==================== design 1
Design 1, wiring heat map:
18 x 18 tiles, from white (low) to dark blue (high), scaled to the fullest tile. Values are wire area over tile area, all layers added.
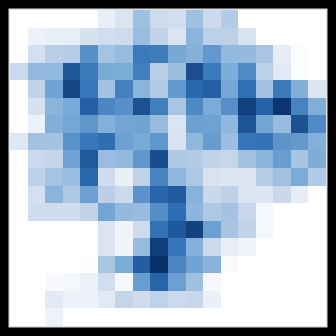

## src/rtl/hazard_pkg.sv

```systemverilog
// Shared encodings for the pipeline hazard controller and its forwarding compare.
// Latency: n/a (types and constants only).
// Backpressure: n/a.
package hazard_pkg;

  // Sequencer states; the numeric values are visible on the debug port
  typedef enum logic [2:0] {
    ST_BOOT   = 3'd0,
    ST_RUN    = 3'd1,
    ST_STALL  = 3'd2,
    ST_DRAIN  = 3'd3,
    ST_HALTED = 3'd4
  } hazState_t;

  // Execute operand source selects
  localparam logic [1:0] FWD_RF  = 2'b00;  // register file read
  localparam logic [1:0] FWD_MEM = 2'b01;  // memory-stage ALU result
  localparam logic [1:0] FWD_WB  = 2'b10;  // ResultW

  localparam logic [3:0] OP_HALT_DEFAULT = 4'hF;

endpackage

```

## src/rtl/hazard_forward_unit.sv

```systemverilog
// Forwarding select for one execute operand; memory stage beats writeback.
// Latency: purely combinational.
// Backpressure: none; the select simply follows its inputs.
module hazard_forward_unit
  import hazard_pkg::*;
(
  input  logic [3:0] srcE,
  input  logic [3:0] destAddM,
  input  logic       RegWriteM,
  input  logic [3:0] destAddW,
  input  logic       RegWriteW,
  output logic [1:0] fwdSel
);

  // Youngest matching producer wins; register 0 is an ordinary register here
  always_comb begin
    fwdSel = FWD_RF;
    if (RegWriteM && (destAddM == srcE)) begin
      fwdSel = FWD_MEM;
    end else if (RegWriteW && (destAddW == srcE)) begin
      fwdSel = FWD_WB;
    end
  end

endmodule

```

## src/rtl/pipeline_hazard_ctrl.sv

```systemverilog
// Sequencing/hazard control for the 5-stage pipeline: boot hold-off, load-use stall, branch flush, halt drain, forwarding.
// Latency: hazard outputs are combinational in the detecting cycle; state changes on the next rising clk edge.
// Backpressure: a load-use hazard drops enable and injects one execute bubble; BOOT, DRAIN and HALTED hold enable low. Optional HAZARD_PERF_EN adds event counters.
module pipeline_hazard_ctrl
  import hazard_pkg::*;
#(
  parameter int unsigned BOOT_CYCLES  = 4,
  parameter int unsigned DRAIN_CYCLES = 3,
  parameter logic [3:0]  OP_HALT      = OP_HALT_DEFAULT
) (
  input  logic        clk,
  input  logic        reset,
  input  logic [3:0]  opcodeD,
  input  logic [3:0]  srcAddD1,
  input  logic [3:0]  srcAddD2,
  input  logic        useSrc2D,
  input  logic        branchTakenD,
  input  logic [3:0]  destAddE,
  input  logic        RegWriteE,
  input  logic        MemToRegE,
  input  logic [3:0]  destAddM,
  input  logic        RegWriteM,
  input  logic [3:0]  destAddW,
  input  logic        RegWriteW,
  output logic        enable,
  output logic        flushD,
  output logic        flushC,
  output logic [1:0]  fwdSel1E,
  output logic [1:0]  fwdSel2E,
  output logic        halted,
  output logic [2:0]  state
`ifdef HAZARD_PERF_EN
  ,
  output logic [15:0] stallCount,
  output logic [15:0] flushCount,
  output logic [15:0] cycleCount
`endif
);

  // A zero-length boot or drain still spends one cycle in that state
  localparam logic [15:0] BOOT_LAST  = (BOOT_CYCLES  > 1) ? 16'(BOOT_CYCLES  - 1) : 16'd0;
  localparam logic [15:0] DRAIN_LAST = (DRAIN_CYCLES > 1) ? 16'(DRAIN_CYCLES - 1) : 16'd0;

  hazState_t   curState;
  hazState_t   nextState;
  logic [15:0] bootCnt;
  logic [15:0] drainCnt;
  logic [3:0]  srcE1;
  logic [3:0]  srcE2;
  logic        loadUse;
  logic [1:0]  fwdRaw1;
  logic [1:0]  fwdRaw2;

  // Load in execute whose destination is read by the decode instruction
  assign loadUse = MemToRegE & RegWriteE &
                   ((destAddE == srcAddD1) | (useSrc2D & (destAddE == srcAddD2)));

  assign state = curState;

  // State register plus boot/drain dwell counters, cleared whenever their state is left
  always_ff @(posedge clk or negedge reset) begin
    if (!reset) begin
      curState <= ST_BOOT;
      bootCnt  <= '0;
      drainCnt <= '0;
    end else begin
      curState <= nextState;
      bootCnt  <= ((curState == ST_BOOT)  && (nextState == ST_BOOT))  ? bootCnt  + 16'd1 : '0;
      drainCnt <= ((curState == ST_DRAIN) && (nextState == ST_DRAIN)) ? drainCnt + 16'd1 : '0;
    end
  end

  // Next state and pipeline controls; defaults describe a frozen pipeline with a bubble
  always_comb begin
    nextState = curState;
    enable    = 1'b0;
    flushD    = 1'b0;
    flushC    = 1'b1;
    halted    = 1'b0;
    case (curState)
      ST_BOOT: begin
        if (bootCnt == BOOT_LAST) nextState = ST_RUN;
      end
      ST_RUN: begin
        if (loadUse) begin
          // Load-use beats a same-cycle branch; the branch is seen again next cycle
          nextState = ST_STALL;
        end else begin
          enable = 1'b1;
          flushC = 1'b0;
          flushD = branchTakenD;
          // A halt in a taken branch's shadow is speculative and ignored
          if (!branchTakenD && (opcodeD == OP_HALT)) nextState = ST_DRAIN;
        end
      end
      ST_STALL: begin
        // Execute now holds the bubble, so no load-use check this cycle
        enable    = 1'b1;
        flushC    = 1'b0;
        flushD    = branchTakenD;
        nextState = ST_RUN;
      end
      ST_DRAIN: begin
        if (drainCnt == DRAIN_LAST) nextState = ST_HALTED;
      end
      ST_HALTED: begin
        halted = 1'b1;
      end
      default: begin
        nextState = ST_BOOT;
      end
    endcase
  end

  // Execute-stage copies of the decode source addresses, advancing with the pipeline
  always_ff @(posedge clk or negedge reset) begin
    if (!reset) begin
      srcE1 <= '0;
      srcE2 <= '0;
    end else if (enable) begin
      srcE1 <= srcAddD1;
      srcE2 <= srcAddD2;
    end
  end

  hazard_forward_unit fwdUnit1 (
    .srcE      (srcE1),
    .destAddM  (destAddM),
    .RegWriteM (RegWriteM),
    .destAddW  (destAddW),
    .RegWriteW (RegWriteW),
    .fwdSel    (fwdRaw1)
  );

  hazard_forward_unit fwdUnit2 (
    .srcE      (srcE2),
    .destAddM  (destAddM),
    .RegWriteM (RegWriteM),
    .destAddW  (destAddW),
    .RegWriteW (RegWriteW),
    .fwdSel    (fwdRaw2)
  );

  // No instruction has reached execute during boot, so read the register file
  assign fwdSel1E = (curState == ST_BOOT) ? FWD_RF : fwdRaw1;
  assign fwdSel2E = (curState == ST_BOOT) ? FWD_RF : fwdRaw2;

`ifdef HAZARD_PERF_EN
  // Saturating event counters; HALTED generates no events so they freeze there
  always_ff @(posedge clk or negedge reset) begin
    if (!reset) begin
      stallCount <= '0;
      flushCount <= '0;
      cycleCount <= '0;
    end else if (curState != ST_HALTED) begin
      if ((curState == ST_RUN) && loadUse && (stallCount != 16'hFFFF))
        stallCount <= stallCount + 16'd1;
      if (flushD && (flushCount != 16'hFFFF))
        flushCount <= flushCount + 16'd1;
      if (((curState == ST_RUN) || (curState == ST_STALL)) && (cycleCount != 16'hFFFF))
        cycleCount <= cycleCount + 16'd1;
    end
  end
`endif

endmodule

```

## config.mk

```make
export PLATFORM = sky130hd
export DESIGN_NAME = pipeline_hazard_ctrl
export DESIGN_NICKNAME = d
export VERILOG_FILES = /design/src/rtl/hazard_pkg.sv /design/src/rtl/hazard_forward_unit.sv /design/src/rtl/pipeline_hazard_ctrl.sv
export SDC_FILE = /design/constraint.sdc
export NUM_CORES = 1
export LEC_CHECK = 0
export CAP_MARGIN = 20
export CORE_MARGIN = 5
export CORE_UTILIZATION = 40
export CTS_BUF_LIST = sky130_fd_sc_hd__clkbuf_4
export DETAILED_ROUTE_END_ITERATION = 6
export HOLD_SLACK_MARGIN = 0.02
export PLACE_DENSITY_LB_ADDON = 0.3
export SLEW_MARGIN = 10
export SYNTH_ARGS = -nofsm -noshare
export SYNTH_HDL_FRONTEND = slang
export SYNTH_HIERARCHICAL = 1
export SYNTH_SLANG_ARGS = --single-unit
```

## constraint.sdc

```tcl
create_clock -name clk -period 4.25 [get_ports clk]
set_clock_uncertainty 0.2 [all_clocks]
set_input_delay 0.85 -clock clk [delete_from_list [all_inputs] [get_ports clk]]
set_output_delay 0.85 -clock clk [all_outputs]
set_load 0.005 [all_outputs]
```

==================== design 2
===== config.mk =====
export PLATFORM = sky130hd
export DESIGN_NAME = conv_packet_feeder
export DESIGN_NICKNAME = d
export VERILOG_FILES = /design/src/rtl/conv_packet_feeder_pkg.sv /design/src/rtl/conv_window_packer.sv /design/src/rtl/conv_packet_feeder.sv
export SDC_FILE = /design/constraint.sdc
export NUM_CORES = 1
export LEC_CHECK = 0
export CELL_PAD_IN_SITES_DETAIL_PLACEMENT = 0
export CELL_PAD_IN_SITES_GLOBAL_PLACEMENT = 2
export CORE_ASPECT_RATIO = 1.1
export CORE_MARGIN = 1
export CORE_UTILIZATION = 37
export CTS_CLUSTER_DIAMETER = 60
export CTS_CLUSTER_SIZE = 40
export DETAILED_ROUTE_END_ITERATION = 8
export GPL_TIMING_DRIVEN = 0
export PLACE_DENSITY = 0.89
export SKIP_LAST_GASP = 1
export SYNTH_ARGS = -nofsm -noshare
export SYNTH_HDL_FRONTEND = slang
export SYNTH_SLANG_ARGS = --single-unit
export TNS_END_PERCENT = 50

===== constraint.sdc =====
create_clock -name clk -period 14.3 [get_ports clk]
set_input_delay 2.86 -clock clk [delete_from_list [all_inputs] [get_ports clk]]
set_output_delay 2.86 -clock clk [all_outputs]
set_load 0.01 [all_outputs]

===== src/rtl/conv_packet_feeder_pkg.sv =====
// Shared widths and FSM state encoding for the convolution packet feeder.
package conv_packet_feeder_pkg;

  localparam int PIX_W  = 8;
  localparam int KERN_W = 36;
  localparam int RES_W  = 32;
  localparam int WIN_N  = 9;
  localparam int PKT_W  = KERN_W + WIN_N * PIX_W;
  localparam int CNT_W  = $clog2(WIN_N);
  localparam int SLOT_W = $clog2(WIN_N - 1);

  typedef enum logic [2:0] {
    ST_COLLECT,
    ST_SEND,
    ST_WAIT_RES,
    ST_RELEASE,
    ST_OUTPUT
  } state_t;

endpackage


===== src/rtl/conv_window_packer.sv =====
// Collects a 3x3 pixel window in raster order and latches it with the kernel
// into one packet on the ninth beat.
module conv_window_packer
  import conv_packet_feeder_pkg::*;
(
  input  logic              clk,
  input  logic              rst,
  input  logic              i_en,
  input  logic              i_valid,
  input  logic [PIX_W-1:0]  i_pix,
  input  logic [KERN_W-1:0] i_kernel,
  output logic              o_last,
  output logic [PKT_W-1:0]  o_packet
);

  logic [PIX_W-1:0]       r_slot [WIN_N-1];
  logic [CNT_W-1:0]       r_cnt;
  logic [PKT_W-1:0]       r_packet;
  logic                   w_beat;
  logic [WIN_N*PIX_W-1:0] w_window;

  assign w_beat   = i_en & i_valid;
  assign o_last   = w_beat && (r_cnt == CNT_W'(WIN_N - 1));
  assign o_packet = r_packet;

  // The ninth pixel is taken straight from the input, so only eight slots exist.
  always_comb begin
    w_window = '0;
    for (int i = 0; i < WIN_N - 1; i++)
      w_window[(WIN_N-1-i)*PIX_W +: PIX_W] = r_slot[i];
    w_window[PIX_W-1:0] = i_pix;
  end

  always_ff @(posedge clk or posedge rst) begin
    if (rst) begin
      r_cnt    <= '0;
      r_packet <= '0;
      for (int i = 0; i < WIN_N - 1; i++)
        r_slot[i] <= '0;
    end else if (w_beat) begin
      if (o_last) begin
        r_cnt    <= '0;
        r_packet <= {i_kernel, w_window};
      end else begin
        r_slot[r_cnt[SLOT_W-1:0]] <= i_pix;
        r_cnt                     <= r_cnt + 1'b1;
      end
    end
  end

endmodule


===== src/rtl/conv_packet_feeder.sv =====
// Sequences pixel windows to a convolution accelerator and returns its result,
// aborting with a sticky error if the accelerator stalls too long.
//
// state       | meaning
// ST_COLLECT  | accepting pixels; ninth beat latches the packet
// ST_SEND     | offering packet; acc_valid follows acc_ready until it drops
// ST_WAIT_RES | acc_target_ready high, waiting for acc_res_valid
// ST_RELEASE  | waiting for the accelerator to drop acc_res_valid
// ST_OUTPUT   | presenting res_data until res_ready
module conv_packet_feeder
  import conv_packet_feeder_pkg::*;
#(
  parameter int TIMEOUT_CYC = 255
) (
  input  logic              clk,
  input  logic              rst,
  input  logic              kernel_load,
  input  logic [KERN_W-1:0] kernel_in,
  input  logic              pix_valid,
  output logic              pix_ready,
  input  logic [PIX_W-1:0]  pix_data,
  input  logic              acc_ready,
  output logic              acc_valid,
  output logic [PKT_W-1:0]  acc_data,
  input  logic              acc_res_valid,
  output logic              acc_target_ready,
  input  logic [RES_W-1:0]  acc_res_data,
  output logic              res_valid,
  input  logic              res_ready,
  output logic [RES_W-1:0]  res_data,
  output logic              err
);

  localparam int TMO_W = $clog2(TIMEOUT_CYC + 1);

  state_t            r_state;
  state_t            w_next;
  logic [KERN_W-1:0] r_kernel;
  logic              r_acc_valid;
  logic [RES_W-1:0]  r_res_data;
  logic              r_err;
  logic [TMO_W-1:0]  r_tmo;
  logic              w_last;
  logic              w_tmo_hit;
  logic              w_timed;

  conv_window_packer u_packer (
    .clk      (clk),
    .rst      (rst),
    .i_en     (pix_ready),
    .i_valid  (pix_valid),
    .i_pix    (pix_data),
    .i_kernel (r_kernel),
    .o_last   (w_last),
    .o_packet (acc_data)
  );

  assign w_timed   = (r_state == ST_SEND) || (r_state == ST_WAIT_RES);
  assign w_tmo_hit = w_timed && (r_tmo == '0);

  always_comb begin
    w_next = r_state;
    case (r_state)
      ST_COLLECT:  if (w_last) w_next = ST_SEND;
      ST_SEND: begin
        if (w_tmo_hit)                    w_next = ST_COLLECT;
        else if (r_acc_valid && !acc_ready) w_next = ST_WAIT_RES;
      end
      ST_WAIT_RES: begin
        if (w_tmo_hit)          w_next = ST_COLLECT;
        else if (acc_res_valid) w_next = ST_RELEASE;
      end
      ST_RELEASE:  if (!acc_res_valid) w_next = ST_OUTPUT;
      ST_OUTPUT:   if (res_ready) w_next = ST_COLLECT;
      default:     w_next = ST_COLLECT;
    endcase
  end

  // Timeout down-counter reloads on each entry to a timed state; abort at zero.
  always_ff @(posedge clk or posedge rst) begin
    if (rst) begin
      r_state     <= ST_COLLECT;
      r_kernel    <= '0;
      r_acc_valid <= 1'b0;
      r_res_data  <= '0;
      r_err       <= 1'b0;
      r_tmo       <= '0;
    end else begin
      r_state     <= w_next;
      r_acc_valid <= (r_state == ST_SEND) && (w_next == ST_SEND) &&
                     (r_acc_valid || acc_ready);
      if (kernel_load)
        r_kernel <= kernel_in;
      if (w_tmo_hit)
        r_err <= 1'b1;
      if ((r_state == ST_WAIT_RES) && acc_res_valid && !w_tmo_hit)
        r_res_data <= acc_res_data;
      if ((w_next != r_state) && ((w_next == ST_SEND) || (w_next == ST_WAIT_RES)))
        r_tmo <= TMO_W'(TIMEOUT_CYC - 1);
      else if (r_tmo != '0)
        r_tmo <= r_tmo - 1'b1;
    end
  end

  assign pix_ready        = (r_state == ST_COLLECT);
  assign acc_target_ready = (r_state == ST_WAIT_RES);
  assign res_valid        = (r_state == ST_OUTPUT);
  assign acc_valid        = r_acc_valid;
  assign res_data         = r_res_data;
  assign err              = r_err;

endmodule


==================== design 3
### src/rtl/mpmc9_cache_reader.sv
// mpmc9_cache_reader: sequences one line read through cache port 0. A miss
// requests a line fill from the memory controller. After each fill the lookup
// is retried. When the retries are used up, an error response is returned.
// Optional fill watchdog: define MPMC9_RDR_TIMEOUT_EN (limit set by FILL_TIMEOUT).

package mpmc9_pkg;
  localparam int unsigned LINE_TAG_W = 20;
  localparam int unsigned LINE_DAT_W = 512;

  typedef struct packed {
    logic [LINE_TAG_W-1:0] tag;
    logic [LINE_DAT_W-1:0] data;
  } mpmc9_cache_line_t;
endpackage

module mpmc9_cache_reader
  import mpmc9_pkg::*;
#(
  parameter int unsigned MAX_RETRY    = 2,
  parameter int unsigned FILL_TIMEOUT = 1023
) (
  input  logic              rclk0,
  input  logic              rst,
  input  logic              req_valid,
  output logic              req_ready,
  input  logic [31:0]       req_adr,
  output logic              resp_valid,
  input  logic              resp_ready,
  output mpmc9_cache_line_t resp_dat,
  output logic              resp_err,
  output logic [31:0]       radr0,
  input  mpmc9_cache_line_t rdat0,
  input  logic              hit0,
  output logic              fill_req,
  output logic [31:0]       fill_adr,
  input  logic              fill_ack
);

  localparam int unsigned ADR_W    = 32;
  localparam int unsigned LINE_LSB = 6;
  localparam int unsigned RETRY_W  = (MAX_RETRY > 0) ? $clog2(MAX_RETRY + 1) : 1;

  typedef enum logic [2:0] {
    S_IDLE  = 3'd0,
    S_LOOK1 = 3'd1,
    S_LOOK2 = 3'd2,
    S_CHECK = 3'd3,
    S_FILL  = 3'd4,
    S_RESP  = 3'd5
  } state_t;

  state_t            r_state, w_state_n;
  logic [ADR_W-1:0]  r_adr, w_adr_n;
  logic [RETRY_W-1:0] r_retry, w_retry_n;
  mpmc9_cache_line_t r_dat, w_dat_n;
  logic              r_err, w_err_n;
  logic              r_req_ready, w_req_ready_n;
  logic              r_resp_valid, w_resp_valid_n;
  logic [ADR_W-1:0]  r_radr, w_radr_n;
  logic              r_fill_req, w_fill_req_n;
  logic [ADR_W-1:0]  r_fill_adr, w_fill_adr_n;
  logic              w_look_n;
  logic              w_last_try;

  // Elaboration guard: a zero watchdog limit is meaningless
  if (FILL_TIMEOUT == 0) begin : g_bad_timeout
    $error("mpmc9_cache_reader: FILL_TIMEOUT must be at least 1");
  end

  assign w_last_try = (r_retry == RETRY_W'(MAX_RETRY));

`ifdef MPMC9_RDR_TIMEOUT_EN
  localparam int unsigned WD_W = (FILL_TIMEOUT > 1) ? $clog2(FILL_TIMEOUT) : 1;

  logic [WD_W-1:0] r_wdog, w_wdog_n;
  logic            w_timeout;

  assign w_timeout = (r_wdog == WD_W'(FILL_TIMEOUT - 1));

  // Watchdog counts cycles spent in FILL and restarts at zero on every entry
  always_comb begin
    w_wdog_n = '0;
    if (r_state == S_FILL && w_state_n == S_FILL) w_wdog_n = r_wdog + WD_W'(1);
  end

  // Watchdog register
  always_ff @(posedge rclk0) begin
    if (rst) r_wdog <= '0;
    else     r_wdog <= w_wdog_n;
  end
`endif

  // State register
  always_ff @(posedge rclk0) begin
    if (rst) r_state <= S_IDLE;
    else     r_state <= w_state_n;
  end

  // Next-state logic
  always_comb begin
    w_state_n = r_state;
    case (r_state)
      S_IDLE:  if (req_valid) w_state_n = S_LOOK1;
      S_LOOK1: w_state_n = S_LOOK2;
      S_LOOK2: w_state_n = S_CHECK;
      S_CHECK: w_state_n = (!hit0 && !w_last_try) ? S_FILL : S_RESP;
      S_FILL: begin
        if (fill_ack) w_state_n = S_LOOK1;
`ifdef MPMC9_RDR_TIMEOUT_EN
        else if (w_timeout) w_state_n = S_RESP;
`endif
      end
      S_RESP:  if (resp_ready) w_state_n = S_IDLE;
      default: w_state_n = S_IDLE;
    endcase
  end

  // Datapath and registered-output next values
  always_comb begin
    w_adr_n   = r_adr;
    w_retry_n = r_retry;
    w_dat_n   = r_dat;
    w_err_n   = r_err;
    case (r_state)
      S_IDLE: begin
        if (req_valid) begin
          w_adr_n   = req_adr;
          w_retry_n = '0;
        end
      end
      S_CHECK: begin
        if (hit0) begin
          w_dat_n = rdat0;
          w_err_n = 1'b0;
        end else if (!w_last_try) begin
          w_retry_n = r_retry + RETRY_W'(1);
        end else begin
          w_dat_n = '0;
          w_err_n = 1'b1;
        end
      end
`ifdef MPMC9_RDR_TIMEOUT_EN
      S_FILL: begin
        if (!fill_ack && w_timeout) begin
          w_dat_n = '0;
          w_err_n = 1'b1;
        end
      end
`endif
      default: ;
    endcase
    w_req_ready_n  = (w_state_n == S_IDLE);
    w_resp_valid_n = (w_state_n == S_RESP);
    w_look_n       = (w_state_n inside {S_LOOK1, S_LOOK2, S_CHECK});
    w_radr_n       = w_look_n ? w_adr_n : '0;
    w_fill_req_n   = (w_state_n == S_FILL);
    w_fill_adr_n   = w_fill_req_n ? {w_adr_n[ADR_W-1:LINE_LSB], LINE_LSB'(0)} : '0;
  end

  // Datapath and output registers
  always_ff @(posedge rclk0) begin
    if (rst) begin
      r_adr        <= '0;
      r_retry      <= '0;
      r_dat        <= '0;
      r_err        <= 1'b0;
      r_req_ready  <= 1'b1;
      r_resp_valid <= 1'b0;
      r_radr       <= '0;
      r_fill_req   <= 1'b0;
      r_fill_adr   <= '0;
    end else begin
      r_adr        <= w_adr_n;
      r_retry      <= w_retry_n;
      r_dat        <= w_dat_n;
      r_err        <= w_err_n;
      r_req_ready  <= w_req_ready_n;
      r_resp_valid <= w_resp_valid_n;
      r_radr       <= w_radr_n;
      r_fill_req   <= w_fill_req_n;
      r_fill_adr   <= w_fill_adr_n;
    end
  end

  assign req_ready  = r_req_ready;
  assign resp_valid = r_resp_valid;
  assign resp_dat   = r_dat;
  assign resp_err   = r_err;
  assign radr0      = r_radr;
  assign fill_req   = r_fill_req;
  assign fill_adr   = r_fill_adr;

endmodule
### config.mk
export PLATFORM = sky130hd
export DESIGN_NAME = mpmc9_cache_reader
export DESIGN_NICKNAME = d
export VERILOG_FILES = /design/src/rtl/mpmc9_cache_reader.sv
export SDC_FILE = /design/constraint.sdc
export NUM_CORES = 1
export LEC_CHECK = 0
export ABC_AREA = 1
export ABC_CLOCK_PERIOD_IN_PS = 4550
export CAP_MARGIN = 30
export CORE_AREA = 3 3 450 452
export CTS_CLUSTER_DIAMETER = 200
export DETAILED_ROUTE_END_ITERATION = 8
export DIE_AREA = 0 0 453 455
export HOLD_SLACK_MARGIN = 0.03
export SYNTH_ARGS = -nofsm -noshare
export SYNTH_HDL_FRONTEND = slang
export SYNTH_SLANG_ARGS = --single-unit
### constraint.sdc
create_clock -name rclk0 -period 4.55 [get_ports rclk0]
set_input_delay 0.91 -clock rclk0 [delete_from_list [all_inputs] [get_ports rclk0]]
set_output_delay 0.91 -clock rclk0 [all_outputs]
set_load 0.005 [all_outputs]

==> notes/layouts.md <==
Pictures saved along the way, in no particular order.

Wiring by layer.
shot_01.png
Bar = 20 µm. Only two layers are drawn.
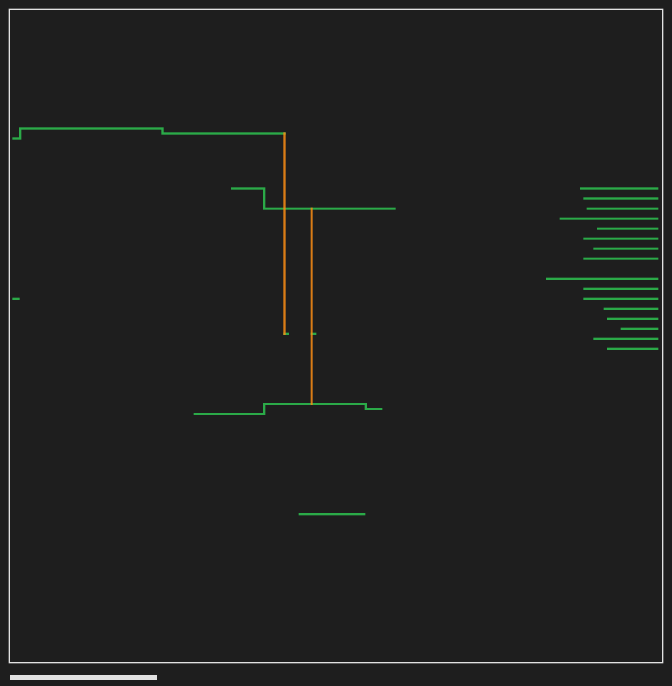
shot_02.png
Bar = 100 µm. Only two layers are drawn.
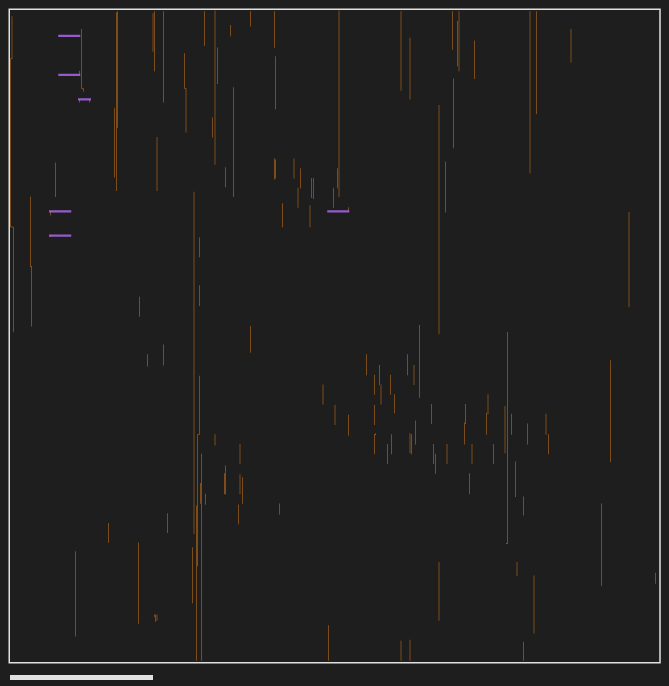
shot_03.png
Bar = 50 µm. Only two layers are drawn.
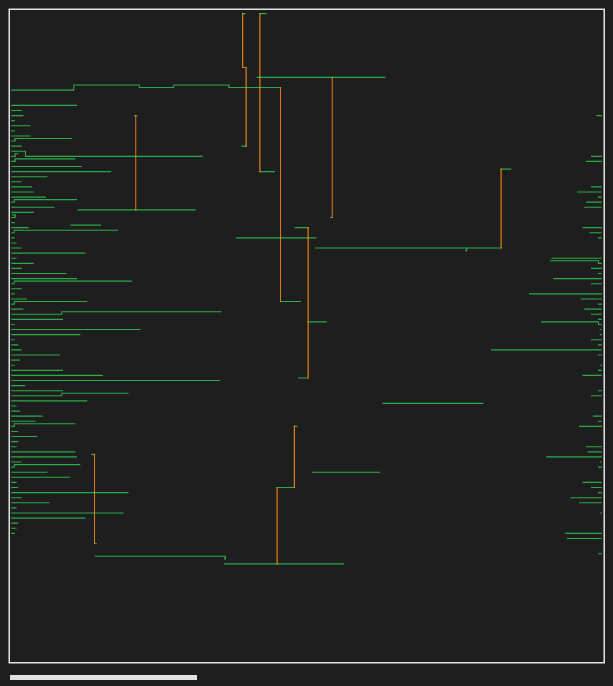
| picture | from |
|---|---|
| shot_02.png | design 3 |
| shot_01.png | design 1 |
| shot_03.png | design 2 |

Key to shot_02.png:
[met4] orange | wire length: 4290 µm
[met5] purple | wire length: 76.4 µm

Design 3, met1 routing:
Bar = 100 µm. Cells faint in the background.
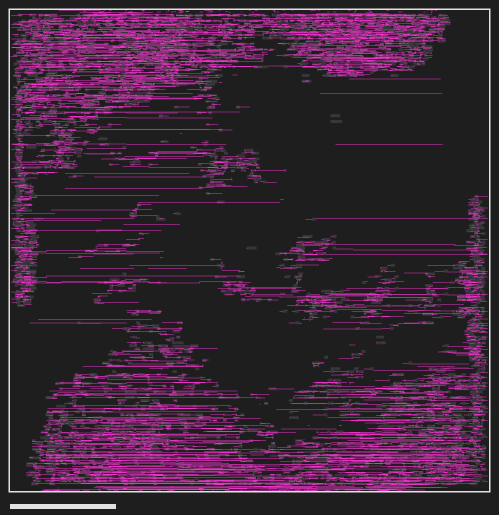
main direction: horizontal
nets with wire on the layer: 4034
wire length on this layer: 65.8 mm
longest straight run: 210 µm

Design 3, congestion heat map:
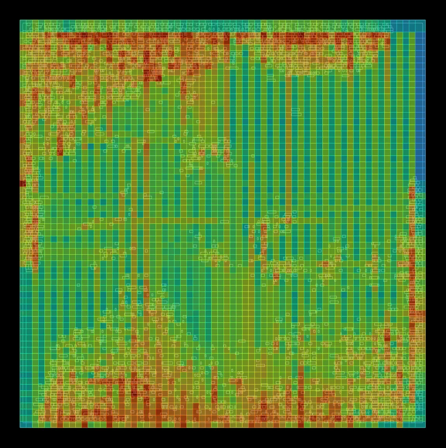
layer with the highest usage: met2
global routing usage summed across all routing layers: 0.156
met2 usage: 0.254
fraction of met3 tracks used by global routing: 0.0782
final core utilization: 0.194

==> reports/metrics.yaml, design 3 <==
global_route_wire_length_before_repair_mm: 215
adder_share: 0.000585
aoi_share: 0.133
vias_per_cell: 3.56
comb-cell-share: 0.197
ios: 1170
share_of_the_cycle_needed_by_the_critical_path_after_routing: 0.629
worstSetupPathDepth: 1
cap_violations: 0
design_power_total_mw: 14.0
layout.cells.most_common: "clkdlybuf4s50_1"
seqPwrFrac: 0.408
preCtsSetupSlack_ps: 1250
chip_area_um2: 206000
post_synth_inst_count: 2665
yosysCellCount: 2665
layout_top_cells: "clkdlybuf4s50_1 (1162), nand2_1 (1099), dfxtp_1 (631)"
finalWorstSetupSlack_ps: 1690
post_dp_cell_area_um2: 35700
wl_met1_mm: 65.8
regToRegSetupSlack_ps: 1930
seqCellArea_um2: 12600
run_status: "finished clean"
timing.final.setup_violations: 0
fin_nets: 4319
stdcell_area_um2: 38600
cts_root_buffer: "clkbuf_16"
proportion_of_synthesized_flip_flops_having_asynchronous_set_or_reset: 0
share_clk_of_total_power: 0.499
cp_num_buf_inv: 1
initCoreUtil: 0.107
gpl.final_weighted_congestion: 0.994
fill_cells: 22200
r2r_end: "resp_dat[255]"
route.top_layer_used: "met5"
critical_path.endpoint: "resp_dat[451]"
largest_cell_class: "sequential cells"
most_used_standard_cell_by_instance_count_after_synthesis: "nand2_1"
sequential_area_share_after_synthesis: 0.591
warnings: 42
synth_flop_count: 631
maxSlewHeadroom: 0.278
worst-path-max-fanout: 2
period_minus_slack_ps: 2860
syn_avg_cell_area_um2: 8.02
==> design 3: per-layer routing <==
layer,GRT usage,vias to the layer above
met5,0,-
met3,0.0782,289
met1,0.182,11000
li1,-,10700
met4,0.0371,12
met2,0.254,1040
==> design 3: power groups by stage <==
stage	Sequential, mW	Combinational, mW	Clock, mW
6_report	5.72	1.30	7.00
5_1_grt	5.72	1.39	7.49
4_1_cts	5.72	1.31	7.31
3_3_place_gp	5.83	1.30	0
2_1_floorplan	5.83	0.350	0
3_5_place_dp	5.83	1.30	0
Design 1, congestion heat map:
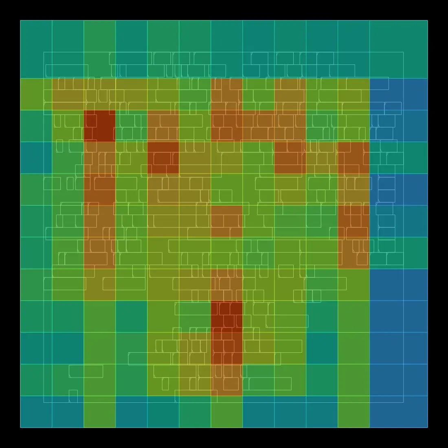
met2 usage: 0.237
M1 GR Usage: 0.180

About 'wiring heat map' of design 1:
tiles over half the peak: 25%
fullest tile: 0.35
nearly empty tiles: 28%
emptiest ninth of the die: lower right
mean over tiles: 0.10

==> reports/metrics.yaml, design 1 <==
comb-cell-share: 0.422
non_clock_buffer_area_share: 0.144
antenna_cells: 0
stdcell_count: 375
postRouteAntennaNets: 0
yosys_warnings: 6
clock_cell_share_of_area: 0.0342
run_status: "finished clean"
wl_per_cell_um: 13.9
area.growth.synth_to_final_pct: 24.6
clock_net_power_mw: 0.316
worst-path-max-fanout: 7
post_synth_main_area_contributors: "dfrtp_1 (44%), xor2_1 (8.9%), xnor2_1 (6.8%), nor2_1 (5.3%), mux2_4 (3.7%)"
critical_path.endpoint: "flushC"
regToRegSetupSlack_ps: 2040
top_cell_area_share: 0.437
post_cts_resize_count: 0
stdcell_area_um2: 3070
fill_cells: 579
post_dp_cell_area_um2: 2950
insertion_delay_ps: 350
grt.met3_usage: 0.0354
maximum_number_of_pins_on_one_net_before_global_route_repair: 44
buffer_ports.inserted: 42
seqCellArea_um2: 1080
r2r_cells: 5
width_of_the_die_um: 88.5
layout.cells.most_common: "dfrtp_1"
setup_tns_final_ps: 0
synth.cell_area_um2: 2460
report.final.hold_viol_count: 0
h_tree_levels: 2
flop-count: 43
worst_setup_path_end_kind: "output pin"
seqPwrFrac: 0.431
fraction_of_final_layout_cells_with_drive_strength_greater_than_1: 0.0800
design 1: cell families after synthesis:
group                      count (synthesis)  synth area share
and+or+nand+nor                          120             0.260
xor gates and xnor gates                  44             0.156
DFF                                       43             0.437
buffers and inverters                     21            0.0376
AOI/OAI and AO/OA                         15            0.0482
muxes                                      8            0.0457
adders and majority gates                  3            0.0152
design 1: routing by layer:
layer / vias to the layer above / part of all wire
met5: - / 0
met4: 0 / 0.010
met3: 5 / 0.048
met2: 26 / 0.49
met1: 920 / 0.45
li1: 976 / -
Design 2, met1 routing:
Bar = 50 µm. Cells faint in the background.
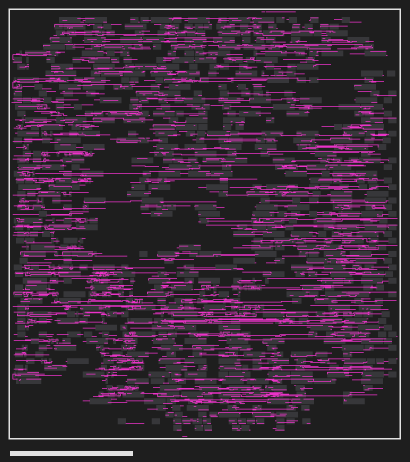
main direction: horizontal
longest straight run: 46.9 µm
overall via count from detail_route: 6081
M1 GR Usage: 0.212
total wire length: 21.9 mm

Design 2, congestion heat map:
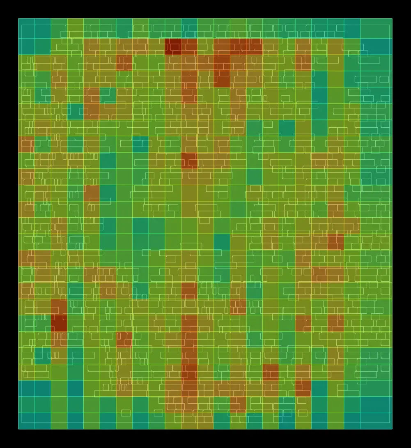
fraction of met3 tracks used by global routing: 0.0476
global routing usage summed across all routing layers: 0.161

==> reports/metrics.yaml, design 2 <==
run_status: "finished clean"
numPlacedInstances: 1264
global_route_wire_length_before_repair_mm: 34.7
multi_input_comb_area_um2: 3290
setup_tns_final_ps: 0
timing.final.setup_violations: 0
seqCellArea_um2: 6430
critical_path.endpoint: "res_valid"
vias_per_cell: 4.68
synth_flop_count: 257
warnings: 32
final.signal_buffer_count: 257
dpl.hpwl_mm: 14.9
chip_area_um2: 27600
min_to: "u_packer.o_packet[47]"
drcViolationCount: 0
worst_setup_path_startpoint: "r_state[0]"
internal_pwr_total_mw: 1.81
cap_violations: 0
sequential_area_share_after_synthesis: 0.646
slew_limit_fails: 0
ys_chip_area_um2: 9960
synth_top_flop_cell: "dfrtp_1"
report.final.hold_viol_count: 0
core_area_um2: 26300
cts_root_buffer: "clkbuf_16"
synthTopLogicFamily: "multiplexers"
tapCellCount: 352
power_density_nw_per_um2: 188
post_synth_and_or_nand_nor_area_fraction: 0.0690
initCoreUtil: 0.379
dieHeight_um: 174
worst_min_path_start: "u_packer.r_slot[39]"
num-multi-input-gates: 390
non_clock_buffer_area_share: 0.187
maximum_number_of_pins_on_one_net_before_global_route_repair: 120
leakagePower_nw: 6.01
aoi_share: 0.0143
fraction_of_final_layout_cells_with_drive_strength_greater_than_1: 0.253
hold_depth: 1
regToRegSetupSlack_ps: 12030
stdcell_area_um2: 13500
yosysCellCount: 684
rsz0062_at_grt: "false"
mux_share: 0.236
fin_worst_skew_ps: 16.1
comb-cell-share: 0.245
grt_pass1_vias: 6282
finalWorstSetupSlack_ps: 9410
period_minus_slack_ps: 4890
cp.arrival_ps: 2030
seq_area_frac: 0.478
clock_sinks: 257
insertion_delay_ps: 500
max_power_group: "registers"
p_comb_mw: 0.785
design_power_total_mw: 2.53
global_route_total_overflow: 0
synthesis.nets: 771
post_cts_resize_count: 0
flip_flop_and_latch_power_mw: 1.13
synthDominantAreaCellType: "dfrtp_1"
post_dp_cell_area_um2: 12700
[design 2: critical path: stages, from the launching register on]
cell,delay [ps]
dfrtp_1,430
buf_2,200
nor3_1,280
clkdlybuf4s50_1,610
[design 2: state kept, by name, indices dropped and copies added (netlist names)]
name and flops:
err 1, r_tmo 8, r_kernel 36, u_packer.r_cnt 4, acc_valid 1, u_packer.r_slot 64, u_packer.o_packet 108, res_data 32
r_state 3
[design 2: metal layers]
layer  wire length, µm  GRT usage
met5                 0          0
met3              1540     0.0476
met1              9760      0.212
met2             10300      0.261
met4               319     0.0353

==================== design 4
===== config.mk =====
export PLATFORM = sky130hd
export DESIGN_NAME = logic_unit_arbiter
export DESIGN_NICKNAME = d
export VERILOG_FILES = /design/src/rtl/logic_unit_arbiter.sv
export SDC_FILE = /design/constraint.sdc
export NUM_CORES = 1
export LEC_CHECK = 0
export CAP_MARGIN = 30
export CORE_ASPECT_RATIO = 0.7
export CORE_MARGIN = 5
export CORE_UTILIZATION = 34
export CTS_CLUSTER_SIZE = 30
export DETAILED_ROUTE_END_ITERATION = 8
export PLACE_DENSITY_LB_ADDON = 0.1
export SETUP_SLACK_MARGIN = 0.15
export SYNTH_ARGS = -nofsm -noshare
export SYNTH_HDL_FRONTEND = slang
export SYNTH_SLANG_ARGS = --single-unit

===== constraint.sdc =====
create_clock -name clk -period 1.3 [get_ports clk]
set_input_delay 0.195 -clock clk [delete_from_list [all_inputs] [get_ports clk]]
set_output_delay 0.195 -clock clk [all_outputs]
set_load 0.005 [all_outputs]

===== src/rtl/logic_unit_arbiter.sv =====
// Round-robin arbiter sharing one combinational logic unit between two requesters.
// Optional macro LU_ZERO_FLAG_EN adds a registered rsp_zero flag alongside rsp_data.
module logic_unit_arbiter #(
    parameter int unsigned WIDTH = 32
) (
    input  logic             clk,
    input  logic             rst,
    input  logic             req0_valid,
    output logic             req0_ready,
    input  logic [WIDTH-1:0] req0_a,
    input  logic [WIDTH-1:0] req0_b,
    input  logic [1:0]       req0_op,
    input  logic             req1_valid,
    output logic             req1_ready,
    input  logic [WIDTH-1:0] req1_a,
    input  logic [WIDTH-1:0] req1_b,
    input  logic [1:0]       req1_op,
    output logic [WIDTH-1:0] lu_a,
    output logic [WIDTH-1:0] lu_b,
    output logic [1:0]       lu_op,
    input  logic [WIDTH-1:0] lu_result,
    output logic             rsp_valid,
    input  logic             rsp_ready,
    output logic [WIDTH-1:0] rsp_data,
    output logic             rsp_id
`ifdef LU_ZERO_FLAG_EN
    ,
    output logic             rsp_zero
`endif
);

    typedef enum logic [1:0] {StIdle, StExec, StResp} state_e;

    state_e            state_q, state_d;
    logic              prio_q, prio_d;
    logic [WIDTH-1:0]  lu_a_q, lu_a_d;
    logic [WIDTH-1:0]  lu_b_q, lu_b_d;
    logic [1:0]        lu_op_q, lu_op_d;
    logic              rsp_valid_q, rsp_valid_d;
    logic [WIDTH-1:0]  rsp_data_q, rsp_data_d;
    logic              rsp_id_q, rsp_id_d;
`ifdef LU_ZERO_FLAG_EN
    logic              rsp_zero_q, rsp_zero_d;
`endif

    logic grant;
    logic any_valid;

    // Priority holder wins if valid, otherwise fall back to the other requester.
    always_comb begin
        any_valid = req0_valid | req1_valid;
        if (prio_q ? req1_valid : req0_valid) begin
            grant = prio_q;
        end else begin
            grant = ~prio_q;
        end
    end

    always_comb begin
        state_d     = state_q;
        prio_d      = prio_q;
        lu_a_d      = lu_a_q;
        lu_b_d      = lu_b_q;
        lu_op_d     = lu_op_q;
        rsp_valid_d = rsp_valid_q;
        rsp_data_d  = rsp_data_q;
        rsp_id_d    = rsp_id_q;
`ifdef LU_ZERO_FLAG_EN
        rsp_zero_d  = rsp_zero_q;
`endif
        req0_ready  = 1'b0;
        req1_ready  = 1'b0;

        unique case (state_q)
            StIdle: begin
                if (any_valid && !rst) begin
                    req0_ready = ~grant;
                    req1_ready = grant;
                    lu_a_d     = grant ? req1_a  : req0_a;
                    lu_b_d     = grant ? req1_b  : req0_b;
                    lu_op_d    = grant ? req1_op : req0_op;
                    rsp_id_d   = grant;
                    prio_d     = ~grant;
                    state_d    = StExec;
                end
            end
            StExec: begin
                rsp_data_d  = lu_result;
                rsp_valid_d = 1'b1;
`ifdef LU_ZERO_FLAG_EN
                rsp_zero_d  = (lu_result == '0);
`endif
                state_d     = StResp;
            end
            StResp: begin
                if (rsp_ready) begin
                    rsp_valid_d = 1'b0;
                    state_d     = StIdle;
                end
            end
            default: state_d = StIdle;
        endcase
    end

    always_ff @(posedge clk) begin
        if (rst) begin
            state_q     <= StIdle;
            prio_q      <= 1'b0;
            lu_a_q      <= '0;
            lu_b_q      <= '0;
            lu_op_q     <= 2'b00;
            rsp_valid_q <= 1'b0;
            rsp_data_q  <= '0;
            rsp_id_q    <= 1'b0;
`ifdef LU_ZERO_FLAG_EN
            rsp_zero_q  <= 1'b0;
`endif
        end else begin
            state_q     <= state_d;
            prio_q      <= prio_d;
            lu_a_q      <= lu_a_d;
            lu_b_q      <= lu_b_d;
            lu_op_q     <= lu_op_d;
            rsp_valid_q <= rsp_valid_d;
            rsp_data_q  <= rsp_data_d;
            rsp_id_q    <= rsp_id_d;
`ifdef LU_ZERO_FLAG_EN
            rsp_zero_q  <= rsp_zero_d;
`endif
        end
    end

    assign lu_a      = lu_a_q;
    assign lu_b      = lu_b_q;
    assign lu_op     = lu_op_q;
    assign rsp_valid = rsp_valid_q;
    assign rsp_data  = rsp_data_q;
    assign rsp_id    = rsp_id_q;
`ifdef LU_ZERO_FLAG_EN
    assign rsp_zero  = rsp_zero_q;
`endif

endmodule


==================== design 5
$ cat src/rtl/lc3b_types_pkg.sv
`default_nettype none
// ============================================================================
// Module   : lc3b_types (package)
// Purpose  : Shared type definitions for the LC-3b memory subsystem.
//            Holds the Wishbone arbiter FSM state encoding.
// Ports    : none (package)
// Revision : 1.0 - initial release
// ============================================================================
package lc3b_types;

  // Arbiter FSM states, explicitly one bit wide.
  typedef enum logic [0:0] {
    IDLE = 1'b0,
    BUSY = 1'b1
  } wb_arb_state_t;

endpackage : lc3b_types
`default_nettype wire

$ cat src/rtl/wb_arbiter_rr_pick.sv
`default_nettype none
// ============================================================================
// Module   : rr_pick
// Purpose  : Combinational round-robin selector. Scans the request vector
//            starting at last+1 (modulo NUM_CH) and returns the first
//            requesting channel.
// Ports    : req   in  NUM_CH  request vector, one bit per channel
//            last  in  IDX_W   most recently served channel
//            valid out 1       at least one request present
//            idx   out IDX_W   selected channel (0 when valid is low)
// Revision : 1.0 - initial release
// ============================================================================
module rr_pick #(
  parameter int NUM_CH = 2,
  parameter int IDX_W  = $clog2(NUM_CH)
) (
  input  logic [NUM_CH-1:0] req,
  input  logic [IDX_W-1:0]  last,
  output logic              valid,
  output logic [IDX_W-1:0]  idx
);

  localparam logic [IDX_W:0] C_NUM_CH = (IDX_W + 1)'(NUM_CH);

  // One extra bit so last+k (at most 2*NUM_CH-1) never overflows before
  // the modulo fold.
  logic [IDX_W:0] w_cand;

  // Walk the offsets from farthest to nearest so the nearest requester
  // (highest priority) is the last assignment and wins.
  always_comb begin
    valid  = 1'b0;
    idx    = '0;
    w_cand = '0;
    for (int k = NUM_CH; k >= 1; k--) begin
      w_cand = {1'b0, last} + (IDX_W + 1)'(k);
      if (w_cand >= C_NUM_CH) begin
        w_cand = w_cand - C_NUM_CH;
      end
      if (req[w_cand[IDX_W-1:0]]) begin
        valid = 1'b1;
        idx   = w_cand[IDX_W-1:0];
      end
    end
  end

endmodule : rr_pick
`default_nettype wire

$ cat src/rtl/wb_arbiter.sv
`default_nettype none
// ============================================================================
// Module   : wb_arbiter
// Purpose  : N-channel Wishbone arbiter. Merges NUM_CH upstream master ports
//            onto one shared slave port with round-robin fairness, steers the
//            slave ack to the granted channel only, and keeps per-channel
//            saturating grant / wait-cycle counters.
// Ports    : clk, rst_n                  clock, async active-low reset
//            s_cyc/s_stb/s_we[N]         upstream request strobes
//            s_adr/s_dat_m/s_sel[N]      upstream request fields
//            s_dat_s[N], s_ack[N]        response to upstream
//            m_cyc..m_sel                request to shared slave
//            m_dat_s, m_ack              response from shared slave
//            grant_cnt[N], wait_cnt[N]   performance counters
//            grant_clr[N], wait_clr[N]   synchronous counter clears
// Revision : 1.0 - initial release
// ============================================================================
module wb_arbiter
  import lc3b_types::*;
#(
  parameter int NUM_CH = 2,
  parameter int ADDR_W = 12,
  parameter int DATA_W = 128,
  parameter int CNT_W  = 16
) (
  input  logic                  clk,
  input  logic                  rst_n,

  input  logic                  s_cyc     [NUM_CH],
  input  logic                  s_stb     [NUM_CH],
  input  logic                  s_we      [NUM_CH],
  input  logic [ADDR_W-1:0]     s_adr     [NUM_CH],
  input  logic [DATA_W-1:0]     s_dat_m   [NUM_CH],
  input  logic [DATA_W/8-1:0]   s_sel     [NUM_CH],
  output logic [DATA_W-1:0]     s_dat_s   [NUM_CH],
  output logic                  s_ack     [NUM_CH],

  output logic                  m_cyc,
  output logic                  m_stb,
  output logic                  m_we,
  output logic [ADDR_W-1:0]     m_adr,
  output logic [DATA_W-1:0]     m_dat_m,
  output logic [DATA_W/8-1:0]   m_sel,
  input  logic [DATA_W-1:0]     m_dat_s,
  input  logic                  m_ack,

  output logic [CNT_W-1:0]      grant_cnt [NUM_CH],
  output logic [CNT_W-1:0]      wait_cnt  [NUM_CH],
  input  logic                  grant_clr [NUM_CH],
  input  logic                  wait_clr  [NUM_CH]
);

  localparam int               IDX_W      = $clog2(NUM_CH);
  localparam logic [IDX_W-1:0] C_LAST_RST = IDX_W'(NUM_CH - 1);
  localparam logic [CNT_W-1:0] C_CNT_ONE  = CNT_W'(1);

  wb_arb_state_t     r_state, w_state_nxt;
  logic [IDX_W-1:0]  r_gnt,   w_gnt_nxt;
  logic [IDX_W-1:0]  r_last,  w_last_nxt;

  logic [NUM_CH-1:0] w_req;
  logic [NUM_CH-1:0] w_grant_inc;
  logic              w_pick_valid;
  logic [IDX_W-1:0]  w_pick_idx;

  rr_pick #(
    .NUM_CH (NUM_CH),
    .IDX_W  (IDX_W)
  ) u_rr_pick (
    .req    (w_req),
    .last   (r_last),
    .valid  (w_pick_valid),
    .idx    (w_pick_idx)
  );

  // --------------------------------------------------------------------------
  // State register. Reset is asynchronous so m_cyc (decoded from r_state)
  // drops immediately when rst_n falls mid-transaction.
  // --------------------------------------------------------------------------
  always_ff @(posedge clk or negedge rst_n) begin
    if (!rst_n) begin
      r_state <= IDLE;
      r_gnt   <= '0;
      r_last  <= C_LAST_RST;
    end else begin
      r_state <= w_state_nxt;
      r_gnt   <= w_gnt_nxt;
      r_last  <= w_last_nxt;
    end
  end

  // --------------------------------------------------------------------------
  // Next-state and output decode.
  // --------------------------------------------------------------------------
  always_comb begin
    w_state_nxt = r_state;
    w_gnt_nxt   = r_gnt;
    w_last_nxt  = r_last;
    w_grant_inc = '0;
    m_cyc       = 1'b0;
    m_stb       = 1'b0;
    m_we        = 1'b0;
    m_adr       = '0;
    m_dat_m     = '0;
    m_sel       = '0;
    for (int i = 0; i < NUM_CH; i++) begin
      s_ack[i] = 1'b0;
    end

    case (r_state)
      IDLE: begin
        // m_ack seen here is a stale/late response and is dropped.
        if (w_pick_valid) begin
          w_gnt_nxt   = w_pick_idx;
          w_state_nxt = BUSY;
        end
      end

      BUSY: begin
        m_cyc   = s_cyc[r_gnt];
        m_stb   = s_stb[r_gnt];
        m_we    = s_we[r_gnt];
        m_adr   = s_adr[r_gnt];
        m_dat_m = s_dat_m[r_gnt];
        m_sel   = s_sel[r_gnt];

        if (m_ack) begin
          s_ack[r_gnt]       = 1'b1;
          w_grant_inc[r_gnt] = 1'b1;
          w_last_nxt         = r_gnt;
          w_state_nxt        = IDLE;
        end else if (!s_cyc[r_gnt]) begin
          // Abort: no ack and no count, but the channel still moves to the
          // back of the round-robin order.
          w_last_nxt  = r_gnt;
          w_state_nxt = IDLE;
        end
      end

      default: begin
        w_state_nxt = IDLE;
      end
    endcase
  end

  // --------------------------------------------------------------------------
  // Per-channel request decode, read-data fan-out and saturating counters.
  // A clear takes priority over a coincident increment.
  // --------------------------------------------------------------------------
  for (genvar gi = 0; gi < NUM_CH; gi++) begin : g_ch
    logic [CNT_W-1:0] r_grant_cnt;
    logic [CNT_W-1:0] r_wait_cnt;
    logic             w_wait_inc;

    assign w_req[gi]   = s_cyc[gi] & s_stb[gi];
    assign s_dat_s[gi] = m_dat_s;

    // A channel is waiting whenever it requests but does not own the bus.
    assign w_wait_inc = w_req[gi] & ~((r_state == BUSY) && (r_gnt == IDX_W'(gi)));

    always_ff @(posedge clk or negedge rst_n) begin
      if (!rst_n) begin
        r_grant_cnt <= '0;
      end else if (grant_clr[gi]) begin
        r_grant_cnt <= '0;
      end else if (w_grant_inc[gi] && (r_grant_cnt != '1)) begin
        r_grant_cnt <= r_grant_cnt + C_CNT_ONE;
      end
    end

    always_ff @(posedge clk or negedge rst_n) begin
      if (!rst_n) begin
        r_wait_cnt <= '0;
      end else if (wait_clr[gi]) begin
        r_wait_cnt <= '0;
      end else if (w_wait_inc && (r_wait_cnt != '1)) begin
        r_wait_cnt <= r_wait_cnt + C_CNT_ONE;
      end
    end

    assign grant_cnt[gi] = r_grant_cnt;
    assign wait_cnt[gi]  = r_wait_cnt;
  end : g_ch

endmodule : wb_arbiter
`default_nettype wire

$ cat config.mk
export PLATFORM = sky130hd
export DESIGN_NAME = wb_arbiter
export DESIGN_NICKNAME = d
export VERILOG_FILES = /design/src/rtl/lc3b_types_pkg.sv /design/src/rtl/wb_arbiter_rr_pick.sv /design/src/rtl/wb_arbiter.sv
export SDC_FILE = /design/constraint.sdc
export NUM_CORES = 1
export LEC_CHECK = 0
export CORE_AREA = 5 5 359 361
export CTS_BUF_LIST = sky130_fd_sc_hd__clkbuf_2 sky130_fd_sc_hd__clkbuf_4 sky130_fd_sc_hd__clkbuf_8
export DETAILED_ROUTE_END_ITERATION = 10
export DIE_AREA = 0 0 364 366
export HOLD_SLACK_MARGIN = 0.02
export PLACE_DENSITY_LB_ADDON = 0.3
export SLEW_MARGIN = 25
export SYNTH_ARGS = -nofsm -noshare
export SYNTH_HDL_FRONTEND = slang
export SYNTH_HIERARCHICAL = 1
export SYNTH_SLANG_ARGS = --single-unit
export TNS_END_PERCENT = 5
$ cat constraint.sdc
create_clock -name clk -period 5.88 [get_ports clk]
set_input_delay 1.176 -clock clk [delete_from_list [all_inputs] [get_ports clk]]
set_output_delay 1.176 -clock clk [all_outputs]
set_load 0.02 [all_outputs]
==================== design 6
File: src/rtl/rob_mem_responder_pkg.sv
// Shared types and constants for the ROB commit-time memory responder.
package rob_mem_responder_pkg;

    localparam int unsigned DEF_ADDR_WIDTH = 32;
    localparam int unsigned DEF_DATA_WIDTH = 32;
    localparam logic [31:0] DEF_IO_ADDR    = 32'h0003_0000;

    localparam logic TRUE  = 1'b1;
    localparam logic FALSE = 1'b0;

    typedef enum logic [1:0] {
        MEM_IDLE    = 2'd0,
        MEM_STORE   = 2'd1,
        MEM_IO_ADDR = 2'd2,
        MEM_IO_DATA = 2'd3
    } mem_state_t;

    // Only byte, halfword and word stores reach the bus.
    function automatic logic store_size_ok(input logic [5:0] size);
        return (size == 6'd1) || (size == 6'd2) || (size == 6'd4);
    endfunction

    // Addresses with bits [17:16] == 2'b11 map onto the UART/IO space.
    function automatic logic in_io_space(input logic [1:0] hi_bits);
        return hi_bits == 2'b11;
    endfunction

endpackage

File: src/rtl/rob_mem_responder.sv
// Serialises ROB commit-time stores and IO reads onto the byte-wide RAM/IO bus
// and returns a one-cycle completion pulse for each finished request.
module rob_mem_responder
    import rob_mem_responder_pkg::*;
#(
    parameter int unsigned ADDR_WIDTH = DEF_ADDR_WIDTH,
    parameter int unsigned DATA_WIDTH = DEF_DATA_WIDTH,
    parameter logic [31:0] IO_ADDR    = DEF_IO_ADDR
) (
    input  logic                  clk,
    input  logic                  rst,
    input  logic                  rdy,
    input  logic                  clear,
    input  logic                  if_out_mem,
    input  logic [5:0]            out_mem_size,
    input  logic [ADDR_WIDTH-1:0] out_mem_addr,
    input  logic [DATA_WIDTH-1:0] out_mem_data,
    output logic                  if_stored,
    input  logic                  if_out_mem_io,
    output logic                  if_get_mem,
    output logic [DATA_WIDTH-1:0] data_mem,
    output logic                  bus_req,
    input  logic                  bus_gnt,
    input  logic [7:0]            mem_din,
    output logic [7:0]            mem_dout,
    output logic [ADDR_WIDTH-1:0] mem_a,
    output logic                  mem_wr,
    input  logic                  io_buffer_full
);

    mem_state_t            state_q, state_d;
    logic [5:0]            cnt_q, cnt_d;
    logic [ADDR_WIDTH-1:0] addr_q;
    logic [DATA_WIDTH-1:0] data_q;
    logic [5:0]            size_q;
    logic                  latch_store;
    logic                  stored_d;
    logic                  get_d;
    logic [DATA_WIDTH-1:0] data_mem_d;
    logic                  io_stall;
    logic [8:0]            lane_shift;

    assign io_stall   = in_io_space(addr_q[17:16]) && io_buffer_full;
    assign lane_shift = {cnt_q, 3'b000};
    assign bus_req    = (state_q != MEM_IDLE);

    // Next-state, completion pulses and combinational bus drive.
    always_comb begin
        state_d     = state_q;
        cnt_d       = cnt_q;
        latch_store = FALSE;
        stored_d    = FALSE;
        get_d       = FALSE;
        data_mem_d  = data_mem;
        mem_a       = '0;
        mem_dout    = '0;
        mem_wr      = FALSE;

        if (clear) begin
            state_d = MEM_IDLE;
            cnt_d   = '0;
        end else begin
            case (state_q)
                MEM_IDLE: begin
                    if (if_out_mem) begin
                        latch_store = TRUE;
                        cnt_d       = '0;
                        if (store_size_ok(out_mem_size)) begin
                            state_d = MEM_STORE;
                        end else begin
                            stored_d = TRUE;
                        end
                    end else if (if_out_mem_io) begin
                        state_d = MEM_IO_ADDR;
                    end
                end
                MEM_STORE: begin
                    if (bus_gnt) begin
                        mem_a    = addr_q + ADDR_WIDTH'(cnt_q);
                        mem_dout = 8'(data_q >> lane_shift);
                        if (!io_stall) begin
                            mem_wr = TRUE;
                            if (cnt_q == size_q - 6'd1) begin
                                state_d  = MEM_IDLE;
                                cnt_d    = '0;
                                stored_d = TRUE;
                            end else begin
                                cnt_d = cnt_q + 6'd1;
                            end
                        end
                    end
                end
                MEM_IO_ADDR: begin
                    if (bus_gnt) begin
                        mem_a   = ADDR_WIDTH'(IO_ADDR);
                        state_d = MEM_IO_DATA;
                    end
                end
                MEM_IO_DATA: begin
                    if (bus_gnt) begin
                        mem_a = ADDR_WIDTH'(IO_ADDR);
                    end
                    data_mem_d = DATA_WIDTH'(mem_din);
                    get_d      = TRUE;
                    state_d    = MEM_IDLE;
                end
                default: begin
                    state_d = MEM_IDLE;
                end
            endcase
        end

        if (!rdy) begin
            mem_a    = '0;
            mem_dout = '0;
            mem_wr   = FALSE;
        end
    end

    // State, byte counter and completion pulse registers; frozen while rdy is low.
    always_ff @(posedge clk) begin
        if (rst) begin
            state_q    <= MEM_IDLE;
            cnt_q      <= '0;
            if_stored  <= FALSE;
            if_get_mem <= FALSE;
            data_mem   <= '0;
        end else if (rdy) begin
            state_q    <= state_d;
            cnt_q      <= cnt_d;
            if_stored  <= stored_d;
            if_get_mem <= get_d;
            data_mem   <= data_mem_d;
        end
    end

    // Request latch: address, data and size captured when a store is accepted.
    always_ff @(posedge clk) begin
        if (rst) begin
            addr_q <= '0;
            data_q <= '0;
            size_q <= '0;
        end else if (rdy && latch_store) begin
            addr_q <= out_mem_addr;
            data_q <= out_mem_data;
            size_q <= out_mem_size;
        end
    end

endmodule

File: config.mk
export PLATFORM = sky130hd
export DESIGN_NAME = rob_mem_responder
export DESIGN_NICKNAME = d
export VERILOG_FILES = /design/src/rtl/rob_mem_responder_pkg.sv /design/src/rtl/rob_mem_responder.sv
export SDC_FILE = /design/constraint.sdc
export NUM_CORES = 1
export LEC_CHECK = 0
export CAP_MARGIN = 25
export CELL_PAD_IN_SITES_DETAIL_PLACEMENT = 0
export CELL_PAD_IN_SITES_GLOBAL_PLACEMENT = 1
export CORE_UTILIZATION = 26
export CTS_BUF_LIST = sky130_fd_sc_hd__clkbuf_4
export DETAILED_ROUTE_END_ITERATION = 10
export PLACE_DENSITY = 0.63
export RECOVER_POWER = 100
export SYNTH_ARGS = -nofsm -noshare
export SYNTH_HDL_FRONTEND = slang
export SYNTH_SLANG_ARGS = --single-unit
File: constraint.sdc
create_clock -name clk -period 4.8 [get_ports clk]
set_input_delay 0.96 -clock clk [delete_from_list [all_inputs] [get_ports clk]]
set_output_delay 0.96 -clock clk [all_outputs]
set_load 0.005 [all_outputs]
==================== design 7
## config.mk

```make
export PLATFORM = sky130hd
export DESIGN_NAME = scancode_rec
export DESIGN_NICKNAME = d
export VERILOG_FILES = /design/src/rtl/scancode_rec.sv
export SDC_FILE = /design/constraint.sdc
export NUM_CORES = 1
export LEC_CHECK = 0
export CAP_MARGIN = 10
export CORE_ASPECT_RATIO = 2
export CORE_MARGIN = 1.5
export CORE_UTILIZATION = 51
export CTS_CLUSTER_DIAMETER = 40
export DETAILED_ROUTE_END_ITERATION = 12
export GPL_ROUTABILITY_DRIVEN = 0
export PLACE_DENSITY_LB_ADDON = 0.3
export SYNTH_ARGS = -nofsm -noshare
export SYNTH_HDL_FRONTEND = slang
export SYNTH_SLANG_ARGS = --single-unit
```

## constraint.sdc

```tcl
create_clock -name clk -period 1.7 [get_ports clk]
set_input_delay 0.34 -clock clk [delete_from_list [all_inputs] [get_ports clk]]
set_output_delay 0.34 -clock clk [all_outputs]
set_load 0.005 [all_outputs]
```

## src/rtl/scancode_rec.sv

```systemverilog
// PS/2 scan-code sequence recogniser: folds E0/F0 prefixes into a single
// key event {key_code, make, brk, extended} held in a one-deep output
// register with valid/ready handshake, sticky overflow and a sequence timeout.
module scancode_rec #(
    parameter int unsigned TIMEOUT = 50000
) (
    input  logic       clk,
    input  logic       reset,
    input  logic [7:0] din,
    input  logic       din_new,
    output logic [7:0] key_code,
    output logic       make,
    output logic       brk,
    output logic       extended,
    output logic       key_valid,
    input  logic       key_ready,
    output logic       overflow
);

    localparam int unsigned DW = 8;
    localparam int unsigned TW = 16;

    localparam logic [DW-1:0] CODE_EXT = 8'hE0;
    localparam logic [DW-1:0] CODE_BRK = 8'hF0;
    localparam logic [TW-1:0] TO_LAST  = TW'(TIMEOUT - 1);

    typedef enum logic [1:0] {
        S_IDLE    = 2'd0,
        S_EXT     = 2'd1,
        S_BRK     = 2'd2,
        S_EXT_BRK = 2'd3
    } state_t;

    state_t         state_q, state_d;
    logic [TW-1:0]  timer_q, timer_d;

    logic [DW-1:0]  key_code_q, key_code_d;
    logic           make_q, make_d;
    logic           brk_q, brk_d;
    logic           ext_q, ext_d;
    logic           valid_q, valid_d;
    logic           ovf_q, ovf_d;

    logic           is_ext_c;
    logic           is_brk_c;
    logic           complete_c;
    logic           ev_brk_c;
    logic           ev_ext_c;
    logic           timeout_c;
    logic           accept_c;

    assign is_ext_c   = din_new && (din == CODE_EXT);
    assign is_brk_c   = din_new && (din == CODE_BRK);
    // Any byte other than the two prefixes terminates a sequence.
    assign complete_c = din_new && !is_ext_c && !is_brk_c;
    // A pending din_new always wins over an expiring timer.
    assign timeout_c  = (state_q != S_IDLE) && (timer_q == TO_LAST) && !din_new;
    assign accept_c   = valid_q && key_ready;

    // Sequence state register.
    always_ff @(posedge clk or posedge reset) begin
        if (reset) begin
            state_q <= S_IDLE;
        end else begin
            state_q <= state_d;
        end
    end

    // Next-state decode of prefix bytes and timeout.
    always_comb begin
        state_d = state_q;
        if (is_ext_c) begin
            state_d = S_EXT;
        end else if (is_brk_c) begin
            case (state_q)
                S_IDLE:    state_d = S_BRK;
                S_EXT:     state_d = S_EXT_BRK;
                S_BRK:     state_d = S_BRK;
                S_EXT_BRK: state_d = S_EXT_BRK;
                default:   state_d = S_IDLE;
            endcase
        end else if (complete_c || timeout_c) begin
            state_d = S_IDLE;
        end
    end

    // Event attributes implied by the prefixes seen so far.
    always_comb begin
        ev_brk_c = 1'b0;
        ev_ext_c = 1'b0;
        case (state_q)
            S_EXT:     ev_ext_c = 1'b1;
            S_BRK:     ev_brk_c = 1'b1;
            S_EXT_BRK: begin
                ev_brk_c = 1'b1;
                ev_ext_c = 1'b1;
            end
            default:   ;
        endcase
    end

    // Idle-cycle counter, only running inside a multi-byte sequence.
    always_comb begin
        timer_d = timer_q + TW'(1);
        if (din_new || (state_q == S_IDLE)) begin
            timer_d = '0;
        end
    end

    always_ff @(posedge clk or posedge reset) begin
        if (reset) begin
            timer_q <= '0;
        end else begin
            timer_q <= timer_d;
        end
    end

    // Output register: load on free slot or same-cycle accept, else drop and flag.
    always_comb begin
        key_code_d = key_code_q;
        make_d     = make_q;
        brk_d      = brk_q;
        ext_d      = ext_q;
        valid_d    = valid_q;
        ovf_d      = ovf_q;
        if (complete_c && (!valid_q || accept_c)) begin
            key_code_d = din;
            make_d     = !ev_brk_c;
            brk_d      = ev_brk_c;
            ext_d      = ev_ext_c;
            valid_d    = 1'b1;
        end else if (complete_c) begin
            ovf_d      = 1'b1;
        end else if (accept_c) begin
            valid_d    = 1'b0;
        end
    end

    always_ff @(posedge clk or posedge reset) begin
        if (reset) begin
            key_code_q <= '0;
            make_q     <= 1'b0;
            brk_q      <= 1'b0;
            ext_q      <= 1'b0;
            valid_q    <= 1'b0;
            ovf_q      <= 1'b0;
        end else begin
            key_code_q <= key_code_d;
            make_q     <= make_d;
            brk_q      <= brk_d;
            ext_q      <= ext_d;
            valid_q    <= valid_d;
            ovf_q      <= ovf_d;
        end
    end

    assign key_code  = key_code_q;
    assign make      = make_q;
    assign brk       = brk_q;
    assign extended  = ext_q;
    assign key_valid = valid_q;
    assign overflow  = ovf_q;

endmodule

```

Design 6, wiring by layer:
Bar = 50 µm. Only two layers are drawn.
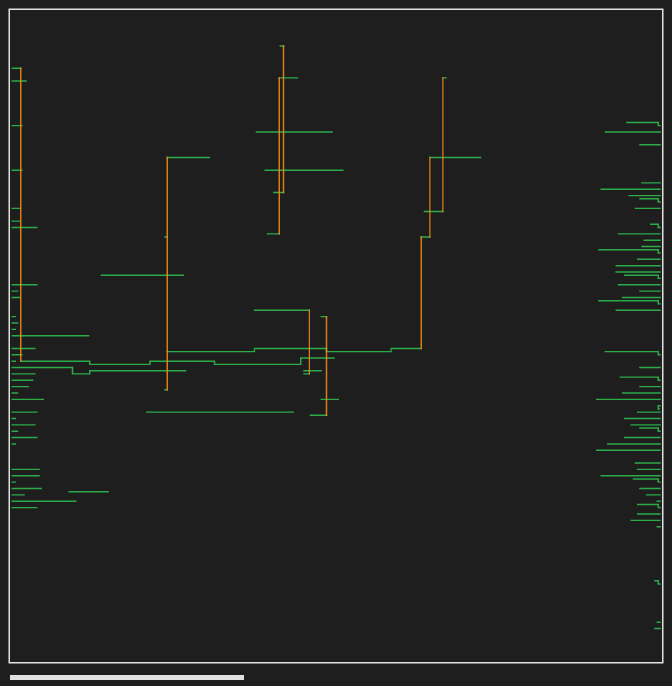
[met4] orange | wire length: 281 µm
[met3] green | wire length: 779 µm

Design 6, zoomed window:
Bar = 5 µm. Window x 94 to 114, y 94 to 114 µm. Cells in gray, sequential cells in the stronger gray; small squares are vias.
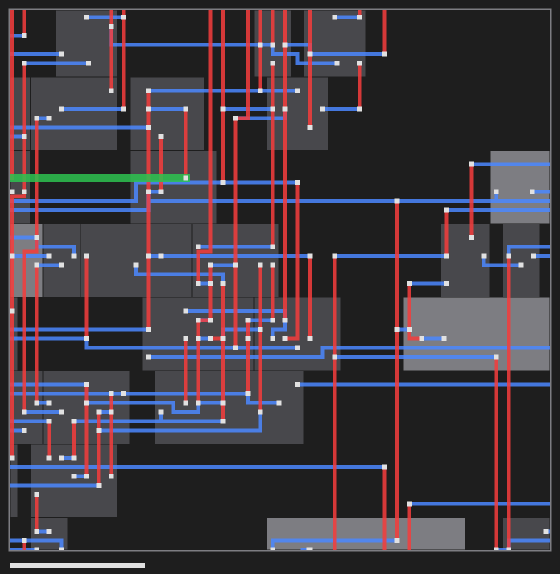
[met3] green
[met2] red
[met1] blue
sequential cells in the window: 1
netlist names of flops here include: `addr_q` (1)
cells with their middle in the window: 18
most frequent: nand2_1 (3), a2111oi_0 (3), and3_1 (2)

==> reports/metrics.yaml, design 6 <==
grt_usage: 0.152
violations: "capacitance limit, slew limit"
comb-cell-share: 0.429
cpLargestDelayFamily: "AND-OR/OR-AND gates"
post_synth_main_area_contributors: "dfxtp_1 (36%), nand2_1 (13%), a21oi_1 (9.7%), buf_4 (4.0%), mux4_2 (3.7%)"
critical_path.endpoint: "mem_a[30]"
r2r_cells: 6
synth_flop_count: 88
num_vias: 4666
sequential_area_share_after_synthesis: 0.360
min-delay-path-class: "reg -> reg"
fin_nets: 855
grt.met3_usage: 0.0334
slew_limit_fails: 57
seq_area_frac: 0.272
global_route_wire_length_before_repair_mm: 23.3
yosysCellCount: 640
worst_setup_path_startpoint: "cnt_q[0]"
crit_path_cell_trace: "ha_1 -> inv_1 -> fa_1 -> nor2b_1 -> o21a_1 -> o21ai_0 -> buf_4 -> a2111o_1 -> or3_1 -> a21oi_1 -> clkdlybuf4s50_1"
edf_count: 0
maximum_number_of_pins_on_one_net_before_global_route_repair: 92
tapCellCount: 229
detail_route.wirelength_mm: 14.6
numPlacedInstances: 978
fin_worst_skew_ps: 18.0
timing.setup.critical_path_class: "reg -> out"
warnings: 26
wl_per_cell_um: 14.6
hold_depth: 2
adder_share: 0.0245
run_status: "finished with violations"
grt_antenna_before_repair: 1
post_synth_inst_count: 640
num-multi-input-gates: 497
yosys_warnings: 0
drt_iter0_markers: 217
worst_setup_path_end_kind: "output pin"
clock_cell_share_of_area: 0.0239
top_cell_area_share: 0.360
seqCellArea_um2: 1760
crit_path_launch_type: "flip-flop"
worst-path-max-fanout: 6
dr_wl_met3_um: 778
cts_tree: "built"
yosysUniqueCellTypes: 53
antenna_cells: 1
layout_top_cells: "nand2_1 (171), a21oi_1 (95), clkdlybuf4s50_1 (94)"
gr-max-usage-layer: "met2"
mux_share: 0.0388
largest_cell_class: "logic gates"
cap_violations: 2
final.signal_buffer_count: 148
drcViolationCount: 0
post_cts_resize_count: 0
cp_num_buf_inv: 3
h_tree_levels: 3
ctsHoldBuffers: 0
timing.final.setup_violations: 0
synthDominantAreaCellType: "dfxtp_1"
fraction_of_final_layout_cells_with_drive_strength_greater_than_1: 0.0575
initCoreUtil: 0.269
gpl.final_weighted_congestion: 0.821
detailedRoute.firstPassIterationCount: 4
buffer_ports.inserted: 137
design 6: metrics by stage:
stage               hold slack, ps  setup WS, ps
global route                   480          45.0
detailed placement             446           546
floorplan                      433          1360
CTS                            467           233
finish                         464           304
global placement               441           677
design 6: where the power goes:
group	internal (mW)	switching (mW)	leakage, nW
Clock	0.171	0.294	0.0845
Combinational	0.0991	0.0871	1.52
Sequential	0.753	0.0191	0.713
Total	1.02	0.400	2.32
design 6: flip-flops by register name (all words and copies together), names as in the netlist:
register    flops
addr_q         32
size_q          6
if_get_mem      1
if_stored       1
cnt_q           6
data_q         32
state_q         2
data_mem        8
Design 5, met1 routing:
Bar = 100 µm. Cells faint in the background.
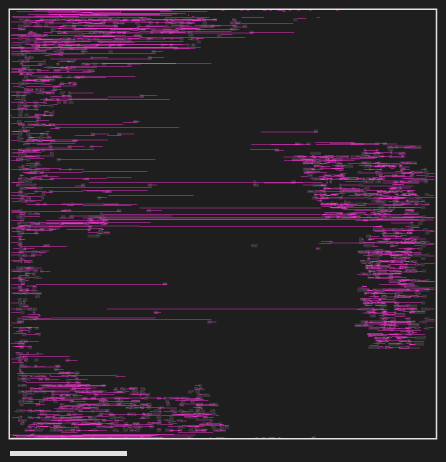
wire length on this layer: 23.6 mm
share of all routed wire: 39%
nets with wire on the layer: 1486
longest straight run: 273 µm

==> reports/metrics.yaml, design 5 <==
cts_buffers: 9
stdcell_count: 2952
rsz0062_at_grt: "false"
setup_tns_final_ps: 0
synth_flop_count: 67
r2r_cells: 4
cap_violations: 0
grt_antenna_before_repair: 18
worst_setup_path_startpoint: "m_ack"
yosysUniqueCellTypes: 44
drcViolationCount: 0
global_route.usage.met2: 0.139
r2r_end: "g_ch[0].r_grant_cnt[12]"
min-delay-path-class: "reg -> reg"
run_status: "finished clean"
path_clk_slew_ps: 90
grt_pass1_vias: 8528
period_minus_slack_ps: 4490
design 5: where the power goes:
group	internal (mW)	switching [mW]	leakage (nW)	total [mW]
registers	0.469	0.0608	0.926	0.530
logic	0.682	0.664	3.61	1.35
clock network	0.221	0.231	0.106	0.452
total	1.37	0.956	4.64	2.33
design 5: final cells by class:
cell class / count / area [µm²]
fill: 14400 / 111000
timing repair buffer: 559 / 5570
multi-input combinational: 638 / 4660
tap: 1650 / 2060
sequential: 67 / 1690
clock buffer: 11 / 151
clock inverter: 5 / 60.1
inverter: 15 / 56.3
antenna: 7 / 17.5
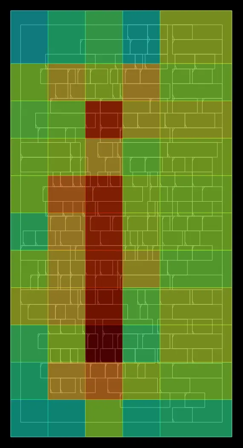
Design 7: congestion heat map
average wire per cell in the routed design: 16.0 µm
global routing usage summed across all routing layers: 0.232
fraction of met3 tracks used by global routing: 0.0670

==> reports/metrics.yaml, design 7 <==
clock_cell_share_of_area: 0.0460
chip_area_um2: 3220
fill_cells: 198
mux_share: 0.0863
synthesis.nets: 143
maxSlewHeadroom: 0.740
aoi_share: 0.125
sequential_area_share_after_synthesis: 0.530
h_tree_levels: 2
fin_worst_skew_ps: 5.93
dpl.hpwl_mm: 2.32
critical_path.endpoint: "key_code[5]"
layout.cells.most_common: "dfrtp_1"
seq_area_frac: 0.408
period_minus_slack_ps: 1670
syn_avg_cell_area_um2: 11.3
detailedRoute.firstPassIterationCount: 4
report.final.hold_viol_count: 0
run_status: "finished clean"
warnings: 26
comb-cell-share: 0.338
power_density_nw_per_um2: 807
clock_tree.buffer_depth: 2
share_clk_of_total_power: 0.366
share_of_the_cycle_needed_by_the_critical_path_after_routing: 0.980
worst_setup_path_end_kind: "flip-flop"
post_synth_inst_count: 130
global_route_wire_length_before_repair_mm: 5.02
tapCellCount: 29
parity_gate_share_of_the_synthesized_area_counting_xor_and_xnor_cells: 0.0179
yosysUniqueCellTypes: 39
worst_slew_pin_slew_ps: 389
placement_rows: 27
synthDominantAreaCellType: "dfrtp_1"
route.top_layer_used: "met4"
gr-max-usage-layer: "met2"
postRouteAntennaNets: 0
initCoreUtil: 0.535
clock.fmax_mhz: 600
yosys_warnings: 0
drt_iter0_markers: 38
holdWs_ps: 434
internal_pwr_total_mw: 1.21
ios: 25
setup_tns_final_ps: 0
core_area_um2: 2740
width_of_the_die_um: 40.9
wl_met1_mm: 1.18
synth_flop_count: 31
timing.setup.critical_path_class: "in -> reg"
switching_power_mw: 0.328
worst-path-max-fanout: 6
maximum_number_of_pins_on_one_net_before_global_route_repair: 32
share_comb_of_total_power: 0.122
post_synth_and_or_nand_nor_area_fraction: 0.198
met2_wirelength_mm: 1.81
non_clock_buffer_area_share: 0.178
largest_cell_class: "sequential cells"
yosysCellCount: 130
cap_violations: 0
==> design 7: flip-flops by register name (all words and copies together), names as in the netlist <==
signal     flops
key_valid      1
brk            1
timer_q       16
overflow       1
state_q        2
key_code       8
make           1
extended       1
==> design 7: worst max-delay path, cell delays in order <==
cell	delay (ps)
clkdlybuf4s50_1	480
and4bb_2	260
a211o_1	280
buf_4	170
mux2_4	300
==> design 7: stage by stage <==
step           area, µm²  instances   util
2_1_floorplan       1460        130      -
6_report            1900        199  0.695
4_1_cts             1900        199  0.695
5_1_grt             1900        199  0.695
3_5_place_dp        1810        192  0.662
3_3_place_gp        1810        192  0.662
Design 4, wiring heat map:
30 x 21 tiles, from white (low) to dark blue (high), scaled to the fullest tile. Values are wire area over tile area, all layers added.
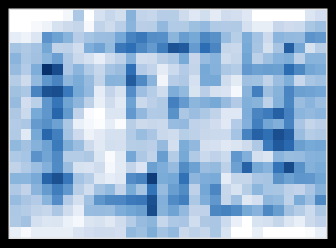
tiles over half the peak: 25%
nearly empty tiles: 3.5%
mean over tiles: 0.20
fullest tile: 0.55
overall via count from detail_route: 5468
total wire length: 19.6 mm
average wire per cell in the routed design: 19.9 µm
global routing usage summed across all routing layers: 0.233

==> reports/metrics.yaml, design 4 <==
clock.fmax_mhz: 673
m1_gr_usage: 0.308
gr-max-usage-layer: "met2"
yosysCellCount: 557
report.final.hold_viol_count: 0
holdWs_ps: 283
largest_cell_class: "non-clock buffers"
rsz0062_at_grt: "true"
flop-count: 103
internal_pwr_total_mw: 6.38
antenna_cells: 0
path_clk_slew_ps: 70
flip_flop_and_latch_power_mw: 3.60
buffer_ports.inserted: 270
seqCellArea_um2: 2090
seq_area_frac: 0.255
tapCellCount: 166
cts_tree: "built"
edf_count: 0
crit_path_launch_type: "flip-flop"
final.signal_buffer_count: 315
share_clk_of_total_power: 0.307
met2_wirelength_mm: 9.17
warnings: 29
violations: "setup timing"
fill_cells: 1116
maximum_number_of_pins_on_one_net_before_global_route_repair: 52
crit_path_cell_trace: "nor3_4 -> buf_6 -> buf_6 -> buf_12 -> a21oi_1 -> a311oi_1"
slowest_delay_ps: 330
timing.final.setup_violations: 70
detailedRoute.firstPassIterationCount: 6
power_density_nw_per_um2: 1090
finalWorstSetupSlack_ps: -186
postRouteAntennaNets: 0
max_power_group: "registers"
run_status: "finished with violations"
ctsHoldBuffers: 0
synthTopLogicFamily: "AND-OR/OR-AND gates"
final_core_util: 0.625
worst_setup_path_startpoint: "state_q[0]"
drcViolationCount: 0
most_used_standard_cell_by_instance_count_after_synthesis: "dfxtp_1"
area.growth.synth_to_final_pct: 80.4
mux_share: 0
multi_input_comb_area_um2: 2250
stdcell_area_um2: 8180
fin_nets: 983
synthDominantAreaCellType: "dfxtp_1"
netSwitchingFraction: 0.282
numPlacedInstances: 952
leakagePower_nw: 3.18
share_comb_of_total_power: 0.287
cap_violations: 0
timing.setup.critical_path_class: "reg -> reg"
post_synth_and_or_nand_nor_area_fraction: 0.146
==> design 4: state kept, by name (all words and copies together), names as in the netlist <==
signal,cells
lu_a,32
lu_b,32
state_q,2
rsp_id,1
rsp_valid,1
rsp_data,32
lu_op,2
prio_q,1
==> design 4: worst max-delay path, delay by kind of cell, from the launching register on <==
| family | cells | cell delay, ps |
|---|---|---|
| buffers and inverters | 3 | 480 |
| AND-OR/OR-AND | 2 | 360 |
| flip-flops | 1 | 330 |
| AND/OR/NAND/NOR | 1 | 200 |

==================== design 8
Design 8, wiring by layer:
Bar = 20 µm. Only two layers are drawn.
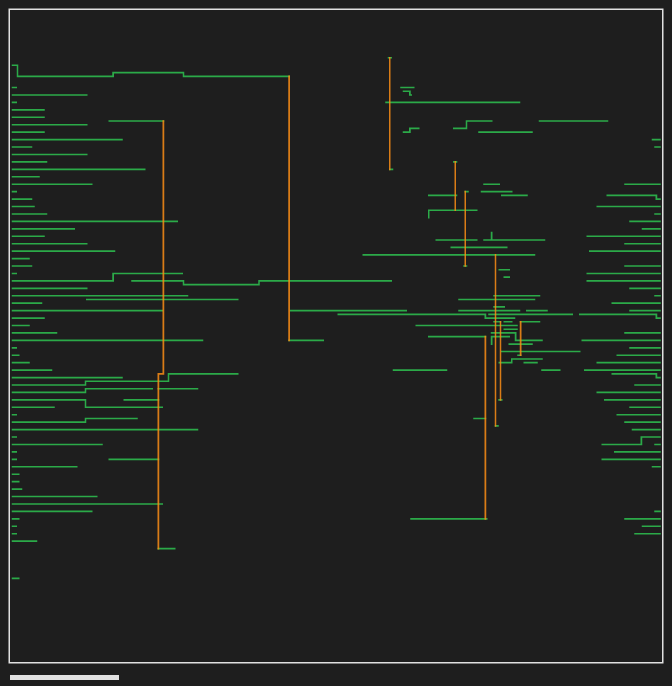
Design 8, wiring heat map:
24 x 24 tiles, from white (low) to dark blue (high), scaled to the fullest tile. Values are wire area over tile area, all layers added.
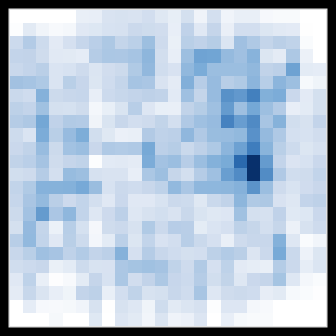
===== src/rtl/imem_fetch_pkg.sv =====
// rtl/imem_fetch_pkg.sv - shared types and constants for the instruction fetch sequencer
// Purpose: fetch state encoding and the end-of-program word used by imem_fetch_ctrl.
package imem_fetch_pkg;

  typedef enum logic [1:0] {
    IDLE  = 2'd0,
    RUN   = 2'd1,
    HALT  = 2'd2,
    FAULT = 2'd3
  } fetch_state_e;

  // An all-zero word marks end-of-program padding in the instruction memory.
  localparam logic [31:0] HALT_WORD = 32'h0000_0000;

endpackage


===== src/rtl/imem_fetch_ctrl.sv =====
// rtl/imem_fetch_ctrl.sv - program counter and fetch register between instruction memory and decode
// Purpose: owns the PC, addresses the combinational instruction memory, registers each
// fetched word toward decode with a valid/ready handshake, handles redirects, stops on an
// all-zero word and faults on out-of-range fetches.
// Ports:
//   clka, rsta            clock; synchronous active-low reset
//   start                 pulse: leave IDLE/HALT/FAULT and fetch from RESET_PC
//   imem_addr/imem_data   word address out (= pc), instruction word in (same cycle)
//   if_valid/if_ready     handshake toward decode
//   if_instr/if_pc        registered instruction and the address it came from
//   br_valid/br_target    redirect from execute (absolute word address)
//   halted/fault          HALT / FAULT state flags
//   instr_count           completed decode handshakes, wraps
import imem_fetch_pkg::*;

module imem_fetch_ctrl #(
  parameter int              size     = 32,
  parameter int              MemSize  = 128,
  parameter logic [size-1:0] RESET_PC = '0
) (
  input  logic            clka,
  input  logic            rsta,
  input  logic            start,
  output logic [size-1:0] imem_addr,
  input  logic [size-1:0] imem_data,
  output logic            if_valid,
  input  logic            if_ready,
  output logic [size-1:0] if_instr,
  output logic [size-1:0] if_pc,
  input  logic            br_valid,
  input  logic [size-1:0] br_target,
  output logic            halted,
  output logic            fault,
  output logic [31:0]     instr_count
);

  fetch_state_e    state_q, state_d;
  logic [size-1:0] pc_q, pc_d;
  logic            if_valid_q, if_valid_d;
  logic [size-1:0] if_instr_q, if_instr_d;
  logic [size-1:0] if_pc_q, if_pc_d;
  logic [31:0]     count_q, count_d;
  logic            slot_free;

  // The output register can take a new word when it is empty or being consumed now.
  assign slot_free = !if_valid_q || if_ready;

  always_comb begin
    state_d    = state_q;
    pc_d       = pc_q;
    if_valid_d = if_valid_q;
    if_instr_d = if_instr_q;
    if_pc_d    = if_pc_q;
    count_d    = count_q;

    // A handshake completes regardless of what else happens this edge, flush included.
    if (if_valid_q && if_ready) begin
      count_d = count_q + 32'd1;
    end

    case (state_q)
      RUN: begin
        if (br_valid) begin
          pc_d       = br_target;
          if_valid_d = 1'b0;
        end else if (slot_free) begin
          if (pc_q >= size'(MemSize)) begin
            state_d    = FAULT;
            if_valid_d = 1'b0;
          end else if (imem_data == size'(HALT_WORD)) begin
            // The padding word itself is never handed to decode.
            state_d    = HALT;
            if_valid_d = 1'b0;
          end else begin
            if_instr_d = imem_data;
            if_pc_d    = pc_q;
            if_valid_d = 1'b1;
            pc_d       = pc_q + 1'b1;
          end
        end
      end
      default: begin
        if (start) begin
          state_d    = RUN;
          pc_d       = RESET_PC;
          if_valid_d = 1'b0;
        end
      end
    endcase
  end

  always_ff @(posedge clka) begin
    if (!rsta) begin
      state_q    <= IDLE;
      pc_q       <= RESET_PC;
      if_valid_q <= 1'b0;
      if_instr_q <= '0;
      if_pc_q    <= '0;
      count_q    <= '0;
    end else begin
      state_q    <= state_d;
      pc_q       <= pc_d;
      if_valid_q <= if_valid_d;
      if_instr_q <= if_instr_d;
      if_pc_q    <= if_pc_d;
      count_q    <= count_d;
    end
  end

  assign imem_addr   = pc_q;
  assign if_valid    = if_valid_q;
  assign if_instr    = if_instr_q;
  assign if_pc       = if_pc_q;
  assign halted      = (state_q == HALT);
  assign fault       = (state_q == FAULT);
  assign instr_count = count_q;

endmodule

===== config.mk =====
export PLATFORM = sky130hd
export DESIGN_NAME = imem_fetch_ctrl
export DESIGN_NICKNAME = d
export VERILOG_FILES = /design/src/rtl/imem_fetch_pkg.sv /design/src/rtl/imem_fetch_ctrl.sv
export SDC_FILE = /design/constraint.sdc
export NUM_CORES = 1
export LEC_CHECK = 0
export CAP_MARGIN = 10
export CORE_MARGIN = 3
export CORE_UTILIZATION = 45
export DETAILED_ROUTE_END_ITERATION = 6
export GPL_ROUTABILITY_DRIVEN = 0
export GPL_TIMING_DRIVEN = 0
export PLACE_DENSITY_LB_ADDON = 0.05
export SYNTH_ARGS = -nofsm -noshare
export SYNTH_HDL_FRONTEND = slang
export SYNTH_SLANG_ARGS = --single-unit

===== constraint.sdc =====
create_clock -name clka -period 6.1 [get_ports clka]
set_input_delay 1.22 -clock clka [delete_from_list [all_inputs] [get_ports clka]]
set_output_delay 1.22 -clock clka [all_outputs]
set_load 0.1 [all_outputs]

==> reports/metrics.yaml <==
worst_slew_pin_slew_ps: 1040
sequential_area_share_after_synthesis: 0.454
post_dp_cell_area_um2: 7960
netSwitchingFraction: 0.301
cp_num_buf_inv: 1
route.top_layer_used: "met4"
placement_rows: 40
met2_wirelength_mm: 8.05
drcViolationCount: 1
violations: "DRC"
path_clk_slew_ps: 60
post_cts_resize_count: 0
share_comb_of_total_power: 0.216
edf_count: 0
run_status: "finished with violations"
post_synth_main_area_contributors: "dfxtp_1 (45%), mux2i_1 (7.5%), nor2b_1 (4.8%), and3_1 (4.0%), xnor2_1 (3.9%)"
crit_path_top_delay_cell: "clkdlybuf4s50_1"
design_power_total_mw: 2.49
worst_setup_path_startpoint: "imem_addr[0]"
clock_net_power_mw: 1.03
synthesis.nets: 683
drt_iter0_markers: 371
timing.setup.critical_path_class: "reg -> out"
slew_limit_fails: 0
switching_power_mw: 0.749
worst-endpoint-required_ps: 4880
Notes on 'wiring by layer' of design 8 above:
[met4] orange | wire length: 255 µm
[met3] green | wire length: 1540 µm

Notes on 'wiring heat map' of design 8 above:
fullest tile: 0.81
densest ninth of the die: middle right
mean over tiles: 0.20
tiles over half the peak: 4.5%
global routing usage summed across all routing layers: 0.239
total wire length: 17.1 mm
average wire per cell in the routed design: 17.0 µm

-- final timing paths --
check	end	slack [ps]	depth (start not counted)
setup / recovery	imem_addr[0]	2730	1
hold / removal	if_pc[9]	480	1
setup reg to reg	imem_addr[20]	3650	8
hold reg to reg	if_pc[9]	480	1
-- layout make-up --
cell class,count,share of cell area
multi-input cells,436,0.345
clock buffers,25,0.0579
repair buffers,198,0.232
plain buffers,35,0.0193
flip-flops and latches,131,0.307
well taps,168,0.0246
clock inverters,4,0.0114
inverters,9,0.00395


==> screenshots <==
Congestion heat map.
Plate I
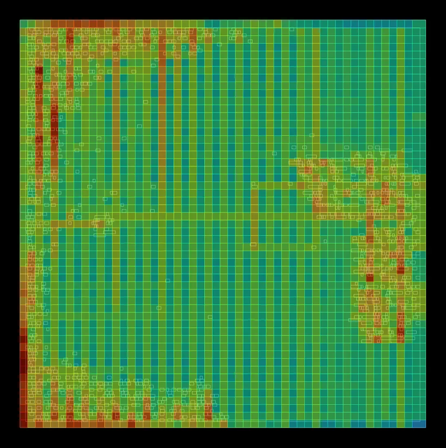
Plate II
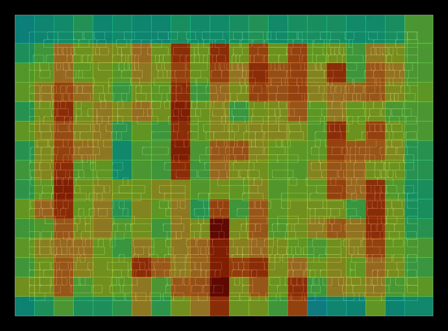
Plate III
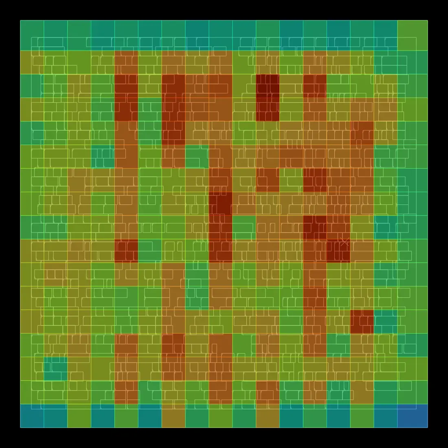
Plate IV
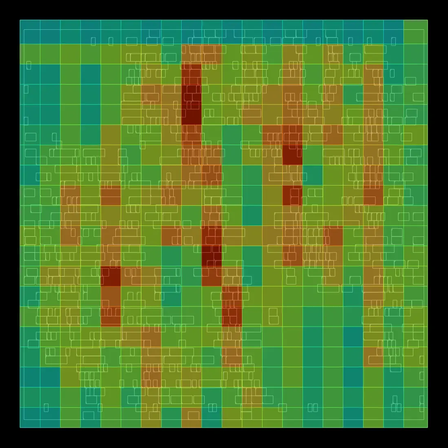
For design 8, see Plate III.
For design 5, see Plate I.
For design 4, see Plate II.
For design 6, see Plate IV.
The one with the least wire per cell is Plate IV.


==> layout pictures side by side <==
Met1 routing.
panel A
Bar = 20 µm. Cells faint in the background.
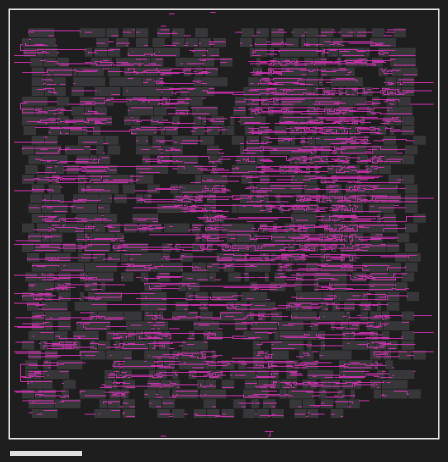
panel B
Bar = 50 µm. Cells faint in the background.
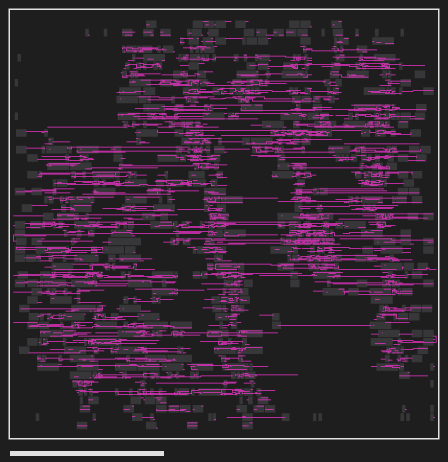
panel C
Bar = 20 µm. Cells faint in the background.
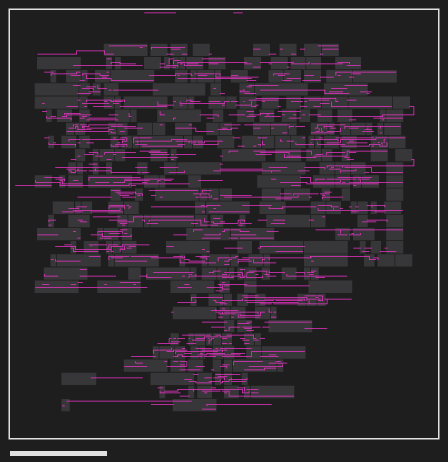
panel D
Bar = 10 µm. Cells faint in the background.
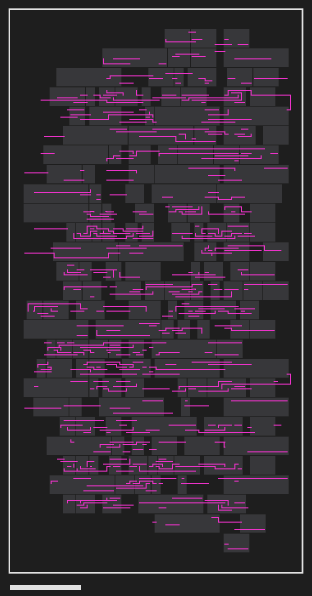
panel E
Bar = 50 µm. Cells faint in the background.
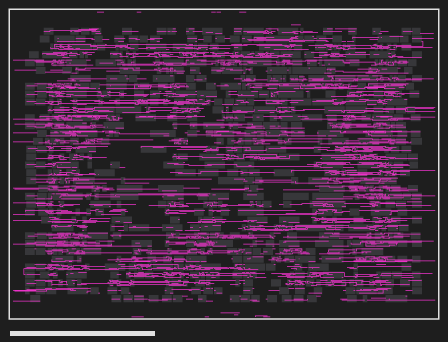
| picture | from |
|---|---|
| panel C | design 1 |
| panel D | design 7 |
| panel E | design 4 |
| panel B | design 6 |
| panel A | design 8 |
The one with the largest die is panel B.

Key to panel D:
share of all routed wire: 37%
main direction: horizontal

No activity file was given, so power comes from the tool's default toggle rates.
